# design 1

### src/rtl/ps2_key_decoder_pkg.sv
// Shared constants for the PS/2 game-key decoder:
// scan codes, button bit positions and frame FSM states.
package ps2_key_decoder_pkg;

    typedef enum logic [1:0] {
        ST_IDLE   = 2'd0,
        ST_DATA   = 2'd1,
        ST_PARITY = 2'd2,
        ST_STOP   = 2'd3
    } rx_state_e;

    localparam logic [7:0] SC_EXT   = 8'hE0;
    localparam logic [7:0] SC_BRK   = 8'hF0;
    localparam logic [7:0] SC_UP    = 8'h75;
    localparam logic [7:0] SC_DOWN  = 8'h72;
    localparam logic [7:0] SC_LEFT  = 8'h6B;
    localparam logic [7:0] SC_RIGHT = 8'h74;
    localparam logic [7:0] SC_SPACE = 8'h29;
    localparam logic [7:0] SC_ENTER = 8'h5A;

    localparam int BTN_UP    = 3;
    localparam int BTN_DOWN  = 2;
    localparam int BTN_LEFT  = 1;
    localparam int BTN_RIGHT = 0;

endpackage

### src/rtl/ps2_frame_rx.sv
// PS/2 frame receiver: synchronizers, clock glitch filter,
// 11-bit frame FSM and mid-frame timeout.
module ps2_frame_rx
    import ps2_key_decoder_pkg::*;
#(
    parameter int CLK_FILTER     = 8,
    parameter int TIMEOUT_CYCLES = 10000
) (
    input  logic       clk,
    input  logic       rst,
    input  logic       ps2_clk_i,
    input  logic       ps2_data_i,
    output logic [7:0] byte_o,
    output logic       valid_o,
    output logic       err_o
);

    localparam int FW = $clog2(CLK_FILTER + 1);
    localparam int TW = $clog2(TIMEOUT_CYCLES + 1);

    logic [1:0]    cs_q, ds_q;
    logic          flt_q, flt_d;
    logic [FW-1:0] fcnt_q, fcnt_d;
    logic [TW-1:0] tcnt_q, tcnt_d;
    logic [7:0]    shift_q;
    logic [2:0]    bcnt_q;
    logic          par_q;
    rx_state_e     state_q, state_d;
    logic          din, fall, edge_w, timeout, frame_ok;

    assign din = ds_q[1];

    // Filtered clock flips only after CLK_FILTER consecutive differing samples
    always_comb begin
        flt_d  = flt_q;
        fcnt_d = '0;
        if (cs_q[1] != flt_q) begin
            if (fcnt_q == FW'(CLK_FILTER - 1)) flt_d  = cs_q[1];
            else                               fcnt_d = fcnt_q + 1'b1;
        end
    end

    assign fall    = flt_q & ~flt_d;
    assign edge_w  = flt_q ^ flt_d;
    assign timeout = (state_q != ST_IDLE) && !edge_w
                  && (tcnt_q == TW'(TIMEOUT_CYCLES - 1));

    always_comb begin
        tcnt_d = tcnt_q + 1'b1;
        if (state_q == ST_IDLE || edge_w || timeout) tcnt_d = '0;
    end

    always_ff @(posedge clk or posedge rst) begin
        if (rst) begin
            cs_q   <= 2'b11;
            ds_q   <= 2'b11;
            flt_q  <= 1'b1;
            fcnt_q <= '0;
            tcnt_q <= '0;
        end else begin
            cs_q   <= {cs_q[0], ps2_clk_i};
            ds_q   <= {ds_q[0], ps2_data_i};
            flt_q  <= flt_d;
            fcnt_q <= fcnt_d;
            tcnt_q <= tcnt_d;
        end
    end

    always_ff @(posedge clk or posedge rst) begin
        if (rst) state_q <= ST_IDLE;
        else     state_q <= state_d;
    end

    always_comb begin
        state_d = state_q;
        if (timeout) begin
            state_d = ST_IDLE;
        end else if (fall) begin
            unique case (state_q)
                ST_IDLE:   if (!din) state_d = ST_DATA;
                ST_DATA:   if (bcnt_q == 3'd7) state_d = ST_PARITY;
                ST_PARITY: state_d = ST_STOP;
                ST_STOP:   state_d = ST_IDLE;
                default:   state_d = ST_IDLE;
            endcase
        end
    end

    always_ff @(posedge clk or posedge rst) begin
        if (rst) begin
            shift_q <= '0;
            bcnt_q  <= '0;
            par_q   <= 1'b0;
        end else if (state_q == ST_IDLE) begin
            bcnt_q  <= '0;
        end else if (fall && state_q == ST_DATA) begin
            shift_q <= {din, shift_q[7:1]};
            bcnt_q  <= bcnt_q + 1'b1;
        end else if (fall && state_q == ST_PARITY) begin
            par_q   <= din;
        end
    end

    always_comb begin
        frame_ok = (^{shift_q, par_q}) & din;
        byte_o   = shift_q;
        valid_o  = fall && (state_q == ST_STOP) && frame_ok;
        err_o    = timeout
                || (fall && state_q == ST_IDLE && din)
                || (fall && state_q == ST_STOP && !frame_ok);
    end

endmodule

### src/rtl/ps2_key_decoder.sv
// PS/2 keyboard to game buttons: arrow levels plus
// edge-triggered space/enter pulses with typematic suppression.
module ps2_key_decoder
    import ps2_key_decoder_pkg::*;
#(
    parameter int CLK_FILTER     = 8,
    parameter int TIMEOUT_CYCLES = 10000
) (
    input  logic       clk,
    input  logic       rst,
    input  logic       PS2_CLK,
    input  logic       PS2_DATA,
    output logic [3:0] btns,
    output logic       continue_btn,
    output logic       start_btn,
    output logic [7:0] scan_code,
    output logic       scan_valid,
    output logic       frame_err
);

    logic [7:0] rx_byte;
    logic       rx_valid, rx_err;

    ps2_frame_rx #(
        .CLK_FILTER     (CLK_FILTER),
        .TIMEOUT_CYCLES (TIMEOUT_CYCLES)
    ) u_rx (
        .clk        (clk),
        .rst        (rst),
        .ps2_clk_i  (PS2_CLK),
        .ps2_data_i (PS2_DATA),
        .byte_o     (rx_byte),
        .valid_o    (rx_valid),
        .err_o      (rx_err)
    );

    logic [3:0] btns_q, btns_d;
    logic [7:0] code_q, code_d;
    logic       cont_q, cont_d, start_q, start_d;
    logic       sv_q, sv_d, ferr_q, ferr_d;
    logic       ext_q, ext_d, brk_q, brk_d;
    logic       sp_held_q, sp_held_d, en_held_q, en_held_d;

    always_comb begin
        btns_d    = btns_q;
        code_d    = code_q;
        ext_d     = ext_q;
        brk_d     = brk_q;
        sp_held_d = sp_held_q;
        en_held_d = en_held_q;
        cont_d    = 1'b0;
        start_d   = 1'b0;
        sv_d      = 1'b0;
        ferr_d    = 1'b0;
        unique case (1'b1)
            rx_err: begin
                ferr_d = 1'b1;
                ext_d  = 1'b0;
                brk_d  = 1'b0;
            end
            rx_valid: begin
                code_d = rx_byte;
                sv_d   = 1'b1;
                if (rx_byte == SC_EXT) begin
                    ext_d = 1'b1;
                end else if (rx_byte == SC_BRK) begin
                    brk_d = 1'b1;
                end else begin
                    ext_d = 1'b0;
                    brk_d = 1'b0;
                    if (ext_q) begin
                        case (rx_byte)
                            SC_UP:    btns_d[BTN_UP]    = ~brk_q;
                            SC_DOWN:  btns_d[BTN_DOWN]  = ~brk_q;
                            SC_LEFT:  btns_d[BTN_LEFT]  = ~brk_q;
                            SC_RIGHT: btns_d[BTN_RIGHT] = ~brk_q;
                            default:  ;
                        endcase
                    end else if (rx_byte == SC_SPACE) begin
                        // Held flag blocks typematic repeats until a break
                        sp_held_d = ~brk_q;
                        cont_d    = ~brk_q & ~sp_held_q;
                    end else if (rx_byte == SC_ENTER) begin
                        en_held_d = ~brk_q;
                        start_d   = ~brk_q & ~en_held_q;
                    end
                end
            end
            default: ;
        endcase
    end

    always_ff @(posedge clk or posedge rst) begin
        if (rst) begin
            btns_q    <= '0;
            code_q    <= '0;
            cont_q    <= 1'b0;
            start_q   <= 1'b0;
            sv_q      <= 1'b0;
            ferr_q    <= 1'b0;
            ext_q     <= 1'b0;
            brk_q     <= 1'b0;
            sp_held_q <= 1'b0;
            en_held_q <= 1'b0;
        end else begin
            btns_q    <= btns_d;
            code_q    <= code_d;
            cont_q    <= cont_d;
            start_q   <= start_d;
            sv_q      <= sv_d;
            ferr_q    <= ferr_d;
            ext_q     <= ext_d;
            brk_q     <= brk_d;
            sp_held_q <= sp_held_d;
            en_held_q <= en_held_d;
        end
    end

    assign btns         = btns_q;
    assign continue_btn = cont_q;
    assign start_btn    = start_q;
    assign scan_code    = code_q;
    assign scan_valid   = sv_q;
    assign frame_err    = ferr_q;

endmodule

### config.mk
export PLATFORM = sky130hd
export DESIGN_NAME = ps2_key_decoder
export DESIGN_NICKNAME = d
export VERILOG_FILES = /design/src/rtl/ps2_key_decoder_pkg.sv /design/src/rtl/ps2_frame_rx.sv /design/src/rtl/ps2_key_decoder.sv
export SDC_FILE = /design/constraint.sdc
export NUM_CORES = 1
export LEC_CHECK = 0
export CAP_MARGIN = 20
export CORE_MARGIN = 2
export CORE_UTILIZATION = 40
export DETAILED_ROUTE_END_ITERATION = 10
export GPL_TIMING_DRIVEN = 0
export HOLD_SLACK_MARGIN = 0.15
export PLACE_DENSITY = 0.6
export RECOVER_POWER = 100
export SLEW_MARGIN = 0
export SYNTH_ARGS = -nofsm -noshare
export SYNTH_HDL_FRONTEND = slang
export SYNTH_SLANG_ARGS = --single-unit
### constraint.sdc
create_clock -name clk -period 2.3 [get_ports clk]
set_clock_uncertainty 0.05 [all_clocks]
set_input_delay 0.23 -clock clk [delete_from_list [all_inputs] [get_ports clk]]
set_output_delay 0.23 -clock clk [all_outputs]
set_load 0.02 [all_outputs]
Fig. 1: design 1, metal layers overlaid
Bar = 20 um.
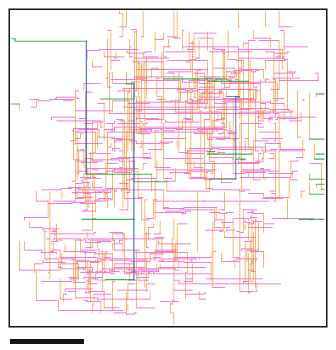
| color | layer | wire length |
|---|---|---|
| magenta | met1 | 2,510 um |
| green | met3 | 164 um |
| orange | met2 | 2,200 um |
| blue | met4 | 112 um |
DR vias: 1,785
routed len/inst: 14.2 um
Tot GR Track Use: 15.7%
routed wire length: 4990 um

==> flow_summary.toml <==
# physical design summary
[status]
status = "complete, no violations"

[grt]
use_met2_pct = 21.9

[worst_setup_path]
worstSetupStartpointType = "flip-flop"
cp.required_ns = 2.47

[logic_synthesis]
syn_area_mm2 = 0.00267
synthFlopType = "dfrtp_1"
yosys-mux-area-fraction_pct = 9.67
adder_share_pct = 4.69
synthCells = 231
top_area_share_pct = 48.8

[clocking]
cts.clk_slew.worst_paths_ns = 0.07
h-tree-depth = 3
cts_hold_buf = 0

[cells_and_area]
nClkBuffers = 14
syn_to_final_growth_pct = 25.8

[pwr]
finalPower_w = 0.00271
switching_share_pct = 28.8
p_leak_nw = 1.49

[place]
dp_slack_ns = -0.212

# design 2

===== src/rtl/pipe_regs.sv =====
// pipe_regs - parametrised multi-stage pipeline register with per-stage
// valid bits, stall, flush and an occupancy counter.
//
// Carries an N-bit word through DEPTH register stages.
// Every stage holds a data word and a valid bit.
// The occupancy counter is kept as a register rather than a popcount of the
// valid bits, so q, q_valid and occ all come straight from flops.
//
// Parameters:
//   N            data width in bits (>= 1)
//   DEPTH        number of register stages (>= 1), latency in enabled cycles
//   ZERO_BUBBLES 1: a stage written with valid=0 stores all-zero data
//                0: a stage written with valid=0 stores d unchanged
//
// Ports:
//   clk      in   rising-edge clock for all state
//   reset    in   synchronous active-high reset
//   en       in   advance enable, 0 stalls every stage
//   flush    in   turn every stage into a bubble, wins over en
//   d        in   input word
//   d_valid  in   d carries a valid entry
//   q        out  word in the last stage
//   q_valid  out  valid bit of the last stage
//   occ      out  registered count of valid stages, 0..DEPTH
module pipe_regs #(
  parameter int N            = 64,
  parameter int DEPTH        = 1,
  parameter int ZERO_BUBBLES = 1,
  localparam int OCC_W       = $clog2(DEPTH + 1)
) (
  input  logic             clk,
  input  logic             reset,
  input  logic             en,
  input  logic             flush,
  input  logic [N-1:0]     d,
  input  logic             d_valid,
  output logic [N-1:0]     q,
  output logic             q_valid,
  output logic [OCC_W-1:0] occ
);

  logic [N-1:0]     s_q [DEPTH];
  logic [N-1:0]     s_d [DEPTH];
  logic [DEPTH-1:0] v_q;
  logic [DEPTH-1:0] v_d;
  logic [OCC_W-1:0] occ_q;
  logic [OCC_W-1:0] occ_d;

  // Next-state logic: flush clears everything, en shifts by one stage, and
  // otherwise every stage holds.
  // The counter update uses the pre-edge valid bit of the last stage, so an
  // entry entering while another leaves keeps occ unchanged.
  always_comb begin
    s_d   = s_q;
    v_d   = v_q;
    occ_d = occ_q;
    if (flush) begin
      for (int i = 0; i < DEPTH; i++) begin
        s_d[i] = '0;
      end
      v_d   = '0;
      occ_d = '0;
    end else if (en) begin
      s_d[0] = ((ZERO_BUBBLES != 0) && !d_valid) ? '0 : d;
      v_d[0] = d_valid;
      for (int i = 1; i < DEPTH; i++) begin
        s_d[i] = s_q[i-1];
        v_d[i] = v_q[i-1];
      end
      occ_d = occ_q + OCC_W'(d_valid) - OCC_W'(v_q[DEPTH-1]);
    end
  end

  // State registers with synchronous reset.
  // On reset, all in-flight entries are discarded on the same edge.
  always_ff @(posedge clk) begin
    if (reset) begin
      for (int i = 0; i < DEPTH; i++) begin
        s_q[i] <= '0;
      end
      v_q   <= '0;
      occ_q <= '0;
    end else begin
      s_q   <= s_d;
      v_q   <= v_d;
      occ_q <= occ_d;
    end
  end

  assign q       = s_q[DEPTH-1];
  assign q_valid = v_q[DEPTH-1];
  assign occ     = occ_q;

endmodule


===== config.mk =====
export PLATFORM = sky130hd
export DESIGN_NAME = pipe_regs
export DESIGN_NICKNAME = d
export VERILOG_FILES = /design/src/rtl/pipe_regs.sv
export SDC_FILE = /design/constraint.sdc
export NUM_CORES = 1
export LEC_CHECK = 0
export CORE_AREA = 3 3 110 80
export DETAILED_ROUTE_END_ITERATION = 12
export DIE_AREA = 0 0 113 83
export DONT_BUFFER_PORTS = 1
export PLACE_DENSITY = 0.48
export SLEW_MARGIN = 20
export SYNTH_ARGS = -nofsm -noshare
export SYNTH_HDL_FRONTEND = slang
export SYNTH_SLANG_ARGS = --single-unit

===== constraint.sdc =====
create_clock -name clk -period 1.2 [get_ports clk]
set_clock_uncertainty 0.05 [all_clocks]
set_input_delay 0.24 -clock clk [delete_from_list [all_inputs] [get_ports clk]]
set_output_delay 0.24 -clock clk [all_outputs]
set_load 0.02 [all_outputs]

Fig. 2: design 2, routing congestion
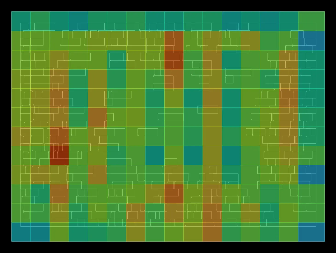
routed len/inst: 16.2 um
fin util: 46.4%
Tot GR Track Use: 14.0%

==> flow_summary.toml <==
# physical design summary
[sta]
finalWorstSetupSlack_ns = 0.0712
fmax_mhz = 886

[worst_setup_path]
reg2regPathDepth = 3
cp_data_arrival_time_ns = 0.84
crit_chain = "buf_4"
r2r-end = "occ$_SDFFE_PP0P_"

[logic_synthesis]
syn_area_mm2 = 0.00273
ys_area_mm2 = 0.00273
top_area_cell = "dfxtp_1"
ys_cells = 226
ys_seq_share_pct = 48.4
aoi_share_pct = 27.3
post-synth-top-count-cell = "dfxtp_1"
yosys-mux-area-fraction_pct = 0
synth_nets = 295

[die]
initial_core_util_pct = 34.8

[place]
gp_congestion = 0.638

[status]
status = "complete, no violations"

[route]
vias_per_cell = 4.88

[pwr]
pg_comb_w = 0.000525
ir_drop_mv = 0.910
power_clock_w = 0.00274

[clocking]
cts_hold_buf = 56

[grt]
overflow = 0
grt_use_met1_pct = 15.9
Fig. 3: design 2, cell classes on the final placement
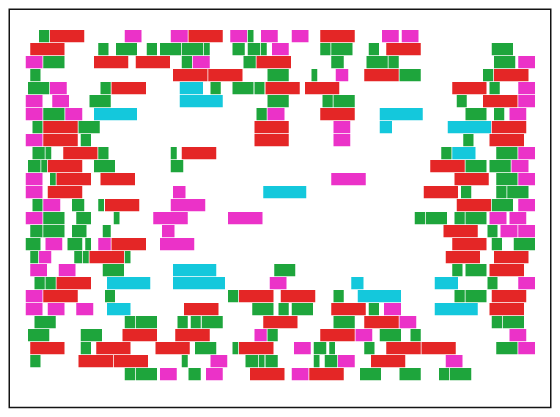
| color | class | cells | share of their area |
|---|---|---|---|
| green | all other logic | 139 | 33% |
| magenta | other buffers and delay cells | 67 | 20% |
| cyan | clock drivers and dummy loads | 16 | 9.3% |
| red | flip-flops | 66 | 38% |
Placeable Area: 0.00784 mm^2
post-route cell area: 0.00364 mm^2
fraction of standard cell area that is sequential: 36.3%
floorplan row count: 27


# design 3

Fig. 4: design 3, wiring heat map
Bar = 20 um. 21 x 21 tiles, from dark blue (low) to red (high), scaled to the fullest tile. Values are wire area over tile area, all layers added.
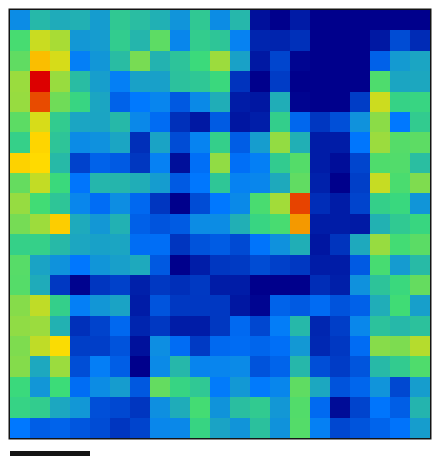
Fig. 5: design 3, ports around the boundary
Pins as bars across the die edge, other pins in gray.
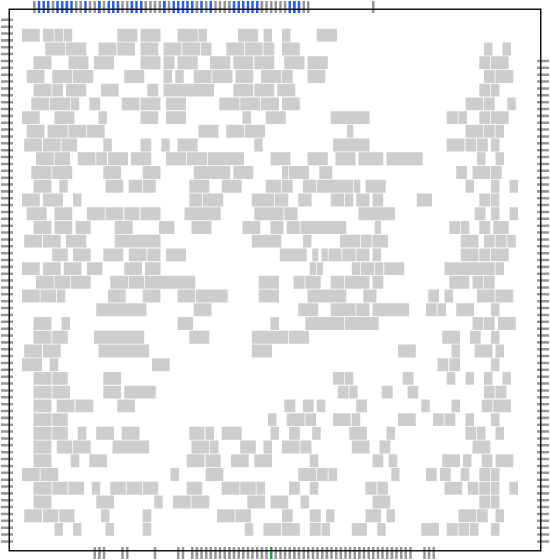
[config.mk]
export PLATFORM = sky130hd
export DESIGN_NAME = mem_port_arbiter
export DESIGN_NICKNAME = d
export VERILOG_FILES = /design/src/rtl/mem_port_arbiter.sv
export SDC_FILE = /design/constraint.sdc
export NUM_CORES = 1
export LEC_CHECK = 0
export CAP_MARGIN = 20
export CORE_AREA = 2 2 103 105
export CTS_CLUSTER_DIAMETER = 120
export DETAILED_ROUTE_END_ITERATION = 10
export DIE_AREA = 0 0 105 107
export PLACE_DENSITY_LB_ADDON = 0.1
export SLEW_MARGIN = 20
export SYNTH_ARGS = -nofsm -noshare
export SYNTH_HDL_FRONTEND = slang
export SYNTH_SLANG_ARGS = --single-unit
export TNS_END_PERCENT = 20
[constraint.sdc]
create_clock -name clk -period 1.7 [get_ports clk]
set_input_delay 0.34 -clock clk [delete_from_list [all_inputs] [get_ports clk]]
set_output_delay 0.34 -clock clk [all_outputs]
set_load 0.01 [all_outputs]
[src/rtl/mem_port_arbiter.sv]
// Single-port memory arbiter between instruction fetch and data access.
// Data has priority; fetch wins after MAX_STARVE lost contention cycles.
module mem_port_arbiter #(
  parameter int ADDR_W     = 32,
  parameter int DATA_W     = 32,
  parameter int MAX_STARVE = 3
) (
  input  logic              clk,
  input  logic              rst,
  input  logic              fetch_req,
  input  logic [ADDR_W-1:0] fetch_addr,
  output logic              fetch_gnt,
  output logic              fetch_rvalid,
  output logic [DATA_W-1:0] fetch_rdata,
  output logic              fetch_stall,
  input  logic              data_req,
  input  logic              data_we,
  input  logic [ADDR_W-1:0] data_addr,
  input  logic [DATA_W-1:0] data_wdata,
  output logic              data_gnt,
  output logic              data_rvalid,
  output logic [DATA_W-1:0] data_rdata,
  output logic              mem_en,
  output logic              mem_we,
  output logic [ADDR_W-1:0] mem_addr,
  output logic [DATA_W-1:0] mem_wdata,
  input  logic [DATA_W-1:0] mem_rdata
);

  localparam logic [3:0] STARVE_MAX = 4'(MAX_STARVE);

  logic [3:0] starve_cnt;
  logic       rd_pending;
  logic       rd_owner;   // 0 = fetch, 1 = data
  logic       contend;

  always_comb begin
    contend   = fetch_req & data_req;
    // rst low suppresses every grant, so nothing reaches memory in reset
    fetch_gnt = rst & fetch_req & (~data_req | (starve_cnt == STARVE_MAX));
    data_gnt  = rst & data_req & ~fetch_gnt;

    mem_en    = fetch_gnt | data_gnt;
    mem_we    = data_gnt & data_we;
    mem_addr  = '0;
    if (fetch_gnt)     mem_addr = fetch_addr;
    else if (data_gnt) mem_addr = data_addr;
    mem_wdata = mem_we ? data_wdata : '0;

    fetch_stall  = rst & fetch_req & ~fetch_gnt;

    fetch_rvalid = rst & rd_pending & ~rd_owner;
    data_rvalid  = rst & rd_pending &  rd_owner;
    fetch_rdata  = fetch_rvalid ? mem_rdata : '0;
    data_rdata   = data_rvalid  ? mem_rdata : '0;
  end

  always_ff @(posedge clk) begin
    if (!rst) begin
      starve_cnt <= '0;
      rd_pending <= 1'b0;
      rd_owner   <= 1'b0;
    end else begin
      if (fetch_gnt)
        starve_cnt <= '0;
      else if (contend && data_gnt && starve_cnt != STARVE_MAX)
        starve_cnt <= starve_cnt + 4'd1;

      // Tag lives exactly one cycle: any non-read cycle clears it
      if (fetch_gnt) begin
        rd_pending <= 1'b1;
        rd_owner   <= 1'b0;
      end else if (data_gnt) begin
        rd_pending <= ~data_we;
        rd_owner   <= 1'b1;
      end else begin
        rd_pending <= 1'b0;
      end
    end
  end

endmodule

==> flow_summary.toml <==
# physical design summary
[status]
status = "finished, violations left"
violations = "negative setup slack"

[pwr]
power_frac_comb_pct = 69.0
ir_drop_mv = 0.163
seq-power_w = 0.000156

[sta]
final_hold_viol_count = 0
setup_violations = 67
finalWorstSetupSlack_ns = -0.474
worst_slew_pin_slew_ns = 0.257

[die]
nWellTaps = 136

[logic_synthesis]
post-synth-top-count-cell = "and2_1"
synth_flops = 6
yosys-mux-area-fraction_pct = 0
ys_cells = 190

[worst_setup_path]
timing.rr.start = "starve_cnt[1]$_SDFFE_PP0P_"

[cells_and_area]
lay_top_count = "clkdlybuf4s50_1"
comb_area_share_pct = 29.1
top_regs = "starve_cnt x4, rd_owner x1, rd_pending x1"

[grt]
use_met2_pct = 32.7
## Picture notes: Fig. 4
mean over tiles: 0.14
densest ninth of the die: north-west
tiles over half the peak: 17%
fullest tile: 0.48
nearly empty tiles: 7.0%
emptiest ninth of the die: north-east
DR vias: 2,556
routed wire length: 9970 um
routed len/inst: 16.3 um
Tot GR Track Use: 16.1%

## Picture notes: Fig. 5
| color | port | pins | direction | edge |
|---|---|---|---|---|
| blue | `mem_wdata` | 32 | output | north |
| green | `rst` | 1 | input | south |
all pins by edge: 77 west, 71 east, 61 north, 59 south
Die H: 107 um
die span in x: 105 um
I/O Buffers: 267


# design 4

Fig. 6: design 4, metal layers overlaid
Bar = 20 um.
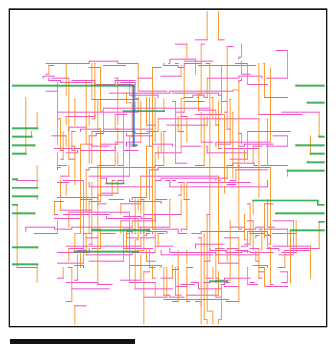
`src/rtl/lfsr_rand_stream.sv`:
```
// Galois-LFSR random source with reseed, rejection-sampled range limit and a valid/ready output.
// Optional RAND_STATS_EN adds saturating accepted/rejected counters.
module lfsr_rand_stream #(
  parameter int unsigned            WIDTH        = 8,
  parameter logic [WIDTH-1:0]       TAPS         = 8'hB8,
  parameter int unsigned            OUT_W        = 8,
  parameter logic [WIDTH-1:0]       DEFAULT_SEED = WIDTH'(1)
) (
  input  logic             clk,
  input  logic             rst,
  input  logic             en,
  input  logic             seed_load,
  input  logic [WIDTH-1:0] seed,
  input  logic [OUT_W-1:0] limit,
  output logic             out_valid,
  input  logic             out_ready,
  output logic [OUT_W-1:0] out_data,
  output logic             busy
`ifdef RAND_STATS_EN
  ,
  output logic [15:0]      gen_count,
  output logic [15:0]      rej_count
`endif
);

  logic [WIDTH-1:0] state_q, state_d;
  logic             valid_q, valid_d;
  logic [OUT_W-1:0] data_q, data_d;
  logic             busy_q, busy_d;

  logic             accept;
  logic             gen_slot;
  logic             admit;
  logic [OUT_W-1:0] cand;
  logic [WIDTH-1:0] step;

  assign accept   = valid_q && out_ready;
  assign gen_slot = en && !seed_load && (!valid_q || out_ready);
  assign cand     = state_q[OUT_W-1:0];
  assign admit    = (limit == '0) || (cand < limit);
  assign step     = state_q[0] ? ((state_q >> 1) ^ TAPS) : (state_q >> 1);

  // Reseed takes priority over both the handshake and generation in the same cycle.
  always_comb begin
    state_d = state_q;
    valid_d = valid_q;
    data_d  = data_q;
    busy_d  = busy_q;
    if (seed_load) begin
      state_d = (seed == '0) ? DEFAULT_SEED : seed;
      valid_d = 1'b0;
      busy_d  = 1'b0;
    end else begin
      if (accept) valid_d = 1'b0;
      if (gen_slot) begin
        state_d = step;
        if (admit) begin
          data_d  = cand;
          valid_d = 1'b1;
          busy_d  = 1'b0;
        end else begin
          busy_d  = 1'b1;
        end
      end
    end
  end

  always_ff @(posedge clk) begin
    if (rst) begin
      state_q <= DEFAULT_SEED;
      valid_q <= 1'b0;
      data_q  <= '0;
      busy_q  <= 1'b0;
    end else begin
      state_q <= state_d;
      valid_q <= valid_d;
      data_q  <= data_d;
      busy_q  <= busy_d;
    end
  end

  assign out_valid = valid_q;
  assign out_data  = data_q;
  assign busy      = busy_q;

`ifdef RAND_STATS_EN
  logic [15:0] gen_q, gen_d;
  logic [15:0] rej_q, rej_d;

  always_comb begin
    gen_d = gen_q;
    rej_d = rej_q;
    if (seed_load) begin
      gen_d = '0;
      rej_d = '0;
    end else begin
      if (accept && gen_q != 16'hFFFF) gen_d = gen_q + 16'd1;
      if (gen_slot && !admit && rej_q != 16'hFFFF) rej_d = rej_q + 16'd1;
    end
  end

  always_ff @(posedge clk) begin
    if (rst) begin
      gen_q <= '0;
      rej_q <= '0;
    end else begin
      gen_q <= gen_d;
      rej_q <= rej_d;
    end
  end

  assign gen_count = gen_q;
  assign rej_count = rej_q;
`endif

endmodule

```
`config.mk`:
```
export PLATFORM = sky130hd
export DESIGN_NAME = lfsr_rand_stream
export DESIGN_NICKNAME = d
export VERILOG_FILES = /design/src/rtl/lfsr_rand_stream.sv
export SDC_FILE = /design/constraint.sdc
export NUM_CORES = 1
export LEC_CHECK = 0
export CAP_MARGIN = 20
export CORE_MARGIN = 2
export CORE_UTILIZATION = 50
export CTS_CLUSTER_DIAMETER = 150
export CTS_CLUSTER_SIZE = 8
export DETAILED_ROUTE_END_ITERATION = 8
export GPL_ROUTABILITY_DRIVEN = 0
export HOLD_SLACK_MARGIN = 0.03
export PLACE_DENSITY = 0.86
export SYNTH_ARGS = -nofsm -noshare
export SYNTH_HDL_FRONTEND = slang
export SYNTH_SLANG_ARGS = --single-unit
```
`constraint.sdc`:
```
create_clock -name clk -period 4.4 [get_ports clk]
set_clock_uncertainty 0.15 [all_clocks]
set_input_delay 0.88 -clock clk [delete_from_list [all_inputs] [get_ports clk]]
set_output_delay 0.88 -clock clk [all_outputs]
set_load 0.02 [all_outputs]
```
==> flow_summary.toml <==
# physical design summary
[sta]
rsz0062_at_grt = "no"
fin_setup_tns_ns = 0
layout_min_cycle_time_ns = 2.66

[clocking]
cts.clk_slew.worst_paths_ns = 0.10

[hold_path]
hold_start = "out_data[1]$_SDFFE_PP0P_"

[worst_setup_path]
crit_fanout = 8
crit_chain = "clkdlybuf4s50_1 > inv_1 > ha_1 > a2111o_1 > a32oi_2 > and2_4 > mux2i_1"

[pwr]
switching_share_pct = 26.4
internal_power_w = 0.000273

[logic_synthesis]
ys_seq_share_pct = 33.3
syn_area_mm2 = 0.00108
common_cells = "nand2b_1 (19), dfxtp_1 (18), mux2i_1 (12), nor2_1 (9), nand2_1 (8)"

[place]
port_buffers = 30
place_area_mm2 = 0.00137
hpwl_um = 1640

[route]
wl_met2_um = 1040
wl_per_cell_um = 12.3
drtIter0Drc = 17
vias_per_cell = 5.24

[cells_and_area]
layout.cells.non_filler = 174
dominant_cells = "logic gates"
nClkBuffers = 4
stdcell_area_mm2 = 0.00141

[die]
initial_core_util_pct = 54.1
die_w_um = 50.5

[status]
status = "complete, no violations"
## Picture notes: Fig. 6
| color | layer | wire length |
|---|---|---|
| green | met3 | 132 um |
| magenta | met1 | 961 um |
| blue | met4 | 9.50 um |
| orange | met2 | 1,040 um |
routed wire length: 2140 um
Tot GR Track Use: 19.4%
DR vias: 912


# design 5

`src/rtl/lsu_pkg.sv`:
```
// Shared encodings and helpers for the load/store bus initiator: funct3 codes,
// FSM states, byte-enable generation and alignment checking.
package lsu_pkg;

  localparam logic [2:0] F3_B  = 3'b000;
  localparam logic [2:0] F3_H  = 3'b001;
  localparam logic [2:0] F3_W  = 3'b010;
  localparam logic [2:0] F3_BU = 3'b100;
  localparam logic [2:0] F3_HU = 3'b101;

  typedef enum logic [2:0] {
    ST_IDLE,
    ST_WR,
    ST_RD_REQ,
    ST_RD_WAIT,
    ST_RESP,
    ST_ERR
  } state_t;

  function automatic logic [3:0] size_mask(input logic [2:0] funct3, input logic [1:0] addr_lo);
    case (funct3)
      F3_B, F3_BU: return 4'b0001 << addr_lo;
      F3_H, F3_HU: return 4'b0011 << {addr_lo[1], 1'b0};
      default:     return 4'b1111;
    endcase
  endfunction

  // Unknown funct3 codes are treated as word accesses.
  function automatic logic is_misaligned(input logic [2:0] funct3, input logic [1:0] addr_lo);
    case (funct3)
      F3_B, F3_BU: return 1'b0;
      F3_H, F3_HU: return addr_lo[0];
      default:     return |addr_lo;
    endcase
  endfunction

endpackage

```
`src/rtl/lsu_align.sv`:
```
// Combinational lane logic: steers store data onto the enabled byte lanes and
// extracts/extends load data from the lane selected by the access address.
module lsu_align
  import lsu_pkg::*;
(
  input  logic [2:0]  st_funct3_i,
  input  logic [3:0]  st_mask_i,
  input  logic [31:0] st_wdata_i,
  output logic [31:0] st_wdata_o,
  input  logic [2:0]  ld_funct3_i,
  input  logic [1:0]  ld_addr_lo_i,
  input  logic [31:0] ld_rdata_i,
  output logic [31:0] ld_rdata_o
);

  // Each lane picks its source byte by access size; the mask zeroes unused lanes.
  generate
    for (genvar gi = 0; gi < 4; gi++) begin : g_lane
      logic [7:0] src_byte;
      always_comb begin
        case (st_funct3_i)
          F3_B, F3_BU: src_byte = st_wdata_i[7:0];
          F3_H, F3_HU: src_byte = st_wdata_i[8*(gi%2) +: 8];
          default:     src_byte = st_wdata_i[8*gi +: 8];
        endcase
      end
      assign st_wdata_o[8*gi +: 8] = st_mask_i[gi] ? src_byte : 8'h00;
    end
  endgenerate

  logic [31:0] shifted;
  assign shifted = ld_rdata_i >> {ld_addr_lo_i, 3'b000};

  always_comb begin
    case (ld_funct3_i)
      F3_B:    ld_rdata_o = {{24{shifted[7]}}, shifted[7:0]};
      F3_BU:   ld_rdata_o = {24'h000000, shifted[7:0]};
      F3_H:    ld_rdata_o = {{16{shifted[15]}}, shifted[15:0]};
      F3_HU:   ld_rdata_o = {16'h0000, shifted[15:0]};
      default: ld_rdata_o = ld_rdata_i;
    endcase
  end

endmodule

```
`src/rtl/lsu_bus_initiator.sv`:
```
// Turns one CPU load/store into a single-cycle-select bus transaction, waits for
// the responder's registered valid and returns extended data or an error.
module lsu_bus_initiator
  import lsu_pkg::*;
#(
  parameter int TIMEOUT = 15
) (
  input  logic        clk,
  input  logic        rst,
  input  logic        req_valid,
  output logic        req_ready,
  input  logic        req_we,
  input  logic [31:0] req_addr,
  input  logic [31:0] req_wdata,
  input  logic [2:0]  req_funct3,
  output logic        rsp_valid,
  output logic [31:0] rsp_rdata,
  output logic        rsp_err,
  output logic [31:0] bus_address,
  output logic [31:0] bus_data_out,
  output logic        bus_rd_wr_en,
  output logic        bus_cs,
  output logic [3:0]  bus_mask,
  input  logic [31:0] bus_data_in,
  input  logic        bus_valid
);

  localparam logic [3:0] TIMEOUT_C = 4'(TIMEOUT);

  state_t      state_q, state_d;
  logic [3:0]  cnt_q, cnt_d;
  logic [31:0] addr_q;
  logic [1:0]  addr_lo_q;
  logic [2:0]  funct3_q;
  logic [3:0]  mask_q;
  logic [31:0] wdata_q;
  logic [31:0] rdata_q;

  logic        accept;
  logic        misaligned;
  logic [3:0]  mask_new;
  logic [31:0] steered_wdata;
  logic [31:0] ld_ext;

  assign accept     = req_valid & (state_q == ST_IDLE);
  assign misaligned = is_misaligned(req_funct3, req_addr[1:0]);
  assign mask_new   = size_mask(req_funct3, req_addr[1:0]);

  lsu_align u_align (
    .st_funct3_i  (req_funct3),
    .st_mask_i    (mask_new),
    .st_wdata_i   (req_wdata),
    .st_wdata_o   (steered_wdata),
    .ld_funct3_i  (funct3_q),
    .ld_addr_lo_i (addr_lo_q),
    .ld_rdata_i   (bus_data_in),
    .ld_rdata_o   (ld_ext)
  );

  always_comb begin
    state_d      = state_q;
    cnt_d        = cnt_q;
    req_ready    = 1'b0;
    bus_cs       = 1'b0;
    bus_rd_wr_en = 1'b0;
    rsp_valid    = 1'b0;
    rsp_err      = 1'b0;
    case (state_q)
      ST_IDLE: begin
        req_ready = 1'b1;
        if (req_valid) begin
          if (misaligned)  state_d = ST_ERR;
          else if (req_we) state_d = ST_WR;
          else             state_d = ST_RD_REQ;
        end
      end
      ST_WR: begin
        bus_cs       = 1'b1;
        bus_rd_wr_en = 1'b1;
        state_d      = ST_RESP;
      end
      ST_RD_REQ: begin
        bus_cs  = 1'b1;
        cnt_d   = 4'd0;
        state_d = ST_RD_WAIT;
      end
      // Valid wins over timeout if both land in the same cycle.
      ST_RD_WAIT: begin
        if (bus_valid) begin
          state_d = ST_RESP;
        end else begin
          cnt_d = cnt_q + 4'd1;
          if (cnt_d == TIMEOUT_C) state_d = ST_ERR;
        end
      end
      ST_RESP: begin
        rsp_valid = 1'b1;
        state_d   = ST_IDLE;
      end
      ST_ERR: begin
        rsp_valid = 1'b1;
        rsp_err   = 1'b1;
        state_d   = ST_IDLE;
      end
      default: state_d = ST_IDLE;
    endcase
  end

  always_ff @(posedge clk or posedge rst) begin
    if (rst) begin
      state_q   <= ST_IDLE;
      cnt_q     <= 4'd0;
      addr_q    <= 32'h0;
      addr_lo_q <= 2'b00;
      funct3_q  <= 3'b000;
      mask_q    <= 4'b0000;
      wdata_q   <= 32'h0;
      rdata_q   <= 32'h0;
    end else begin
      state_q <= state_d;
      cnt_q   <= cnt_d;
      // Misaligned requests leave the bus registers untouched.
      if (accept && !misaligned) begin
        addr_q    <= {req_addr[31:2], 2'b00};
        addr_lo_q <= req_addr[1:0];
        funct3_q  <= req_funct3;
        mask_q    <= mask_new;
        wdata_q   <= req_we ? steered_wdata : 32'h0;
      end
      rdata_q <= (state_q == ST_RD_WAIT && bus_valid) ? ld_ext : 32'h0;
    end
  end

  assign bus_address  = addr_q;
  assign bus_data_out = wdata_q;
  assign bus_mask     = mask_q;
  assign rsp_rdata    = rdata_q;

endmodule

```
`config.mk`:
```
export PLATFORM = sky130hd
export DESIGN_NAME = lsu_bus_initiator
export DESIGN_NICKNAME = d
export VERILOG_FILES = /design/src/rtl/lsu_pkg.sv /design/src/rtl/lsu_align.sv /design/src/rtl/lsu_bus_initiator.sv
export SDC_FILE = /design/constraint.sdc
export NUM_CORES = 1
export LEC_CHECK = 0
export ABC_AREA = 1
export CORE_ASPECT_RATIO = 1.75
export CORE_MARGIN = 8
export CORE_UTILIZATION = 39
export CTS_CLUSTER_DIAMETER = 30
export CTS_CLUSTER_SIZE = 25
export DETAILED_ROUTE_END_ITERATION = 12
export GPL_TIMING_DRIVEN = 1
export PLACE_DENSITY = 0.73
export SLEW_MARGIN = 20
export SYNTH_ARGS = -nofsm -noshare
export SYNTH_HDL_FRONTEND = slang
export SYNTH_SLANG_ARGS = --single-unit
```
`constraint.sdc`:
```
create_clock -name clk -period 6 [get_ports clk]
set_input_delay 0.6 -clock clk [delete_from_list [all_inputs] [get_ports clk]]
set_output_delay 0.6 -clock clk [all_outputs]
set_load 0.02 [all_outputs]
```
Fig. 7: design 5, metal layers overlaid
Bar = 20 um.
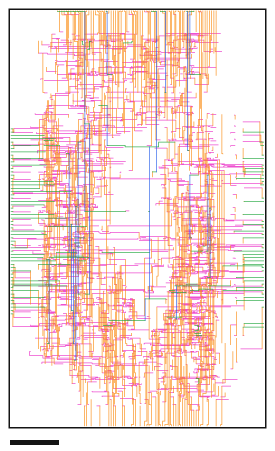
| color | layer | wire length |
|---|---|---|
| magenta | met1 | 6,130 um |
| green | met3 | 996 um |
| orange | met2 | 9,470 um |
| blue | met4 | 823 um |
DR vias: 5,168
routed wire length: 17,400 um

Fig. 8: design 5, sequential cells colored by netlist name
Bar = 20 um. Other sequential cells in the stronger gray, the rest of the logic in the fainter gray.
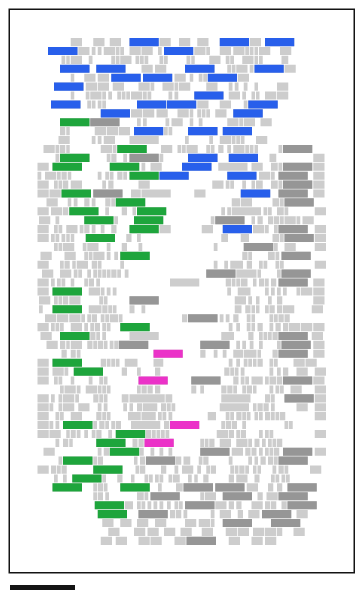
| color | signal | placed flops |
|---|---|---|
| magenta | `cnt_q` | 4 |
| blue | `bus_address` | 30 |
| green | `bus_data_out` | 32 |
fraction of standard cell area that is sequential: 35.3%
Power Sequential: 0.00115 W

Fig. 9: design 5, cell classes on the final placement
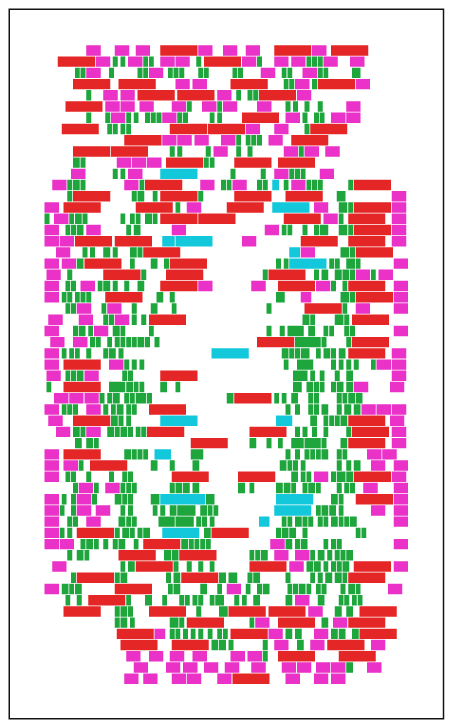
| color | class | cells | share of their area |
|---|---|---|---|
| magenta | other buffers and delay cells | 208 | 27% |
| red | flip-flops | 110 | 36% |
| green | all other logic | 573 | 32% |
| cyan | clock drivers and dummy loads | 16 | 4.0% |
floorplan row count: 57
post-route cell area: 0.00781 mm^2
Placeable Area: 0.0137 mm^2
fin util: 57.0%

==> flow_summary.toml <==
# physical design summary
[status]
status = "complete, no violations"

[worst_setup_path]
cp_top_family = "simple AND/OR/NAND/NOR gates"
crit_cells = 8
crit_chain = "clkdlybuf4s50_1 > nor2_1 > inv_2 > nand2_2 > nand2_4 > inv_2 > nand2_1 > o21ai_1"
end_kind = "flip-flop"

[grt]
busiest_layer = "met2"
overflow = 0
grt_pass1_wl_um = 27400
grt_pass1_vias = 5207

[logic_synthesis]
common_cells = "nand2_1 (321), dfrtp_1 (110), inv_1 (54), o21ai_1 (39), nand3_1 (35)"

[cells_and_area]
nClkBuffers = 9
lay_top_count = "nand2_1"

[clocking]
clock_sinks = 110

[job]
warnings = 27

[sta]
fmax_mhz = 244

[pwr]
pg_comb_w = 0.00153
power_frac_comb_pct = 46.4

# design 6

$ cat config.mk
export PLATFORM = sky130hd
export DESIGN_NAME = spi_sram_master
export DESIGN_NICKNAME = d
export VERILOG_FILES = /design/src/rtl/spi_sram_master.sv
export SDC_FILE = /design/constraint.sdc
export NUM_CORES = 1
export LEC_CHECK = 0
export ABC_AREA = 1
export CORE_MARGIN = 5
export CORE_UTILIZATION = 51
export CTS_BUF_LIST = sky130_fd_sc_hd__clkbuf_2
export CTS_CLUSTER_SIZE = 12
export DETAILED_ROUTE_END_ITERATION = 10
export PLACE_DENSITY = 0.88
export SYNTH_ARGS = -nofsm -noshare
export SYNTH_HDL_FRONTEND = slang
export SYNTH_SLANG_ARGS = --single-unit
$ cat constraint.sdc
create_clock -name clk -period 1.6 [get_ports clk]
set_input_delay 0.24 -clock clk [delete_from_list [all_inputs] [get_ports clk]]
set_output_delay 0.24 -clock clk [all_outputs]
set_load 0.03 [all_outputs]
$ cat src/rtl/spi_sram_master.sv
// SPI mode-0 master for single-byte SRAM read/write frames (addr, cmd, data).
// Define SPI_MASTER_LOOPBACK_EN to add the lpbk port (receive path taps mosi).
module spi_sram_master #(
   parameter int ADDR_W  = 8,
   parameter int DATA_W  = 8,
   parameter int CLK_DIV = 2,
   parameter int GAP     = 2
) (
   input  logic              clk,
   input  logic              rst,
   input  logic              start,
   input  logic              rw,
   input  logic [ADDR_W-1:0] addr,
   input  logic [DATA_W-1:0] wdata,
`ifdef SPI_MASTER_LOOPBACK_EN
   input  logic              lpbk,
`endif
   output logic              busy,
   output logic              done,
   output logic [DATA_W-1:0] rdata,
   output logic              sclk,
   output logic              ss,
   output logic              mosi,
   input  logic              miso
);

   localparam int N  = ADDR_W + 1 + DATA_W;
   localparam int GL = 2 * GAP * CLK_DIV;
   localparam int HW = $clog2(CLK_DIV + 1);
   localparam int BW = $clog2(N + 1);
   localparam int GW = $clog2(GL + 1);

   typedef enum logic [1:0] {IDLE, SHIFT, GAPS, DONE} state_t;

   state_t            state_q, state_d;
   logic [N-1:0]      sreg;
   logic [DATA_W-1:0] rx;
   logic              cmd;
   logic              sclk_q;
   logic [HW-1:0]     hcnt;
   logic [BW-1:0]     bcnt;
   logic [GW-1:0]     gcnt;
   logic              tog, fall, last, gend;
   logic              dphase, accept, rbit, upd;

   assign tog    = hcnt == HW'(CLK_DIV - 1);
   assign fall   = tog & sclk_q;
   assign last   = fall & (bcnt == BW'(N - 1));
   assign gend   = gcnt == GW'(GL - 1);
   assign dphase = bcnt > BW'(ADDR_W);
   assign accept = start & ((state_q == IDLE) | (state_q == DONE));
   assign sclk   = sclk_q;

`ifdef SPI_MASTER_LOOPBACK_EN
   assign rbit = lpbk ? mosi : miso;
   assign upd  = ~cmd | lpbk;
`else
   assign rbit = miso;
   assign upd  = ~cmd;
`endif

   always_ff @(posedge clk or negedge rst) begin
      if (!rst) state_q <= IDLE;
      else      state_q <= state_d;
   end

   always_comb begin
      state_d = state_q;
      unique case (state_q)
         IDLE:    if (start) state_d = SHIFT;
         SHIFT:   if (last)  state_d = GAPS;
         GAPS:    if (gend)  state_d = DONE;
         DONE:    state_d = start ? SHIFT : IDLE;
         default: state_d = IDLE;
      endcase
   end

   always_comb begin
      ss   = 1'b1;
      busy = 1'b0;
      done = 1'b0;
      mosi = 1'b0;
      unique case (state_q)
         SHIFT: begin
            ss   = 1'b0;
            busy = 1'b1;
            mosi = sreg[N-1];
         end
         GAPS:    busy = 1'b1;
         DONE:    done = 1'b1;
         default: ;
      endcase
   end

   // Read frames load zeros into the data slot so mosi idles low there.
   always_ff @(posedge clk or negedge rst) begin
      if (!rst) begin
         sreg   <= '0;
         rx     <= '0;
         rdata  <= '0;
         cmd    <= 1'b0;
         sclk_q <= 1'b0;
         hcnt   <= '0;
         bcnt   <= '0;
         gcnt   <= '0;
      end else if (accept) begin
         sreg   <= {addr, rw, rw ? wdata : {DATA_W{1'b0}}};
         cmd    <= rw;
         sclk_q <= 1'b0;
         hcnt   <= '0;
         bcnt   <= '0;
         gcnt   <= '0;
      end else if (state_q == SHIFT) begin
         if (tog) begin
            hcnt   <= '0;
            sclk_q <= ~sclk_q;
            if (sclk_q) begin
               sreg <= {sreg[N-2:0], 1'b0};
               bcnt <= last ? '0 : bcnt + BW'(1);
            end else if (dphase) begin
               rx <= {rx[DATA_W-2:0], rbit};
            end
         end else begin
            hcnt <= hcnt + HW'(1);
         end
      end else if (state_q == GAPS) begin
         gcnt <= gend ? '0 : gcnt + GW'(1);
         if (gend && upd) rdata <= rx;
      end
   end

endmodule

Fig. 10: design 6, cell classes on the final placement
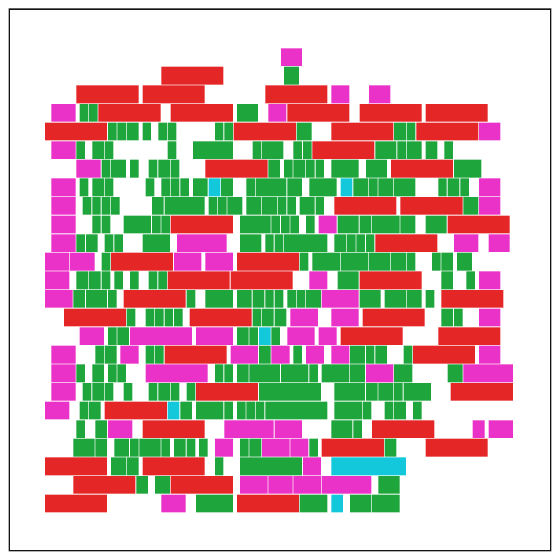
| color | class | cells | share of their area |
|---|---|---|---|
| magenta | other buffers and delay cells | 62 | 20% |
| red | flip-flops | 48 | 36% |
| cyan | clock drivers and dummy loads | 6 | 1.7% |
| green | all other logic | 238 | 42% |
floorplan row count: 25
post-route cell area: 0.00337 mm^2
Placeable Area: 0.00466 mm^2

Fig. 11: design 6, sequential cells colored by netlist name
Bar = 20 um. Other sequential cells in the stronger gray, the rest of the logic in the fainter gray.
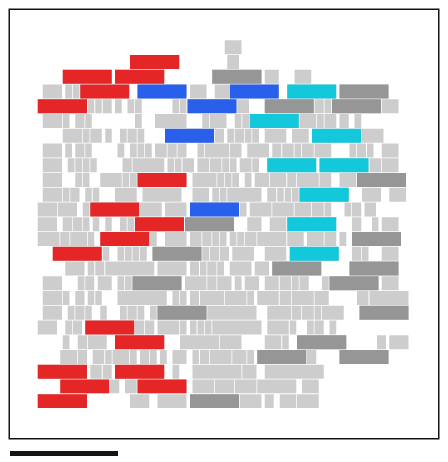
| color | signal | placed flops |
|---|---|---|
| cyan | `rx` | 8 |
| blue | `bcnt` | 5 |
| red | `sreg` | 17 |
not colored: 18
fin util: 72.3%
Power Sequential: 0.00167 W
fraction of standard cell area that is sequential: 35.7%
area taken by flip-flops and latches: 0.00120 mm^2

==> flow_summary.toml <==
# physical design summary
[status]
status = "finished, violations left"
violations = "negative setup slack"

[cells_and_area]
layout.cells.non_filler = 408
logic_gates = 202
nonClockInverterCount = 36
regMostFlops = "sreg"

[worst_setup_path]
reg2regPathDepth = 9
crit_path_max_incr_delay_ns = 0.42
cp_common_cell = "buf_6"
cp-endpoint = "busy"
worstSetupStartpointType = "flip-flop"

[route]
wl_per_cell_um = 14.9

[clocking]
cts_hold_buf = 1
cts_tree = "built"

[pwr]
power_clock_w = 0.000628
switching_share_pct = 41.8
p_switching_w = 0.00231

[place]
hpwl_um = 3510
place_area_mm2 = 0.00283

[sta]
finalWorstSetupSlack_ns = -0.136
finalCritPeriodShare_pct = 109
setup_violations = 45

# design 7

Fig. 12: design 7, metal layers overlaid
Bar = 50 um.
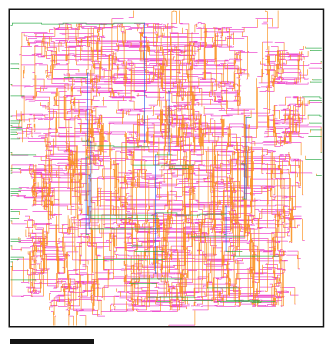
[src/rtl/ram_explorer.sv]
// rtl/ram_explorer.sv - switch/button front end for a simple dual-port RAM with scan and fill engines
module ram_explorer #(
  parameter int DATA_WIDTH = 8,
  parameter int ADDR_WIDTH = 4,
  parameter int SCAN_DIV   = 50_000_000
) (
  input  logic       clk,
  input  logic       rst_n,
  input  logic [9:0] SW,
  input  logic [1:0] KEY,
  output logic [7:0] HEX0,
  output logic [7:0] HEX1,
  output logic [7:0] HEX2,
  output logic [7:0] HEX3,
  output logic [7:0] HEX4,
  output logic [7:0] HEX5,
  output logic       busy,
  output logic       scan_on
);

  localparam int DEPTH = 1 << ADDR_WIDTH;
  localparam int CNT_W = $clog2(SCAN_DIV);
  localparam logic [ADDR_WIDTH-1:0] LAST_ADDR = ADDR_WIDTH'(DEPTH - 1);
  localparam logic [CNT_W-1:0]      LAST_CNT  = CNT_W'(SCAN_DIV - 1);

  localparam logic [1:0] MODE_DATA  = 2'b00;
  localparam logic [1:0] MODE_RADDR = 2'b01;
  localparam logic [1:0] MODE_WADDR = 2'b10;
  localparam logic [1:0] MODE_RUN   = 2'b11;

  typedef enum logic {S_IDLE, S_FILL} state_t;

  state_t                  r_state;
  logic [ADDR_WIDTH-1:0]   r_faddr;
  logic                    r_busy;
  logic [1:0]              r_key_s1;
  logic [1:0]              r_key_s2;
  logic [1:0]              r_key_hist;
  logic [DATA_WIDTH-1:0]   r_din;
  logic [ADDR_WIDTH-1:0]   r_waddr;
  logic [ADDR_WIDTH-1:0]   r_raddr;
  logic [DATA_WIDTH-1:0]   r_dout;
  logic                    r_scan_on;
  logic [CNT_W-1:0]        r_scan_cnt;
  logic [DATA_WIDTH-1:0]   r_mem [DEPTH];

  logic [1:0]              w_mode;
  logic [1:0]              w_press;
  logic                    w_idle;
  logic                    w_p0;
  logic                    w_p1;
  logic                    w_raddr_load;
  logic                    w_scan_toggle;
  logic                    w_we;
  logic [ADDR_WIDTH-1:0]   w_wr_addr;
  logic [7:0]              w_din8;
  logic [7:0]              w_dout8;
  logic [3:0]              w_raddr4;
  logic [3:0]              w_waddr4;

  // Buttons are active-low, so a press is the falling edge of the synchronised level.
  // Presses are ignored entirely while a fill owns the write port.
  assign w_mode        = SW[9:8];
  assign w_press       = r_key_hist & ~r_key_s2;
  assign w_idle        = (r_state == S_IDLE);
  assign w_p0          = w_press[0] & w_idle;
  assign w_p1          = w_press[1] & w_idle;
  assign w_raddr_load  = w_p0 && (w_mode == MODE_RADDR);
  assign w_scan_toggle = w_p1 && (w_mode != MODE_RUN);
  assign w_we          = (r_state == S_FILL) || (w_p0 && (w_mode == MODE_RUN));
  assign w_wr_addr     = (r_state == S_FILL) ? r_faddr : r_waddr;

  assign busy    = r_busy;
  assign scan_on = r_scan_on;

  // Two-flop synchroniser plus history flop per button; idle level is released (1).
  always_ff @(posedge clk or negedge rst_n) begin
    if (!rst_n) begin
      r_key_s1   <= 2'b11;
      r_key_s2   <= 2'b11;
      r_key_hist <= 2'b11;
    end else begin
      r_key_s1   <= KEY;
      r_key_s2   <= r_key_s1;
      r_key_hist <= r_key_s2;
    end
  end

  // Fill sequencer: one word per cycle from address 0 up to the last, then back to idle.
  always_ff @(posedge clk or negedge rst_n) begin
    if (!rst_n) begin
      r_state <= S_IDLE;
      r_faddr <= '0;
      r_busy  <= 1'b0;
    end else begin
      case (r_state)
        S_IDLE: begin
          if (w_p1 && (w_mode == MODE_RUN)) begin
            r_state <= S_FILL;
            r_faddr <= '0;
            r_busy  <= 1'b1;
          end
        end
        S_FILL: begin
          r_faddr <= r_faddr + 1'b1;
          if (r_faddr == LAST_ADDR) begin
            r_state <= S_IDLE;
            r_busy  <= 1'b0;
          end
        end
        default: begin
          r_state <= S_IDLE;
          r_busy  <= 1'b0;
        end
      endcase
    end
  end

  // Write-side registers: data word and auto-incrementing write address.
  always_ff @(posedge clk or negedge rst_n) begin
    if (!rst_n) begin
      r_din   <= '0;
      r_waddr <= '0;
    end else if (w_p0) begin
      case (w_mode)
        MODE_DATA:  r_din   <= SW[DATA_WIDTH-1:0];
        MODE_WADDR: r_waddr <= SW[ADDR_WIDTH-1:0];
        MODE_RUN:   r_waddr <= r_waddr + 1'b1;
        default:    r_waddr <= r_waddr;
      endcase
    end
  end

  // Read address: a manual load wins over a scan step and restarts the step timer.
  always_ff @(posedge clk or negedge rst_n) begin
    if (!rst_n) begin
      r_raddr    <= '0;
      r_scan_on  <= 1'b0;
      r_scan_cnt <= '0;
    end else begin
      if (w_scan_toggle) begin
        r_scan_on <= ~r_scan_on;
      end
      if (w_raddr_load) begin
        r_raddr    <= SW[ADDR_WIDTH-1:0];
        r_scan_cnt <= '0;
      end else if (w_scan_toggle && !r_scan_on) begin
        r_scan_cnt <= '0;
      end else if (r_scan_on) begin
        if (r_scan_cnt == LAST_CNT) begin
          r_scan_cnt <= '0;
          r_raddr    <= r_raddr + 1'b1;
        end else begin
          r_scan_cnt <= r_scan_cnt + CNT_W'(1);
        end
      end
    end
  end

  // Storage array is deliberately not reset; a reset mid-fill leaves unwritten words intact.
  always_ff @(posedge clk) begin
    if (w_we) begin
      r_mem[w_wr_addr] <= r_din;
    end
  end

  // Registered read; a same-address write in the same cycle returns the old word.
  always_ff @(posedge clk or negedge rst_n) begin
    if (!rst_n) begin
      r_dout <= '0;
    end else begin
      r_dout <= r_mem[r_raddr];
    end
  end

  function automatic logic [6:0] hex7(input logic [3:0] v);
    case (v)
      4'h0: hex7 = 7'b1000000;
      4'h1: hex7 = 7'b1111001;
      4'h2: hex7 = 7'b0100100;
      4'h3: hex7 = 7'b0110000;
      4'h4: hex7 = 7'b0011001;
      4'h5: hex7 = 7'b0010010;
      4'h6: hex7 = 7'b0000010;
      4'h7: hex7 = 7'b1111000;
      4'h8: hex7 = 7'b0000000;
      4'h9: hex7 = 7'b0010000;
      4'hA: hex7 = 7'b0001000;
      4'hB: hex7 = 7'b0000011;
      4'hC: hex7 = 7'b1000110;
      4'hD: hex7 = 7'b0100001;
      4'hE: hex7 = 7'b0000110;
      default: hex7 = 7'b0001110;
    endcase
  endfunction

  assign w_din8   = 8'(r_din);
  assign w_dout8  = 8'(r_dout);
  assign w_raddr4 = 4'(r_raddr);
  assign w_waddr4 = 4'(r_waddr);

  // Digits with the decimal point marking the register the current mode edits.
  always_comb begin
    HEX0 = {~(w_mode == MODE_DATA),  hex7(w_din8[3:0])};
    HEX1 = {~(w_mode == MODE_DATA),  hex7(w_din8[7:4])};
    HEX2 = {~(w_mode == MODE_RUN),   hex7(w_dout8[3:0])};
    HEX3 = {~(w_mode == MODE_RUN),   hex7(w_dout8[7:4])};
    HEX4 = {~(w_mode == MODE_RADDR), hex7(w_raddr4)};
    HEX5 = {~(w_mode == MODE_WADDR), hex7(w_waddr4)};
  end

endmodule

[config.mk]
export PLATFORM = sky130hd
export DESIGN_NAME = ram_explorer
export DESIGN_NICKNAME = d
export VERILOG_FILES = /design/src/rtl/ram_explorer.sv
export SDC_FILE = /design/constraint.sdc
export NUM_CORES = 1
export LEC_CHECK = 0
export ABC_AREA = 1
export CAP_MARGIN = 0
export CELL_PAD_IN_SITES_DETAIL_PLACEMENT = 1
export CELL_PAD_IN_SITES_GLOBAL_PLACEMENT = 2
export CORE_AREA = 3 3 184 186
export CTS_CLUSTER_SIZE = 28
export DETAILED_ROUTE_END_ITERATION = 16
export DIE_AREA = 0 0 187 189
export PLACE_DENSITY_LB_ADDON = 0.05
export SKIP_LAST_GASP = 1
export SLEW_MARGIN = 0
export SYNTH_ARGS = -nofsm -noshare
export SYNTH_HDL_FRONTEND = slang
export SYNTH_SLANG_ARGS = --single-unit
[constraint.sdc]
create_clock -name clk -period 2.2 [get_ports clk]
set_input_delay 0.44 -clock clk [delete_from_list [all_inputs] [get_ports clk]]
set_output_delay 0.44 -clock clk [all_outputs]
set_load 0.02 [all_outputs]
==> flow_summary.toml <==
# physical design summary
[sta]
rsz0062_at_grt = "yes"
finalWorstSetupSlack_ns = -0.0260
fmax_mhz = 449
setup_violations = 1
drv_slew = 0

[pwr]
pg_comb_w = 0.0102
top_power_group = "combinational logic"

[route]
vias_per_cell = 4.73

[logic_synthesis]
adder_share_pct = 4.92
top_area_share_pct = 39.8
synthXorXnorAreaFrac_pct = 0.453
synth_flops = 191
synthCells = 1036

[status]
status = "finished, violations left"
violations = "negative setup slack"

[clocking]
ctsRootBufferMaster = "clkbuf_16"

[grt]
grt_use_met3_pct = 2.70

[cells_and_area]
lay_top_cells = "nand2_1 (178), nor2_1 (167), edfxtp_1 (128), buf_4 (114), o21ai_0 (99)"
stdcell_area_mm2 = 0.0125
Notes on Fig. 12 above:
| color | layer | wire length |
|---|---|---|
| orange | met2 | 13,700 um |
| magenta | met1 | 15,000 um |
| blue | met4 | 445 um |
| green | met3 | 934 um |
routed wire length: 30,100 um
DR vias: 7,818
Tot GR Track Use: 17.3%
routed len/inst: 18.2 um


# design 8

Fig. 13: design 8, wiring heat map
Bar = 50 um. 36 x 36 tiles, from dark blue (low) to red (high), scaled to the fullest tile. Values are wire area over tile area, all layers added.
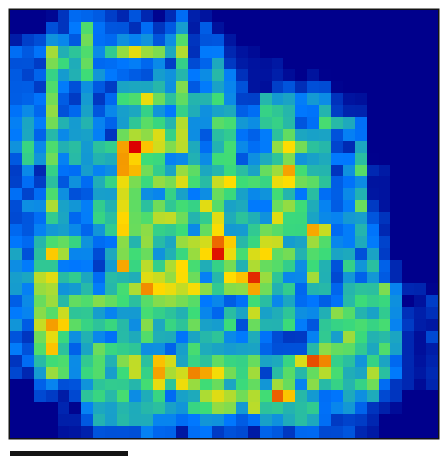
Fig. 14: design 8, sequential cells colored by netlist name
Bar = 50 um. Other sequential cells in the stronger gray, the rest of the logic in the fainter gray.
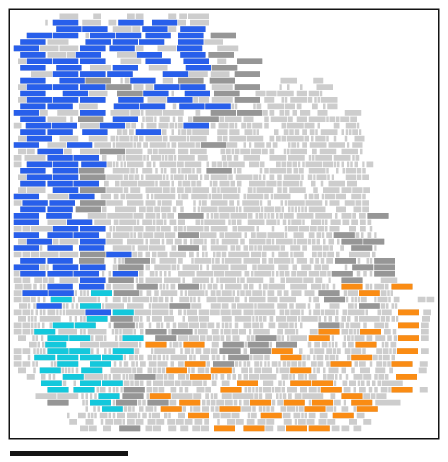
`src/rtl/mvm_dp_pipe.sv`:
```
// mvm_dp_pipe: crossbar matrix-vector datapath with an on-chip weight store, zero-activation
// skipping and a ROW/MULT/ACC sequencer. Define MVM_DP_ACC_SAT_EN for sticky saturating sums.
module mvm_dp_pipe #(
    parameter int XBAR_SIZE = 4,
    parameter int IN_BITS   = 8,
    parameter int WT_BITS   = 8,
    parameter int MULT_BITS = 8,
    parameter int ACC_BITS  = 12
) (
    input  logic                            clk,
    input  logic                            reset_n,
    input  logic                            wt_wr_en,
    input  logic [$clog2(XBAR_SIZE)-1:0]    wt_wr_row,
    input  logic [XBAR_SIZE*WT_BITS-1:0]    wt_wr_data,
    output logic                            wt_wr_err,
    input  logic                            in_valid,
    output logic                            in_ready,
    input  logic [XBAR_SIZE*IN_BITS-1:0]    in_data,
    output logic                            out_valid,
    input  logic                            out_ready,
    output logic [XBAR_SIZE*ACC_BITS-1:0]   out_data,
    output logic [$clog2(XBAR_SIZE+1)-1:0]  skip_cnt,
    output logic                            busy
);
    localparam int RW = $clog2(XBAR_SIZE);
    localparam int SW = $clog2(XBAR_SIZE + 1);
    localparam int PW = IN_BITS + WT_BITS;

    typedef enum logic [2:0] {IDLE, ROW, MULT, ACC, DONE} state_t;

    state_t                       state_q, state_d;
    logic [RW-1:0]                row_q, row_d;
    logic [SW-1:0]                skip_q, skip_d;
    logic [XBAR_SIZE*IN_BITS-1:0] act_q;
    logic                         wt_err_q;
    logic                         load_act, clr_sums, rd_en, prod_en, acc_en, wt_we;
    logic [IN_BITS-1:0]           cur_act;
    logic                         last_row;

    logic [XBAR_SIZE*WT_BITS-1:0] wt_mem [XBAR_SIZE];
    logic [XBAR_SIZE*WT_BITS-1:0] rd_data_q;

    assign cur_act   = act_q[row_q*IN_BITS +: IN_BITS];
    assign last_row  = (row_q == RW'(XBAR_SIZE - 1));
    assign wt_we     = wt_wr_en && (state_q == IDLE || state_q == DONE);

    assign in_ready  = (state_q == IDLE);
    assign out_valid = (state_q == DONE);
    assign busy      = (state_q != IDLE);
    assign skip_cnt  = skip_q;
    assign wt_wr_err = wt_err_q;

    always_comb begin
        state_d  = state_q;
        row_d    = row_q;
        skip_d   = skip_q;
        load_act = 1'b0;
        clr_sums = 1'b0;
        rd_en    = 1'b0;
        prod_en  = 1'b0;
        acc_en   = 1'b0;
        case (state_q)
            IDLE: begin
                if (in_valid) begin
                    load_act = 1'b1;
                    clr_sums = 1'b1;
                    skip_d   = '0;
                    row_d    = '0;
                    state_d  = ROW;
                end
            end
            ROW: begin
                if (cur_act == '0) begin
                    skip_d = skip_q + SW'(1);
                    if (last_row) state_d = DONE;
                    else          row_d   = row_q + RW'(1);
                end else begin
                    rd_en   = 1'b1;
                    state_d = MULT;
                end
            end
            MULT: begin
                prod_en = 1'b1;
                state_d = ACC;
            end
            ACC: begin
                acc_en = 1'b1;
                if (last_row) begin
                    state_d = DONE;
                end else begin
                    row_d   = row_q + RW'(1);
                    state_d = ROW;
                end
            end
            DONE: begin
                if (out_ready) state_d = IDLE;
            end
            default: state_d = IDLE;
        endcase
    end

    always_ff @(posedge clk or negedge reset_n) begin
        if (!reset_n) begin
            state_q  <= IDLE;
            row_q    <= '0;
            skip_q   <= '0;
            act_q    <= '0;
            wt_err_q <= 1'b0;
        end else begin
            state_q  <= state_d;
            row_q    <= row_d;
            skip_q   <= skip_d;
            wt_err_q <= wt_wr_en && !wt_we;
            if (load_act) act_q <= in_data;
        end
    end

    // Weight store is deliberately left out of reset so it maps onto block RAM.
    always_ff @(posedge clk) begin
        if (wt_we) wt_mem[wt_wr_row] <= wt_wr_data;
        if (rd_en) rd_data_q <= wt_mem[row_q];
    end

    for (genvar gi = 0; gi < XBAR_SIZE; gi++) begin : g_col
        logic [PW-1:0]        prod_full;
        logic [MULT_BITS-1:0] prod_q;
        logic [ACC_BITS-1:0]  sum_q, sum_d;

        assign prod_full = PW'(cur_act) * PW'(rd_data_q[gi*WT_BITS +: WT_BITS]);

`ifdef MVM_DP_ACC_SAT_EN
        logic                sat_q;
        logic [ACC_BITS:0]   sum_wide;

        assign sum_wide = {1'b0, sum_q} + (ACC_BITS+1)'(prod_q);
        assign sum_d    = (sat_q || sum_wide[ACC_BITS]) ? '1 : sum_wide[ACC_BITS-1:0];

        always_ff @(posedge clk or negedge reset_n) begin
            if (!reset_n)                          sat_q <= 1'b0;
            else if (clr_sums)                     sat_q <= 1'b0;
            else if (acc_en && sum_wide[ACC_BITS]) sat_q <= 1'b1;
        end
`else
        assign sum_d = sum_q + ACC_BITS'(prod_q);
`endif

        always_ff @(posedge clk or negedge reset_n) begin
            if (!reset_n) begin
                prod_q <= '0;
                sum_q  <= '0;
            end else begin
                if (prod_en)       prod_q <= MULT_BITS'(prod_full >> (PW - MULT_BITS));
                if (clr_sums)      sum_q  <= '0;
                else if (acc_en)   sum_q  <= sum_d;
            end
        end

        assign out_data[gi*ACC_BITS +: ACC_BITS] = sum_q;
    end

endmodule

```
`config.mk`:
```
export PLATFORM = sky130hd
export DESIGN_NAME = mvm_dp_pipe
export DESIGN_NICKNAME = d
export VERILOG_FILES = /design/src/rtl/mvm_dp_pipe.sv
export SDC_FILE = /design/constraint.sdc
export NUM_CORES = 1
export LEC_CHECK = 0
export ABC_AREA = 0
export ABC_CLOCK_PERIOD_IN_PS = 13800
export CORE_UTILIZATION = 60
export DETAILED_ROUTE_END_ITERATION = 8
export PLACE_DENSITY = 0.9
export RECOVER_POWER = 25
export SETUP_SLACK_MARGIN = 0.3
export SLEW_MARGIN = 15
export SYNTH_ARGS = -nofsm -noshare
export SYNTH_HDL_FRONTEND = slang
export SYNTH_SLANG_ARGS = --single-unit
```
`constraint.sdc`:
```
create_clock -name clk -period 13.8 [get_ports clk]
set_input_delay 2.76 -clock clk [delete_from_list [all_inputs] [get_ports clk]]
set_output_delay 2.76 -clock clk [all_outputs]
set_load 0.02 [all_outputs]
```
==> flow_summary.toml <==
# physical design summary
[grt]
grt_use_met3_pct = 2.84

[logic_synthesis]
post-synth-top-count-cell = "nand2_1"
synth_flops = 281
top_area_share_pct = 25.1

[route]
vias_per_cell = 5.90
wl_met3_um = 2440

[worst_setup_path]
cpMaxStageDelayCell = "clkbuf_1"
cp_data_arrival_time_ns = 8.63
end_kind = "flip-flop"

[job]
maxCapViolCount = 2

[sta]
finalWorstSetupSlack_ns = 5.60
drv_slew = 95
slew_headroom_pct = -130
setup_violations = 0

[status]
status = "finished, violations left"
violations = "max-capacitance violations, max-slew violations"

[place]
dp_slack_ns = 7.52

[clocking]
cts.clk_slew.worst_paths_ns = 0.06

[hold_path]
min_to = "act_q[29]$_DFFE_PN0P_"

[pwr]
Notes on Fig. 13 above:
fullest tile: 0.69
densest ninth of the die: center
emptiest ninth of the die: north-east
mean over tiles: 0.21
nearly empty tiles: 17%
Tot GR Track Use: 26.9%
routed wire length: 42,900 um
routed len/inst: 19.3 um
DR vias: 13,100

Notes on Fig. 14 above:
| color | signal | placed flops |
|---|---|---|
| cyan | `act_q` | 32 |
| orange | `g_col.sum_q` | 48 |
| blue | `wt_mem` | 128 |
fin util: 69.0%
fraction of standard cell area that is sequential: 36.1%
area taken by flip-flops and latches: 0.00783 mm^2


# design 9

===== src/rtl/fetch_pc_unit.sv =====
// fetch_pc_unit: program counter and fetch sequencer with start/stall/halt/branch redirect
// Ports: clk/reset (async, active-high); start_i+start_addr_i launch a program from IDLE/HALT;
// stall_i freezes RUN; branch_taken_i+target_i redirect; halt_i stops; pc_o/valid_o/done_o
// report fetch state; instr_count_o counts retired instructions (saturating).
module fetch_pc_unit #(
  parameter int PC_W  = 8,
  parameter int CNT_W = 16
) (
  input  logic             clk,
  input  logic             reset,
  input  logic             start_i,
  input  logic [PC_W-1:0]  start_addr_i,
  input  logic             stall_i,
  input  logic             branch_taken_i,
  input  logic [PC_W-1:0]  target_i,
  input  logic             halt_i,
  output logic [PC_W-1:0]  pc_o,
  output logic             valid_o,
  output logic             done_o,
  output logic [CNT_W-1:0] instr_count_o
);
  typedef enum logic [1:0] {IDLE, RUN, HALT} state_t;
  state_t           state_q, state_d;
  logic [PC_W-1:0]  pc_q, pc_d;
  logic [CNT_W-1:0] cnt_q, cnt_d;
  logic             done_q, done_d;
  logic             advance, go;
  assign valid_o       = state_q == RUN;
  assign advance       = valid_o & ~stall_i;
  assign go            = start_i & (state_q != RUN);
  assign pc_o          = pc_q;
  assign done_o        = done_q;
  assign instr_count_o = cnt_q;
  // halt outranks branch: a halting instruction keeps pc pointing at itself
  always_comb begin
    state_d = go ? RUN : (advance & halt_i) ? HALT : state_q;
    pc_d    = go ? start_addr_i
            : (advance & ~halt_i) ? (branch_taken_i ? target_i : pc_q + 1'b1)
            : pc_q;
    cnt_d   = go ? '0 : (advance & ~&cnt_q) ? cnt_q + 1'b1 : cnt_q;
    done_d  = go ? 1'b0 : (advance & halt_i) ? 1'b1 : done_q;
  end
  always_ff @(posedge clk or posedge reset) begin
    if (reset) begin
      state_q <= IDLE;
      pc_q    <= '0;
      cnt_q   <= '0;
      done_q  <= 1'b0;
    end else begin
      state_q <= state_d;
      pc_q    <= pc_d;
      cnt_q   <= cnt_d;
      done_q  <= done_d;
    end
  end
endmodule


===== config.mk =====
export PLATFORM = sky130hd
export DESIGN_NAME = fetch_pc_unit
export DESIGN_NICKNAME = d
export VERILOG_FILES = /design/src/rtl/fetch_pc_unit.sv
export SDC_FILE = /design/constraint.sdc
export NUM_CORES = 1
export LEC_CHECK = 0
export CAP_MARGIN = 5
export CORE_AREA = 2 2 62 64
export DETAILED_ROUTE_END_ITERATION = 7
export DIE_AREA = 0 0 64 66
export PLACE_DENSITY = 0.76
export SLEW_MARGIN = 20
export SYNTH_ARGS = -nofsm -noshare
export SYNTH_HDL_FRONTEND = slang
export SYNTH_SLANG_ARGS = --single-unit

===== constraint.sdc =====
create_clock -name clk -period 2 [get_ports clk]
set_clock_uncertainty 0.05 [all_clocks]
set_input_delay 0.2 -clock clk [delete_from_list [all_inputs] [get_ports clk]]
set_output_delay 0.2 -clock clk [all_outputs]
set_load 0.005 [all_outputs]

Fig. 15: design 9, wiring heat map
Bar = 20 um. 13 x 13 tiles, from dark blue (low) to red (high), scaled to the fullest tile. Values are wire area over tile area, all layers added.
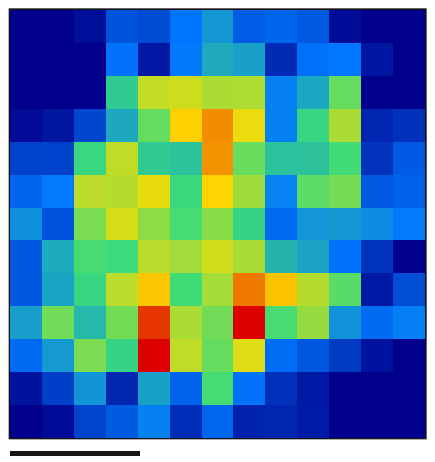
tiles over half the peak: 31%
mean over tiles: 0.16
fullest tile: 0.48
densest ninth of the die: center
emptiest ninth of the die: north-west
routed wire length: 4280 um
routed len/inst: 15.8 um
DR vias: 1,569
Tot GR Track Use: 21.6%

==> flow_summary.toml <==
# physical design summary
[clocking]
clock.latency.late_pin_ns = 0.35
cts_hold_buf = 0

[worst_setup_path]
reg2regPathDepth = 6

[cells_and_area]
drive_gt1_share_pct = 7.66
comb_area_share_pct = 39.2
seq_area_um2 = 651
layout.cells.non_filler = 270

[logic_synthesis]
common_cells = "dfrtp_1 (26), nand2_1 (20), nand3_1 (12), and3_1 (9), inv_1 (8)"
synthXorXnorAreaFrac_pct = 2.26
aoi_share_pct = 21.0
simple_gate_share_pct = 27.2

[pwr]
finalPower_w = 0.00201

[sta]
fin_setup_tns_ns = 0
hold_ws_ns = 0.147
finalWorstSetupSlack_ns = 0.0960

[place]
place_area_mm2 = 0.00213

[route]
routed.top_layer = "met4"
wl_met3_um = 188

[grt]
use_met2_pct = 35.8

[status]
status = "complete, no violations"

# design 10

===== src/rtl/uart_tx_if.sv =====
// Parallel-side bundle of the UART transmitter: byte/config request in, serial line and busy out.
// DATA_VALID is a request taken at a rising edge while busy is low (~busy acts as ready); nothing is queued.
interface uart_tx_if #(
    parameter int DATA_WIDTH = 8,
    parameter int PRESCALE_W = 6
);
    logic [DATA_WIDTH-1:0] P_DATA;
    logic                  DATA_VALID;
    logic                  PAR_EN;
    logic                  PAR_TYP;
    logic [PRESCALE_W-1:0] prescale;
    logic                  TX_OUT;
    logic                  busy;

    modport master (
        output P_DATA, DATA_VALID, PAR_EN, PAR_TYP, prescale,
        input  TX_OUT, busy
    );

    modport slave (
        input  P_DATA, DATA_VALID, PAR_EN, PAR_TYP, prescale,
        output TX_OUT, busy
    );
endinterface


===== src/rtl/uart_tx.sv =====
// UART transmitter: start bit, DATA_WIDTH data bits LSB-first, optional parity, one stop bit.
// Every bit lasts max(prescale,1) clocks; frame format and prescale are captured at accept.
module uart_tx #(
    parameter int DATA_WIDTH = 8,
    parameter int PRESCALE_W = 6
) (
    input  logic       clk,
    input  logic       rst_n,
    uart_tx_if.slave   bus,
    output logic [2:0] state_dbg_o
);

    localparam int BIT_W = (DATA_WIDTH > 1) ? $clog2(DATA_WIDTH) : 1;

    typedef enum logic [2:0] {
        S_IDLE   = 3'd0,
        S_START  = 3'd1,
        S_DATA   = 3'd2,
        S_PARITY = 3'd3,
        S_STOP   = 3'd4
    } state_e;

    state_e                state_q, state_d;
    logic [PRESCALE_W-1:0] edge_cnt_q, edge_cnt_d;
    logic [BIT_W-1:0]      bit_cnt_q, bit_cnt_d;
    logic [DATA_WIDTH-1:0] shift_q, shift_d;
    logic                  par_en_q, par_en_d;
    logic                  par_bit_q, par_bit_d;
    logic [PRESCALE_W-1:0] p_last_q, p_last_d;
    logic                  tx_q, tx_d;
    logic                  busy_q, busy_d;

    logic accept;
    logic bit_end;
    logic last_data;

    assign accept    = (state_q == S_IDLE) && bus.DATA_VALID;
    assign bit_end   = (edge_cnt_q == p_last_q);
    assign last_data = (bit_cnt_q == BIT_W'(DATA_WIDTH - 1));

    // State and datapath registers; reset forces the line high at once.
    always_ff @(posedge clk or negedge rst_n) begin
        if (!rst_n) begin
            state_q    <= S_IDLE;
            edge_cnt_q <= '0;
            bit_cnt_q  <= '0;
            shift_q    <= '0;
            par_en_q   <= 1'b0;
            par_bit_q  <= 1'b0;
            p_last_q   <= '0;
            tx_q       <= 1'b1;
            busy_q     <= 1'b0;
        end else begin
            state_q    <= state_d;
            edge_cnt_q <= edge_cnt_d;
            bit_cnt_q  <= bit_cnt_d;
            shift_q    <= shift_d;
            par_en_q   <= par_en_d;
            par_bit_q  <= par_bit_d;
            p_last_q   <= p_last_d;
            tx_q       <= tx_d;
            busy_q     <= busy_d;
        end
    end

    always_comb begin
        state_d    = state_q;
        edge_cnt_d = edge_cnt_q;
        bit_cnt_d  = bit_cnt_q;
        shift_d    = shift_q;
        par_en_d   = par_en_q;
        par_bit_d  = par_bit_q;
        p_last_d   = p_last_q;

        if (state_q != S_IDLE) begin
            edge_cnt_d = bit_end ? '0 : edge_cnt_q + PRESCALE_W'(1);
        end

        unique case (state_q)
            S_IDLE: begin
                edge_cnt_d = '0;
                bit_cnt_d  = '0;
                if (accept) begin
                    state_d   = S_START;
                    shift_d   = bus.P_DATA;
                    par_en_d  = bus.PAR_EN;
                    // Even parity is the XOR of the data; odd parity inverts it.
                    par_bit_d = (^bus.P_DATA) ^ bus.PAR_TYP;
                    p_last_d  = (bus.prescale == '0) ? '0 : bus.prescale - PRESCALE_W'(1);
                end
            end
            S_START: begin
                if (bit_end) begin
                    state_d   = S_DATA;
                    bit_cnt_d = '0;
                end
            end
            S_DATA: begin
                if (bit_end) begin
                    shift_d = shift_q >> 1;
                    if (last_data) begin
                        state_d = par_en_q ? S_PARITY : S_STOP;
                    end else begin
                        bit_cnt_d = bit_cnt_q + BIT_W'(1);
                    end
                end
            end
            S_PARITY: begin
                if (bit_end) begin
                    state_d = S_STOP;
                end
            end
            S_STOP: begin
                if (bit_end) begin
                    state_d = S_IDLE;
                end
            end
            default: begin
                state_d = S_IDLE;
            end
        endcase
    end

    // Line value is decoded from the next state so the register always matches the state it enters.
    always_comb begin
        tx_d   = 1'b1;
        busy_d = (state_d != S_IDLE);
        unique case (state_d)
            S_START:  tx_d = 1'b0;
            S_DATA:   tx_d = shift_d[0];
            S_PARITY: tx_d = par_bit_d;
            default:  tx_d = 1'b1;
        endcase
    end

    assign bus.TX_OUT  = tx_q;
    assign bus.busy    = busy_q;
    assign state_dbg_o = state_q;

endmodule


===== src/flat_wrapper.sv =====
// flat-port wrapper written by rule: the top's interface ports become plain ports
module uart_tx_flat 
#(
    parameter int DATA_WIDTH = 8,
    parameter int PRESCALE_W = 6
)
  (clk, rst_n, state_dbg_o, bus_P_DATA, bus_DATA_VALID, bus_PAR_EN, bus_PAR_TYP, bus_prescale, bus_TX_OUT, bus_busy);
  uart_tx_if #(.DATA_WIDTH(DATA_WIDTH), .PRESCALE_W(PRESCALE_W)) bus_i ();
  input  logic clk;
  input  logic rst_n;
  output logic [2:0] state_dbg_o;
  input wire logic [$bits(bus_i.P_DATA)-1:0] bus_P_DATA;
  input wire logic [$bits(bus_i.DATA_VALID)-1:0] bus_DATA_VALID;
  input wire logic [$bits(bus_i.PAR_EN)-1:0] bus_PAR_EN;
  input wire logic [$bits(bus_i.PAR_TYP)-1:0] bus_PAR_TYP;
  input wire logic [$bits(bus_i.prescale)-1:0] bus_prescale;
  output wire logic [$bits(bus_i.TX_OUT)-1:0] bus_TX_OUT;
  output wire logic [$bits(bus_i.busy)-1:0] bus_busy;
  assign bus_i.P_DATA = bus_P_DATA;
  assign bus_i.DATA_VALID = bus_DATA_VALID;
  assign bus_i.PAR_EN = bus_PAR_EN;
  assign bus_i.PAR_TYP = bus_PAR_TYP;
  assign bus_i.prescale = bus_prescale;
  assign bus_TX_OUT = bus_i.TX_OUT;
  assign bus_busy = bus_i.busy;
  uart_tx #(.DATA_WIDTH(DATA_WIDTH), .PRESCALE_W(PRESCALE_W)) u_core (.clk(clk), .rst_n(rst_n), .bus(bus_i), .state_dbg_o(state_dbg_o));
endmodule

===== config.mk =====
export PLATFORM = sky130hd
export DESIGN_NAME = uart_tx_flat
export DESIGN_NICKNAME = d
export VERILOG_FILES = /design/src/rtl/uart_tx_if.sv /design/src/rtl/uart_tx.sv /design/src/flat_wrapper.sv
export SDC_FILE = /design/constraint.sdc
export NUM_CORES = 1
export LEC_CHECK = 0
export ABC_AREA = 0
export CORE_MARGIN = 5
export CORE_UTILIZATION = 53
export CTS_CLUSTER_SIZE = 24
export DETAILED_ROUTE_END_ITERATION = 10
export PLACE_DENSITY = 0.78
export REMOVE_ABC_BUFFERS = 1
export SYNTH_ARGS = -nofsm -noshare
export SYNTH_HDL_FRONTEND = slang
export SYNTH_SLANG_ARGS = --single-unit

===== constraint.sdc =====
create_clock -name clk -period 2.5 [get_ports clk]
set_clock_uncertainty 0.1 [all_clocks]
set_input_delay 0.5 -clock clk [delete_from_list [all_inputs] [get_ports clk]]
set_output_delay 0.5 -clock clk [all_outputs]
set_load 0.005 [all_outputs]

Fig. 16: design 10, wiring heat map
Bar = 20 um. 13 x 13 tiles, from dark blue (low) to red (high), scaled to the fullest tile. Values are wire area over tile area, all layers added.
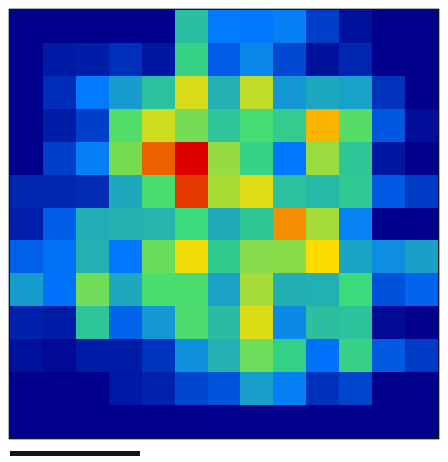
fullest tile: 0.46
mean over tiles: 0.12
emptiest ninth of the die: south-west
Tot GR Track Use: 17.7%
routed len/inst: 14.6 um

==> flow_summary.toml <==
# physical design summary
[worst_setup_path]
cp_top_family = "buffers and inverters"

[cells_and_area]
regMostFlops = "u_core.shift_q"

[pwr]
finalPower_w = 0.00195
p_switching_w = 0.000738
p_clk_share_pct = 15.2
seq_power_share_pct = 43.1

[grt]
grt_pass1_wl_um = 5760
busiest_layer = "met2"

[logic_synthesis]
synthXorXnorAreaFrac_pct = 11.9
simple_gate_share_pct = 17.0
yosys-mux-area-fraction_pct = 0.608
netlist_logic_family_top = "AND-OR/OR-AND gates"

[sta]
rsz0062_at_grt = "no"
slew_headroom_pct = 51.5

[status]
status = "complete, no violations"

[clocking]
numCtsBuffers = 5

[route]
drtAntennaViolNets = 0
wl_met3_um = 161

[place]
place_area_mm2 = 0.00192
place_inst = 224
hpwl_um = 2660

[hold_path]
min_to = "u_core.shift_q[2]$_DFFE_PN0P_"
Fig. 17: design 10, cell classes on the final placement
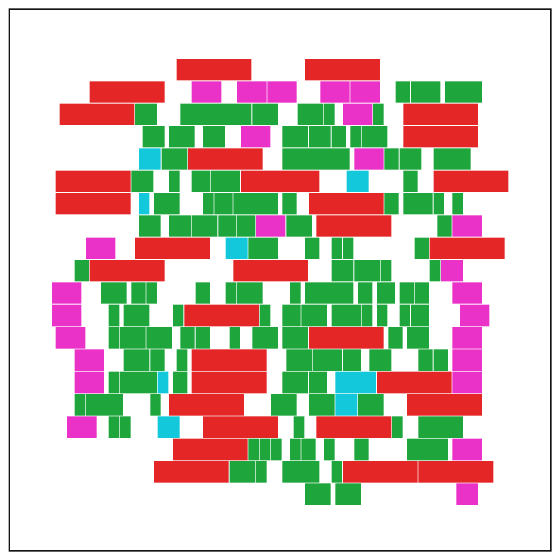
| color | class | cells | share of their area |
|---|---|---|---|
| green | all other logic | 125 | 45% |
| red | flip-flops | 30 | 39% |
| magenta | other buffers and delay cells | 25 | 13% |
| cyan | clock drivers and dummy loads | 8 | 3.1% |
floorplan row count: 20
post-route cell area: 0.00197 mm^2
fraction of standard cell area that is sequential: 38.1%
Placeable Area: 0.00303 mm^2
fin util: 65.2%


# design 11

**src/rtl/via_shift_tx.sv**
```systemverilog
// Byte-to-serial transmitter driving a VIA 6522 shift register through CB1 (clock) and CB2 (data), MSB first.
// Latency: a byte accepted at edge N into an idle, empty block pops at N+1; each frame takes 16*DIV+GAP cycles.
// Backpressure: 2-entry input FIFO; in_ready is low while both entries are occupied (and while reset is held).
module via_shift_tx #(
    parameter int DIV = 8,
    parameter int GAP = 16
) (
    input  logic       master_clock,
    input  logic       not_reset,
    input  logic [7:0] in_data,
    input  logic       in_valid,
    output logic       in_ready,
    input  logic       abort,
    output logic       shift_clock,
    output logic       shift_data,
    output logic       busy,
    output logic       done,
    output logic [1:0] level
);

    typedef enum logic [1:0] {
        S_IDLE = 2'd0,
        S_LOW  = 2'd1,
        S_HIGH = 2'd2,
        S_GAP  = 2'd3
    } state_t;

    // Counters count down to zero, so a phase of length L reloads with L-1.
    localparam logic [7:0] DIV_M1 = 8'(DIV - 1);
    localparam logic [7:0] GAP_M1 = 8'(GAP - 1);

    // Sequencer state
    state_t     r_state;
    logic [7:0] r_cnt;
    logic [2:0] r_bit;
    logic [7:0] r_shreg;

    // FIFO storage: r_mem0 always holds the oldest byte
    logic [7:0] r_mem0;
    logic [7:0] r_mem1;
    logic [1:0] r_level;

    // Registered outputs
    logic       r_in_ready;
    logic       r_sclk;
    logic       r_sdat;
    logic       r_busy;
    logic       r_done;

    // Next-state and control wires
    state_t     w_state_nxt;
    logic [7:0] w_cnt_nxt;
    logic [2:0] w_bit_nxt;
    logic [7:0] w_shreg_nxt;
    logic       w_pop;
    logic       w_push;
    logic       w_wr_low;
    logic [1:0] w_level_nxt;
    logic       w_done_nxt;
    logic       w_sclk_nxt;
    logic       w_sdat_nxt;
    logic       w_busy_nxt;
    logic       w_in_ready_nxt;

    // A push is only taken against the registered in_ready; abort discards it.
    assign w_push = in_valid && r_in_ready && !abort;

    // Next-state logic for the shift sequencer, including the pop decision.
    always_comb begin
        w_state_nxt = r_state;
        w_cnt_nxt   = r_cnt;
        w_bit_nxt   = r_bit;
        w_shreg_nxt = r_shreg;
        w_pop       = 1'b0;
        w_done_nxt  = 1'b0;
        if (abort) begin
            w_state_nxt = S_IDLE;
            w_cnt_nxt   = 8'd0;
            w_bit_nxt   = 3'd0;
            w_shreg_nxt = 8'd0;
        end else begin
            case (r_state)
                S_IDLE: begin
                    if (r_level != 2'd0) begin
                        w_pop       = 1'b1;
                        w_shreg_nxt = r_mem0;
                        w_bit_nxt   = 3'd7;
                        w_cnt_nxt   = DIV_M1;
                        w_state_nxt = S_LOW;
                    end
                end
                S_LOW: begin
                    if (r_cnt == 8'd0) begin
                        w_state_nxt = S_HIGH;
                        w_cnt_nxt   = DIV_M1;
                    end else begin
                        w_cnt_nxt = r_cnt - 8'd1;
                    end
                end
                S_HIGH: begin
                    if (r_cnt == 8'd0) begin
                        if (r_bit == 3'd0) begin
                            w_state_nxt = S_GAP;
                            w_cnt_nxt   = GAP_M1;
                        end else begin
                            w_shreg_nxt = {r_shreg[6:0], 1'b0};
                            w_bit_nxt   = r_bit - 3'd1;
                            w_state_nxt = S_LOW;
                            w_cnt_nxt   = DIV_M1;
                        end
                    end else begin
                        w_cnt_nxt = r_cnt - 8'd1;
                    end
                end
                S_GAP: begin
                    if (r_cnt == 8'd0) begin
                        w_state_nxt = S_IDLE;
                        w_cnt_nxt   = 8'd0;
                        w_done_nxt  = 1'b1;
                    end else begin
                        w_cnt_nxt = r_cnt - 8'd1;
                    end
                end
                default: begin
                    w_state_nxt = S_IDLE;
                end
            endcase
        end
    end

    // FIFO occupancy after this edge; pop and push together leave it unchanged.
    always_comb begin
        w_level_nxt = r_level;
        if (abort) begin
            w_level_nxt = 2'd0;
        end else begin
            case ({w_push, w_pop})
                2'b10:   w_level_nxt = r_level + 2'd1;
                2'b01:   w_level_nxt = r_level - 2'd1;
                default: w_level_nxt = r_level;
            endcase
        end
        // The incoming byte lands in the oldest slot when the FIFO is empty after any pop.
        w_wr_low = w_pop ? (r_level == 2'd1) : (r_level == 2'd0);
    end

    // Output values for the state being entered, so every output can be registered.
    always_comb begin
        w_sclk_nxt = 1'b1;
        w_sdat_nxt = 1'b1;
        case (w_state_nxt)
            S_LOW: begin
                w_sclk_nxt = 1'b0;
                w_sdat_nxt = w_shreg_nxt[7];
            end
            S_HIGH: begin
                w_sdat_nxt = r_sdat;
            end
            default: begin
                w_sclk_nxt = 1'b1;
                w_sdat_nxt = 1'b1;
            end
        endcase
        w_busy_nxt     = (w_state_nxt != S_IDLE) || (w_level_nxt != 2'd0);
        w_in_ready_nxt = (w_level_nxt != 2'd2);
    end

    // Sequencer state register.
    always_ff @(negedge master_clock or negedge not_reset) begin
        if (!not_reset) begin
            r_state <= S_IDLE;
            r_cnt   <= 8'd0;
            r_bit   <= 3'd0;
            r_shreg <= 8'd0;
        end else begin
            r_state <= w_state_nxt;
            r_cnt   <= w_cnt_nxt;
            r_bit   <= w_bit_nxt;
            r_shreg <= w_shreg_nxt;
        end
    end

    // Two-entry FIFO as a tiny shift queue: pops move entry 1 down to entry 0.
    always_ff @(negedge master_clock or negedge not_reset) begin
        if (!not_reset) begin
            r_mem0  <= 8'd0;
            r_mem1  <= 8'd0;
            r_level <= 2'd0;
        end else begin
            r_level <= w_level_nxt;
            if (!abort) begin
                if (w_pop) begin
                    r_mem0 <= r_mem1;
                end
                if (w_push) begin
                    if (w_wr_low) begin
                        r_mem0 <= in_data;
                    end else begin
                        r_mem1 <= in_data;
                    end
                end
            end
        end
    end

    // Output registers; reset forces the idle line levels immediately.
    always_ff @(negedge master_clock or negedge not_reset) begin
        if (!not_reset) begin
            r_in_ready <= 1'b0;
            r_sclk     <= 1'b1;
            r_sdat     <= 1'b1;
            r_busy     <= 1'b0;
            r_done     <= 1'b0;
        end else begin
            r_in_ready <= w_in_ready_nxt;
            r_sclk     <= w_sclk_nxt;
            r_sdat     <= w_sdat_nxt;
            r_busy     <= w_busy_nxt;
            r_done     <= w_done_nxt;
        end
    end

    assign in_ready    = r_in_ready;
    assign shift_clock = r_sclk;
    assign shift_data  = r_sdat;
    assign busy        = r_busy;
    assign done        = r_done;
    assign level       = r_level;

endmodule

```
**config.mk**
```make
export PLATFORM = sky130hd
export DESIGN_NAME = via_shift_tx
export DESIGN_NICKNAME = d
export VERILOG_FILES = /design/src/rtl/via_shift_tx.sv
export SDC_FILE = /design/constraint.sdc
export NUM_CORES = 1
export LEC_CHECK = 0
export CAP_MARGIN = 40
export CORE_UTILIZATION = 35
export CTS_CLUSTER_DIAMETER = 80
export DETAILED_ROUTE_END_ITERATION = 8
export PLACE_DENSITY = 0.55
export SYNTH_ARGS = -nofsm -noshare
export SYNTH_HDL_FRONTEND = slang
export SYNTH_SLANG_ARGS = --single-unit
```
**constraint.sdc**
```tcl
create_clock -name master_clock -period 6.8 [get_ports master_clock]
set_input_delay 1.7 -clock master_clock [delete_from_list [all_inputs] [get_ports master_clock]]
set_output_delay 1.7 -clock master_clock [all_outputs]
set_load 0.01 [all_outputs]
```
Fig. 18: design 11, wiring heat map
Bar = 20 um. 16 x 16 tiles, from dark blue (low) to red (high), scaled to the fullest tile. Values are wire area over tile area, all layers added.
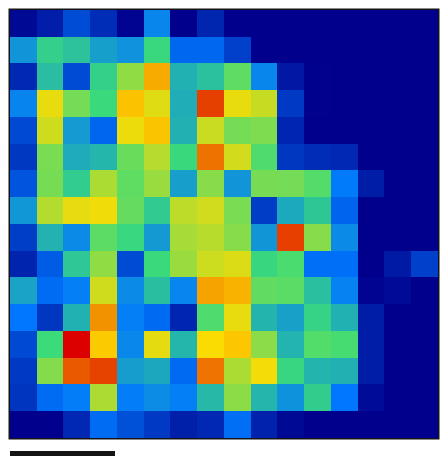
tiles over half the peak: 28%
densest ninth of the die: center
fullest tile: 0.33
mean over tiles: 0.11
nearly empty tiles: 25%
routed wire length: 4610 um
DR vias: 1,672

Fig. 19: design 11, sequential cells colored by netlist name
Bar = 20 um. Other sequential cells in the stronger gray, the rest of the logic in the fainter gray.
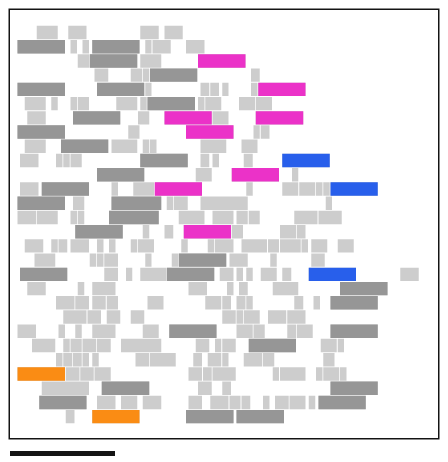
| color | signal | placed flops |
|---|---|---|
| blue | `r_bit` | 3 |
| orange | `level` | 2 |
| magenta | `r_shreg` | 8 |
fin util: 44.1%
Power Sequential: 0.000441 W

==> flow_summary.toml <==
# physical design summary
[die]
dieArea_mm2 = 0.00669

[logic_synthesis]
ys_cells = 213
ys_seq_share_pct = 49.5
yosys-mux-area-fraction_pct = 5.89
aoi_share_pct = 14.7

[pwr]
ir_drop_mv = 0.169

[worst_setup_path]
worstSetupStartpointType = "input pin"
cp_data_arrival_time_ns = 3.38
worstSetupPathType = "in2reg"

[place]
place_area_mm2 = 0.00252
dp_slack_ns = -0.414

[grt]
grt_pass1_vias = 1599

[route]
wl_met2_um = 2120
wl_met1_um = 2310
wl_per_cell_um = 14.4
vias_per_cell = 5.24

[sta]
setup_violations = 0

[status]
status = "complete, no violations"

[job]
maxCapViolCount = 0

[cells_and_area]
fillCellCount = 592

[clocking]
cts_setup_buffers = 0

# design 12

Fig. 20: design 12, metal layers overlaid
Bar = 200 um.
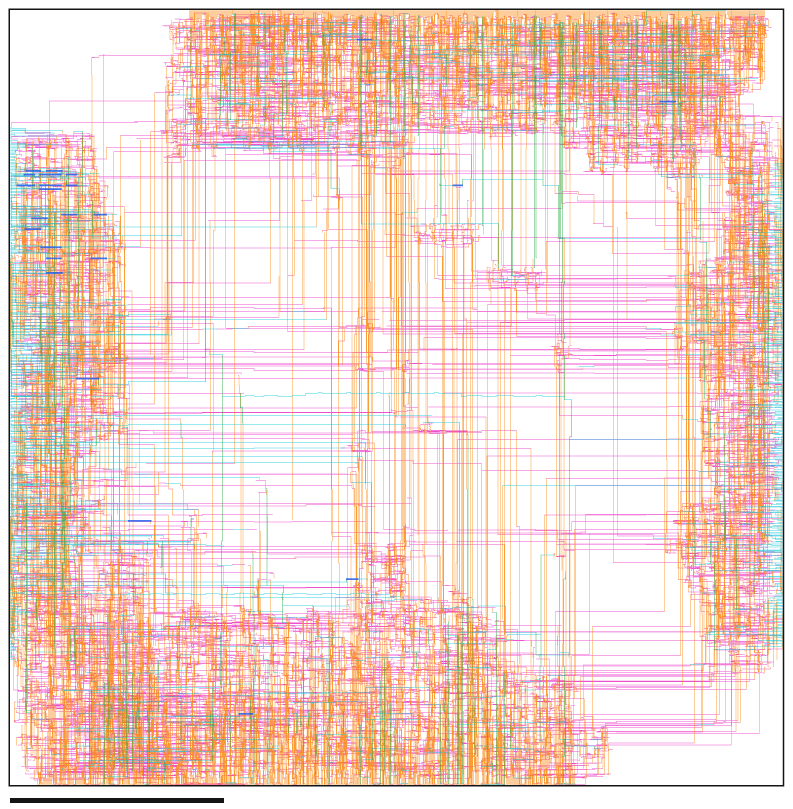
File: src/rtl/yarp_pkg.sv
// Shared encodings for the vector datapath.
package yarp_pkg;

  localparam logic V_ADD  = 1'b0;
  localparam logic V_MMUL = 1'b1;

endpackage

File: src/rtl/valu_seq.sv
// Sequencer that runs one vector ALU command: fetch A/B rows, execute, write back, pulse done.
// All outputs are registered and decoded from the next state so they line up with the state they belong to.
module valu_seq #(
  parameter int unsigned ELEM_WIDTH = 32,
  parameter int unsigned VEC_COUNT  = 4,
  parameter int unsigned VREG_COUNT = 32,
  localparam int unsigned AW = $clog2(VREG_COUNT),
  localparam int unsigned RW = ELEM_WIDTH * VEC_COUNT
) (
  input  logic          clk,
  input  logic          reset,
  input  logic          cmd_valid,
  output logic          cmd_ready,
  input  logic          cmd_op,
  input  logic [AW-1:0] cmd_src_a,
  input  logic [AW-1:0] cmd_src_b,
  input  logic [AW-1:0] cmd_dst,
  output logic          rf_rd_en,
  output logic [AW-1:0] rf_rd_addr,
  input  logic [RW-1:0] rf_rd_data,
  output logic          rf_wr_en,
  output logic [AW-1:0] rf_wr_addr,
  output logic [RW-1:0] rf_wr_data,
  output logic          valu_op,
  output logic [RW-1:0] valu_a   [VEC_COUNT],
  output logic [RW-1:0] valu_b   [VEC_COUNT],
  input  logic [RW-1:0] valu_res [VEC_COUNT],
  output logic          busy,
  output logic          done
);

  localparam int unsigned CW = $clog2(2 * VEC_COUNT + 1);
  localparam logic [CW-1:0] LOAD_LAST = CW'(2 * VEC_COUNT);
  localparam logic [CW-1:0] WB_LAST   = CW'(VEC_COUNT - 1);
  localparam logic [CW-1:0] VC        = CW'(VEC_COUNT);

  typedef enum logic [2:0] {
    S_IDLE,
    S_LOAD,
    S_EXEC,
    S_WB,
    S_DONE
  } state_e;

  state_e        state_q, state_d;
  logic [CW-1:0] cnt_q, cnt_d;
  logic          op_q, op_d;
  logic [AW-1:0] src_a_q, src_a_d;
  logic [AW-1:0] src_b_q, src_b_d;
  logic [AW-1:0] dst_q, dst_d;
  logic [RW-1:0] a_q   [VEC_COUNT];
  logic [RW-1:0] a_d   [VEC_COUNT];
  logic [RW-1:0] b_q   [VEC_COUNT];
  logic [RW-1:0] b_d   [VEC_COUNT];
  logic [RW-1:0] res_q [VEC_COUNT];
  logic [RW-1:0] res_d [VEC_COUNT];

  logic          cmd_ready_q, cmd_ready_d;
  logic          busy_q, busy_d;
  logic          done_q, done_d;
  logic          rd_en_q, rd_en_d;
  logic [AW-1:0] rd_addr_q, rd_addr_d;
  logic          wr_en_q, wr_en_d;
  logic [AW-1:0] wr_addr_q, wr_addr_d;
  logic [RW-1:0] wr_data_q, wr_data_d;

  // Next-state, datapath capture and next-cycle output decode
  always_comb begin
    state_d     = state_q;
    cnt_d       = cnt_q;
    op_d        = op_q;
    src_a_d     = src_a_q;
    src_b_d     = src_b_q;
    dst_d       = dst_q;
    a_d         = a_q;
    b_d         = b_q;
    res_d       = res_q;
    cmd_ready_d = 1'b0;
    busy_d      = 1'b0;
    done_d      = 1'b0;
    rd_en_d     = 1'b0;
    rd_addr_d   = '0;
    wr_en_d     = 1'b0;
    wr_addr_d   = '0;
    wr_data_d   = '0;

    case (state_q)
      S_IDLE: begin
        if (cmd_valid) begin
          state_d = S_LOAD;
          cnt_d   = '0;
          op_d    = cmd_op;
          src_a_d = cmd_src_a;
          src_b_d = cmd_src_b;
          dst_d   = cmd_dst;
        end
      end
      S_LOAD: begin
        // Read data lags the strobe by one cycle, so count value n fills slot n-1
        for (int i = 0; i < int'(VEC_COUNT); i++) begin
          if (cnt_q == CW'(i + 1))               a_d[i] = rf_rd_data;
          if (cnt_q == CW'(int'(VEC_COUNT) + i + 1)) b_d[i] = rf_rd_data;
        end
        if (cnt_q == LOAD_LAST) begin
          state_d = S_EXEC;
          cnt_d   = '0;
        end else begin
          cnt_d = cnt_q + CW'(1);
        end
      end
      S_EXEC: begin
        res_d   = valu_res;
        state_d = S_WB;
        cnt_d   = '0;
      end
      S_WB: begin
        if (cnt_q == WB_LAST) begin
          state_d = S_DONE;
          cnt_d   = '0;
        end else begin
          cnt_d = cnt_q + CW'(1);
        end
      end
      S_DONE: begin
        state_d = S_IDLE;
        cnt_d   = '0;
      end
      default: begin
        state_d = S_IDLE;
        cnt_d   = '0;
      end
    endcase

    cmd_ready_d = (state_d == S_IDLE);
    busy_d      = (state_d != S_IDLE);
    done_d      = (state_d == S_DONE);
    rd_en_d     = (state_d == S_LOAD) && (cnt_d < LOAD_LAST);
    if (rd_en_d) begin
      rd_addr_d = (cnt_d < VC) ? src_a_d + AW'(cnt_d) : src_b_d + AW'(cnt_d - VC);
    end
    wr_en_d = (state_d == S_WB);
    if (wr_en_d) begin
      wr_addr_d = dst_d + AW'(cnt_d);
      for (int i = 0; i < int'(VEC_COUNT); i++) begin
        if (cnt_d == CW'(i)) wr_data_d = res_d[i];
      end
    end
  end

  always_ff @(posedge clk) begin
    if (reset) begin
      state_q     <= S_IDLE;
      cnt_q       <= '0;
      op_q        <= yarp_pkg::V_ADD;
      src_a_q     <= '0;
      src_b_q     <= '0;
      dst_q       <= '0;
      for (int i = 0; i < int'(VEC_COUNT); i++) begin
        a_q[i]   <= '0;
        b_q[i]   <= '0;
        res_q[i] <= '0;
      end
      cmd_ready_q <= 1'b1;
      busy_q      <= 1'b0;
      done_q      <= 1'b0;
      rd_en_q     <= 1'b0;
      rd_addr_q   <= '0;
      wr_en_q     <= 1'b0;
      wr_addr_q   <= '0;
      wr_data_q   <= '0;
    end else begin
      state_q     <= state_d;
      cnt_q       <= cnt_d;
      op_q        <= op_d;
      src_a_q     <= src_a_d;
      src_b_q     <= src_b_d;
      dst_q       <= dst_d;
      a_q         <= a_d;
      b_q         <= b_d;
      res_q       <= res_d;
      cmd_ready_q <= cmd_ready_d;
      busy_q      <= busy_d;
      done_q      <= done_d;
      rd_en_q     <= rd_en_d;
      rd_addr_q   <= rd_addr_d;
      wr_en_q     <= wr_en_d;
      wr_addr_q   <= wr_addr_d;
      wr_data_q   <= wr_data_d;
    end
  end

  assign cmd_ready  = cmd_ready_q;
  assign busy       = busy_q;
  assign done       = done_q;
  assign rf_rd_en   = rd_en_q;
  assign rf_rd_addr = rd_addr_q;
  assign rf_wr_en   = wr_en_q;
  assign rf_wr_addr = wr_addr_q;
  assign rf_wr_data = wr_data_q;
  assign valu_op    = op_q;
  assign valu_a     = a_q;
  assign valu_b     = b_q;

endmodule

File: config.mk
export PLATFORM = sky130hd
export DESIGN_NAME = valu_seq
export DESIGN_NICKNAME = d
export VERILOG_FILES = /design/src/rtl/yarp_pkg.sv /design/src/rtl/valu_seq.sv
export SDC_FILE = /design/constraint.sdc
export NUM_CORES = 2
export LEC_CHECK = 0
export CAP_MARGIN = 20
export CORE_AREA = 4 4 717 719
export CTS_BUF_LIST = sky130_fd_sc_hd__clkbuf_4
export CTS_CLUSTER_DIAMETER = 40
export CTS_CLUSTER_SIZE = 28
export DETAILED_ROUTE_END_ITERATION = 7
export DIE_AREA = 0 0 721 723
export GPL_TIMING_DRIVEN = 0
export PLACE_DENSITY = 0.36
export SYNTH_ARGS = -nofsm -noshare
export SYNTH_HDL_FRONTEND = slang
export SYNTH_SLANG_ARGS = --single-unit
export TNS_END_PERCENT = 20
File: constraint.sdc
create_clock -name clk -period 10 [get_ports clk]
set_input_delay 1 -clock clk [delete_from_list [all_inputs] [get_ports clk]]
set_output_delay 1 -clock clk [all_outputs]
set_load 0.01 [all_outputs]
==> flow_summary.toml <==
# physical design summary
[place]
place_inst = 15600
port_buffers = 1697

[logic_synthesis]
synthXorXnorAreaFrac_pct = 0.121
top_area_cell = "dfxtp_1"

[worst_setup_path]
critPathBufInv = 5

[cells_and_area]
diodes = 81
buffers = 2900
logic_area_mm2 = 0.0246

[status]
status = "complete, no violations"

[pwr]
top_power_group = "clock"
power_density_mw_per_mm2 = 152
p_clk_share_pct = 45.8
seq_power_share_pct = 44.9

[route]
route.detailed.drc = 0

[sta]
layout_min_cycle_time_ns = 4.51
fin_skew_ns = 0.219

[die]
dieArea_mm2 = 0.521
die_w_um = 721

[grt]
grt_use_met1_pct = 18.9
## Picture notes: Fig. 20
| color | layer | wire length |
|---|---|---|
| orange | met2 | 240 mm |
| cyan | met3 | 34.1 mm |
| green | met4 | 18,900 um |
| blue | met5 | 337 um |
| magenta | met1 | 176 mm |
DR vias: 62,100
Tot GR Track Use: 17.2%
routed wire length: 470,000 um
routed len/inst: 27.8 um


# design 13

**config.mk**
```make
export PLATFORM = sky130hd
export DESIGN_NAME = vmem_fill_arb
export DESIGN_NICKNAME = d
export VERILOG_FILES = /design/src/rtl/vmem_fill_arb.sv
export SDC_FILE = /design/constraint.sdc
export NUM_CORES = 1
export LEC_CHECK = 0
export CORE_UTILIZATION = 51
export DETAILED_ROUTE_END_ITERATION = 12
export GPL_TIMING_DRIVEN = 1
export PLACE_DENSITY = 0.77
export RECOVER_POWER = 100
export SLEW_MARGIN = 30
export SYNTH_ARGS = -nofsm -noshare
export SYNTH_HDL_FRONTEND = slang
export SYNTH_SLANG_ARGS = --single-unit
```
**constraint.sdc**
```tcl
create_clock -name clk_i -period 4.7 [get_ports clk_i]
set_input_delay 0.47 -clock clk_i [delete_from_list [all_inputs] [get_ports clk_i]]
set_output_delay 0.47 -clock clk_i [all_outputs]
set_load 0.03 [all_outputs]
```
**src/rtl/vmem_fill_arb.sv**
```systemverilog
// vmem_fill_arb: rectangle fill engine sharing a single vmem write port
// with a CPU store path. The CPU always wins the port; the engine holds its
// cursor until it gets a free cycle.
module vmem_fill_arb #(
   parameter int FB_DIM = 240,
   parameter int PIX_W  = 3
) (
   input  logic             clk_i,
   input  logic             rst_ni,
   input  logic             cpu_we_i,
   input  logic [15:0]      cpu_addr_i,
   input  logic [PIX_W-1:0] cpu_wdata_i,
   input  logic             cfg_we_i,
   input  logic [1:0]       cfg_sel_i,
   input  logic [15:0]      cfg_wdata_i,
   output logic             vmem_we_o,
   output logic [15:0]      vmem_addr_o,
   output logic [PIX_W-1:0] vmem_wdata_o,
   output logic             busy_o,
   output logic             done_o
);

   typedef enum logic [1:0] {
      IDLE = 2'd0,
      FILL = 2'd1,
      DONE = 2'd2
   } state_t;

   localparam logic [8:0] DIM = 9'(FB_DIM);

   state_t state, state_next;

   logic [7:0]       org_x, org_y, size_w, size_h;
   logic [PIX_W-1:0] color;
   logic [7:0]       cur_x, cur_y, last_x, last_y;

   logic [8:0] org_x9, org_y9;
   logic [8:0] room_x, room_y;
   logic [8:0] w_eff, h_eff;
   logic [8:0] last_x9, last_y9;
   logic       empty_rect;
   logic       ctrl_wr, start_req, abort_req;
   logic       grant, last_px;

   // Clip the requested rectangle against the framebuffer edge in 9-bit
   // unsigned arithmetic so an origin past the edge yields an empty fill
   // instead of wrapping.
   always_comb begin
      org_x9     = {1'b0, org_x};
      org_y9     = {1'b0, org_y};
      room_x     = (org_x9 >= DIM) ? 9'd0 : (DIM - org_x9);
      room_y     = (org_y9 >= DIM) ? 9'd0 : (DIM - org_y9);
      w_eff      = ({1'b0, size_w} < room_x) ? {1'b0, size_w} : room_x;
      h_eff      = ({1'b0, size_h} < room_y) ? {1'b0, size_h} : room_y;
      empty_rect = (w_eff == 9'd0) || (h_eff == 9'd0);
      last_x9    = org_x9 + w_eff - 9'd1;
      last_y9    = org_y9 + h_eff - 9'd1;
   end

   // Control decode: abort dominates start when both bits are written.
   assign ctrl_wr   = cfg_we_i && (cfg_sel_i == 2'd3);
   assign start_req = ctrl_wr && cfg_wdata_i[0] && !cfg_wdata_i[1];
   assign abort_req = ctrl_wr && cfg_wdata_i[1];

   // The engine only writes on cycles the CPU leaves the port free.
   assign grant   = (state == FILL) && !cpu_we_i;
   assign last_px = (cur_x == last_x) && (cur_y == last_y);

   // State register.
   always_ff @(posedge clk_i or negedge rst_ni) begin
      if (!rst_ni) begin
         state <= IDLE;
      end else begin
         state <= state_next;
      end
   end

   // Next-state logic: empty rectangles skip straight to DONE, abort exits
   // FILL silently, and the final granted pixel moves to DONE for one cycle.
   always_comb begin
      state_next = state;
      case (state)
         IDLE: begin
            if (start_req) begin
               state_next = empty_rect ? DONE : FILL;
            end
         end
         FILL: begin
            if (abort_req) begin
               state_next = IDLE;
            end else if (grant && last_px) begin
               state_next = DONE;
            end
         end
         DONE: begin
            state_next = IDLE;
         end
         default: begin
            state_next = IDLE;
         end
      endcase
   end

   // Configuration registers accept writes only while the engine is idle,
   // so an in-flight fill never sees its parameters change.
   always_ff @(posedge clk_i or negedge rst_ni) begin
      if (!rst_ni) begin
         org_x  <= '0;
         org_y  <= '0;
         size_w <= '0;
         size_h <= '0;
         color  <= '0;
      end else if (cfg_we_i && (state == IDLE)) begin
         case (cfg_sel_i)
            2'd0: begin
               org_y <= cfg_wdata_i[15:8];
               org_x <= cfg_wdata_i[7:0];
            end
            2'd1: begin
               size_h <= cfg_wdata_i[15:8];
               size_w <= cfg_wdata_i[7:0];
            end
            2'd2: begin
               color <= cfg_wdata_i[PIX_W-1:0];
            end
            default: begin
            end
         endcase
      end
   end

   // Cursor: loaded with the clipped rectangle on start, advanced in
   // row-major order only on granted cycles so a lost cycle retries the
   // same address.
   always_ff @(posedge clk_i or negedge rst_ni) begin
      if (!rst_ni) begin
         cur_x  <= '0;
         cur_y  <= '0;
         last_x <= '0;
         last_y <= '0;
      end else if ((state == IDLE) && start_req) begin
         cur_x  <= org_x;
         cur_y  <= org_y;
         last_x <= last_x9[7:0];
         last_y <= last_y9[7:0];
      end else if (grant && !last_px) begin
         if (cur_x == last_x) begin
            cur_x <= org_x;
            cur_y <= cur_y + 8'd1;
         end else begin
            cur_x <= cur_x + 8'd1;
         end
      end
   end

   // Port mux: CPU passes straight through; otherwise the engine drives
   // the port while filling.
   always_comb begin
      vmem_we_o    = cpu_we_i || (state == FILL);
      vmem_addr_o  = cpu_we_i ? cpu_addr_i : {cur_y, cur_x};
      vmem_wdata_o = cpu_we_i ? cpu_wdata_i : color;
   end

   assign busy_o = (state == FILL);
   assign done_o = (state == DONE);

endmodule

```
Fig. 21: design 13, cell classes on the final placement
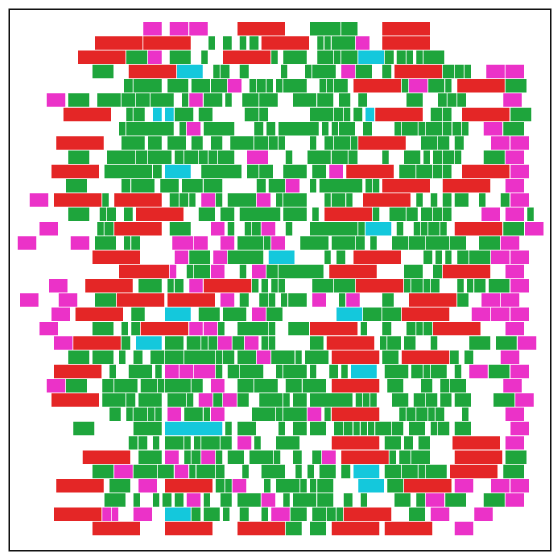
| color | class | cells | share of their area |
|---|---|---|---|
| green | all other logic | 481 | 54% |
| cyan | clock drivers and dummy loads | 16 | 3.3% |
| red | flip-flops | 69 | 27% |
| magenta | other buffers and delay cells | 112 | 15% |
post-route cell area: 0.00661 mm^2
fraction of standard cell area that is sequential: 26.2%
fin util: 67.3%
floorplan row count: 36
Placeable Area: 0.00982 mm^2

==> flow_summary.toml <==
# physical design summary
[grt]
antenna_found_initial = 0
grt_max_degree = 70

[status]
violations = "max-capacitance violations, max-slew violations, negative setup slack"
status = "finished, violations left"

[job]
maxCapViolCount = 2
warnings = 27

[worst_setup_path]
crit_path_start = "org_y[3]$_DFFE_PN0P_"

[pwr]
p_leak_nw = 3.00

[sta]
finalWorstSetupSlack_ns = -0.0348
drv_slew = 87
setup_violations = 1

[logic_synthesis]
synth_flops = 69

[clocking]
cts_buffer_depth = 2
numCtsBuffers = 9

[die]
die_w_um = 103

[route]
finalWirelength_um = 12800

[place]
port_buffers = 62

# design 14

Fig. 22: design 14, routing congestion
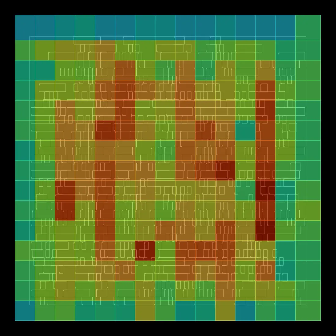
Fig. 23: design 14, cell classes on the final placement
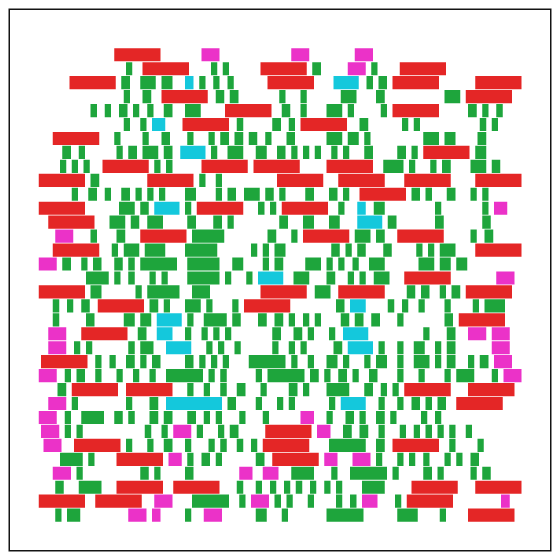
Fig. 24: design 14, sequential cells colored by netlist name
Bar = 20 um. Other sequential cells in the stronger gray, the rest of the logic in the fainter gray.
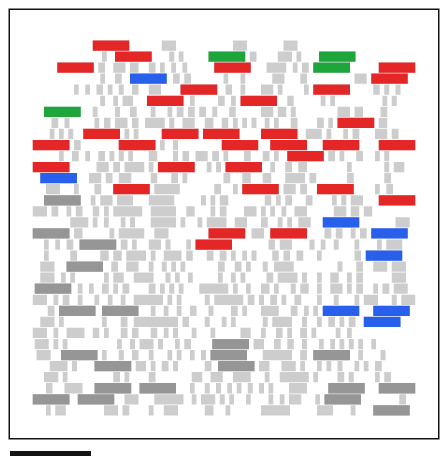
<file path="config.mk">
export PLATFORM = sky130hd
export DESIGN_NAME = cam_ctrl
export DESIGN_NICKNAME = d
export VERILOG_FILES = /design/src/rtl/cam_ctrl.sv
export SDC_FILE = /design/constraint.sdc
export NUM_CORES = 1
export LEC_CHECK = 0
export ABC_AREA = 1
export CAP_MARGIN = 15
export CELL_PAD_IN_SITES_DETAIL_PLACEMENT = 1
export CELL_PAD_IN_SITES_GLOBAL_PLACEMENT = 1
export CORE_MARGIN = 5
export CORE_UTILIZATION = 43
export CTS_CLUSTER_DIAMETER = 80
export DETAILED_ROUTE_END_ITERATION = 6
export HOLD_SLACK_MARGIN = 0.08
export PLACE_DENSITY = 0.76
export SYNTH_ARGS = -nofsm -noshare
export SYNTH_HDL_FRONTEND = slang
export SYNTH_SLANG_ARGS = --single-unit
</file>
<file path="constraint.sdc">
create_clock -name clk -period 4.96 [get_ports clk]
set_input_delay 1.24 -clock clk [delete_from_list [all_inputs] [get_ports clk]]
set_output_delay 1.24 -clock clk [all_outputs]
set_load 0.02 [all_outputs]
</file>
<file path="src/rtl/cam_ctrl.sv">
// Sequencing controller for a small key match table: owns the entries, valid
// bits and round-robin replacement pointer; serves one request per 4 cycles.
module cam_ctrl #(
  parameter  int ENTRIES = 8,
  parameter  int KEY_W   = 4,
  localparam int IDX_W   = $clog2(ENTRIES)
) (
  input  logic               clk,
  input  logic               rst_n,
  input  logic               req_valid,
  output logic               req_ready,
  input  logic [1:0]         req_op,
  input  logic [KEY_W-1:0]   req_key,
  output logic               rsp_valid,
  output logic               rsp_hit,
  output logic [IDX_W-1:0]   rsp_idx,
  output logic               rsp_evict,
  output logic [ENTRIES-1:0] match_vec,
  output logic [3:0]         entry_cnt,
  output logic               full,
  output logic               empty,
  output logic [1:0]         dbg_state
);

  localparam logic [1:0] OP_SEARCH = 2'b00;
  localparam logic [1:0] OP_INSERT = 2'b01;
  localparam logic [1:0] OP_DELETE = 2'b10;
  localparam logic [1:0] OP_CLEAR  = 2'b11;

  typedef enum logic [1:0] {
    S_IDLE    = 2'd0,
    S_COMPARE = 2'd1,
    S_UPDATE  = 2'd2,
    S_RESP    = 2'd3
  } state_t;

  state_t             state, state_nxt;
  logic [1:0]         op_q;
  logic [KEY_W-1:0]   key_q;
  logic [KEY_W-1:0]   entry [ENTRIES];
  logic [ENTRIES-1:0] valid;
  logic [IDX_W-1:0]   rr_ptr;

  logic               hit;
  logic [IDX_W-1:0]   hidx;
  logic [IDX_W-1:0]   free_idx;
  logic [3:0]         cnt;

  // Handshake: a request transfers on a rising edge where req_valid and
  // req_ready are both high; req_ready is high only in IDLE, so a requester
  // seeing it low must hold its request. rsp_valid is a one-cycle strobe
  // with no backpressure.
  assign req_ready = (state == S_IDLE);
  assign dbg_state = state;

  // Lowest matching entry, lowest free entry and occupancy count.
  always_comb begin
    hit      = |match_vec;
    hidx     = '0;
    free_idx = '0;
    cnt      = '0;
    for (int i = ENTRIES - 1; i >= 0; i--) begin
      if (match_vec[i]) hidx = IDX_W'(i);
      if (!valid[i])    free_idx = IDX_W'(i);
    end
    for (int i = 0; i < ENTRIES; i++) cnt = cnt + 4'(valid[i]);
  end

  assign entry_cnt = cnt;
  assign full      = (cnt == 4'(ENTRIES));
  assign empty     = (cnt == 4'd0);

  always_comb begin
    state_nxt = state;
    case (state)
      S_IDLE:    if (req_valid) state_nxt = S_COMPARE;
      S_COMPARE: state_nxt = S_UPDATE;
      S_UPDATE:  state_nxt = S_RESP;
      S_RESP:    state_nxt = S_IDLE;
      default:   state_nxt = S_IDLE;
    endcase
  end

  always_ff @(posedge clk or negedge rst_n) begin
    if (!rst_n) state <= S_IDLE;
    else        state <= state_nxt;
  end

  always_ff @(posedge clk or negedge rst_n) begin
    if (!rst_n) begin
      op_q      <= OP_SEARCH;
      key_q     <= '0;
      valid     <= '0;
      rr_ptr    <= '0;
      match_vec <= '0;
      rsp_valid <= 1'b0;
      rsp_hit   <= 1'b0;
      rsp_idx   <= '0;
      rsp_evict <= 1'b0;
      for (int i = 0; i < ENTRIES; i++) entry[i] <= '0;
    end else begin
      rsp_valid <= 1'b0;
      case (state)
        S_IDLE: begin
          if (req_valid) begin
            op_q  <= req_op;
            key_q <= req_key;
          end
        end
        S_COMPARE: begin
          for (int i = 0; i < ENTRIES; i++)
            match_vec[i] <= valid[i] && (entry[i] == key_q);
        end
        S_UPDATE: begin
          // Response fields are loaded here and held until the next UPDATE.
          rsp_valid <= 1'b1;
          rsp_hit   <= hit;
          rsp_idx   <= hidx;
          rsp_evict <= 1'b0;
          case (op_q)
            OP_INSERT: begin
              if (!hit) begin
                if (!full) begin
                  entry[free_idx] <= key_q;
                  valid[free_idx] <= 1'b1;
                  rsp_idx         <= free_idx;
                end else begin
                  entry[rr_ptr] <= key_q;
                  rsp_evict     <= 1'b1;
                  rsp_idx       <= rr_ptr;
                  rr_ptr        <= rr_ptr + IDX_W'(1);
                end
              end
            end
            OP_DELETE: begin
              if (hit) valid[hidx] <= 1'b0;
            end
            OP_CLEAR: begin
              valid   <= '0;
              rr_ptr  <= '0;
              rsp_hit <= 1'b0;
              rsp_idx <= '0;
            end
            default: ;
          endcase
        end
        default: ;
      endcase
    end
  end

endmodule

</file>
==> flow_summary.toml <==
# physical design summary
[status]
status = "complete, no violations"

[pwr]
pg_comb_w = 0.00136
seq_power_share_pct = 31.0
p_switching_w = 0.00128

[worst_setup_path]
cp.required_ns = 3.72
cp_top_family = "adder cells"

[clocking]
cts_tree = "built"
cts_hold_buf = 0
numCtsBuffers = 9

[die]
ios = 32

[grt]
overflow = 0
grt_use_total_pct = 21.8
grt_pass1_vias = 3733

[logic_synthesis]
netlist_logic_family_top = "simple AND/OR/NAND/NOR gates"
post-synth-top-count-cell = "nand2_1"

[hold_path]
min_to = "rsp_evict$_DFFE_PN0P_"
hold_start = "rsp_evict$_DFFE_PN0P_"

[cells_and_area]
lay_top_count = "nand2_1"
comb_area_share_pct = 43.9
buffers = 36
layout.cells.non_filler = 651

[sta]
finalCritPeriodShare_pct = 97.4
layout_min_cycle_time_ns = 4.83

[route]
wl_met3_um = 378
drtPass1Iterations = 4
drtAntennaViolNets = 0

[place]
dp_slack_ns = -0.00319
## Picture notes: Fig. 22
M2 GR Usage: 36.9%
fin util: 51.4%
met3 Usage GRT: 2.81%
routed len/inst: 17.6 um
GR peak layer: met2

## Picture notes: Fig. 23
| color | class | cells | share of their area |
|---|---|---|---|
| cyan | clock drivers and dummy loads | 16 | 4.6% |
| green | all other logic | 426 | 51% |
| magenta | other buffers and delay cells | 36 | 7.6% |
| red | flip-flops | 65 | 37% |
fraction of standard cell area that is sequential: 35.9%
Placeable Area: 0.00881 mm^2
post-route cell area: 0.00453 mm^2

## Picture notes: Fig. 24
| color | signal | placed flops |
|---|---|---|
| green | `key_q` | 4 |
| red | `entry` | 32 |
| blue | `match_vec` | 8 |
not colored: 21
Power Sequential: 0.000828 W
area taken by flip-flops and latches: 0.00163 mm^2



==> notes/layouts.md <==
Pictures saved along the way, in no particular order.

Metal layers overlaid.
(a)
Bar = 20 um.
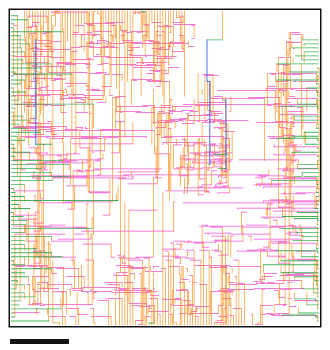
(b)
Bar = 20 um.
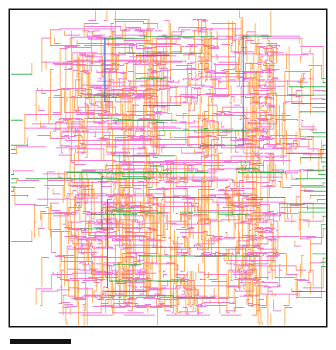
(c)
Bar = 20 um.
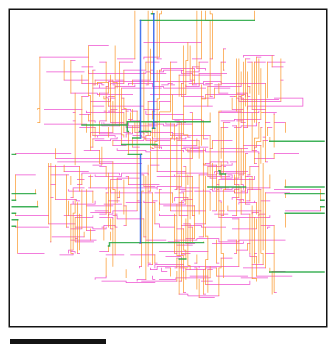
(d)
Bar = 20 um.
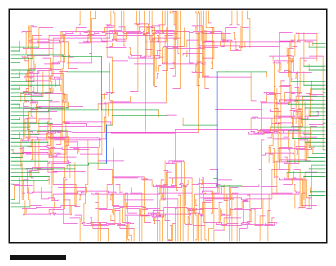
(e)
Bar = 20 um.
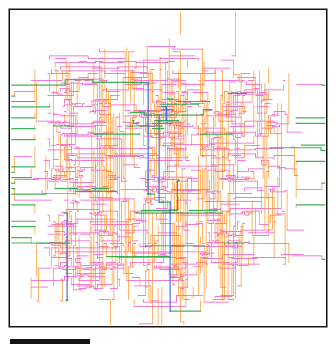
(f)
Bar = 50 um.
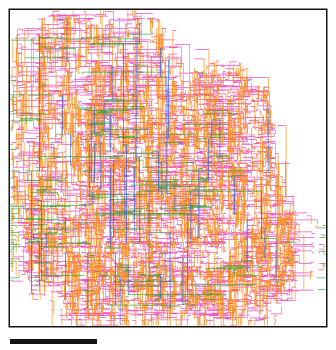
- most wire: (f)
- least wire: (c)
For design 6, see (e).
For design 8, see (f).
For design 3, see (a).
For design 10, see (c).
For design 13, see (b).
For design 2, see (d).


==> gallery <==
Sequential cells colored by netlist name.
shot_01.png
Bar = 20 um. Other sequential cells in the stronger gray, the rest of the logic in the fainter gray.
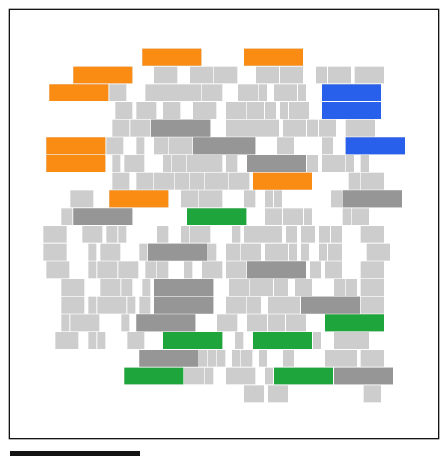
shot_02.png
Bar = 200 um. Other sequential cells in the stronger gray, the rest of the logic in the fainter gray.
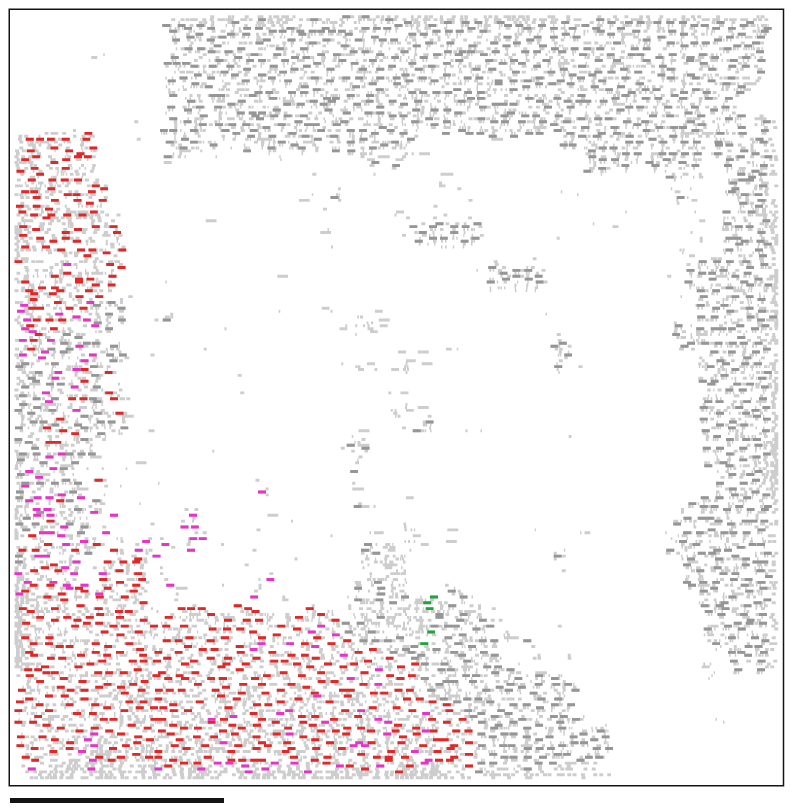
shot_03.png
Bar = 50 um. Other sequential cells in the stronger gray, the rest of the logic in the fainter gray.
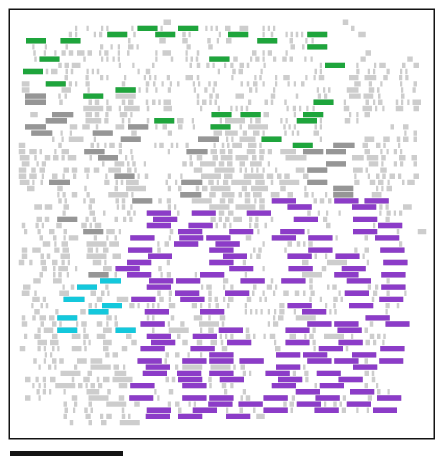
shot_04.png
Bar = 20 um. Other sequential cells in the stronger gray, the rest of the logic in the fainter gray.
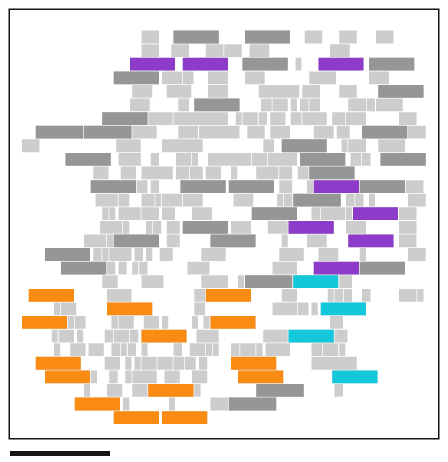
shot_05.png
Bar = 20 um. Other cells in gray.
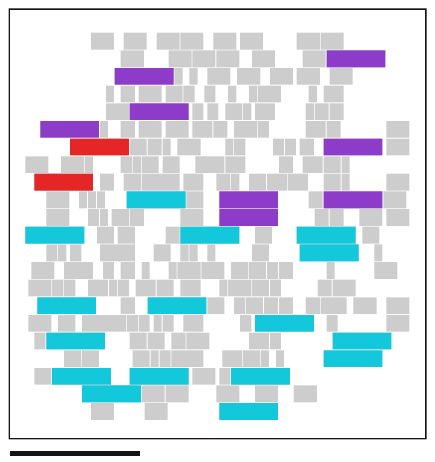
shot_02.png is design 12.
shot_03.png is design 7.
shot_04.png is design 1.
shot_01.png is design 10.
shot_05.png is design 9.
The one with the most sequential cells is shot_02.png.

Power and IR drop assume default switching activity.
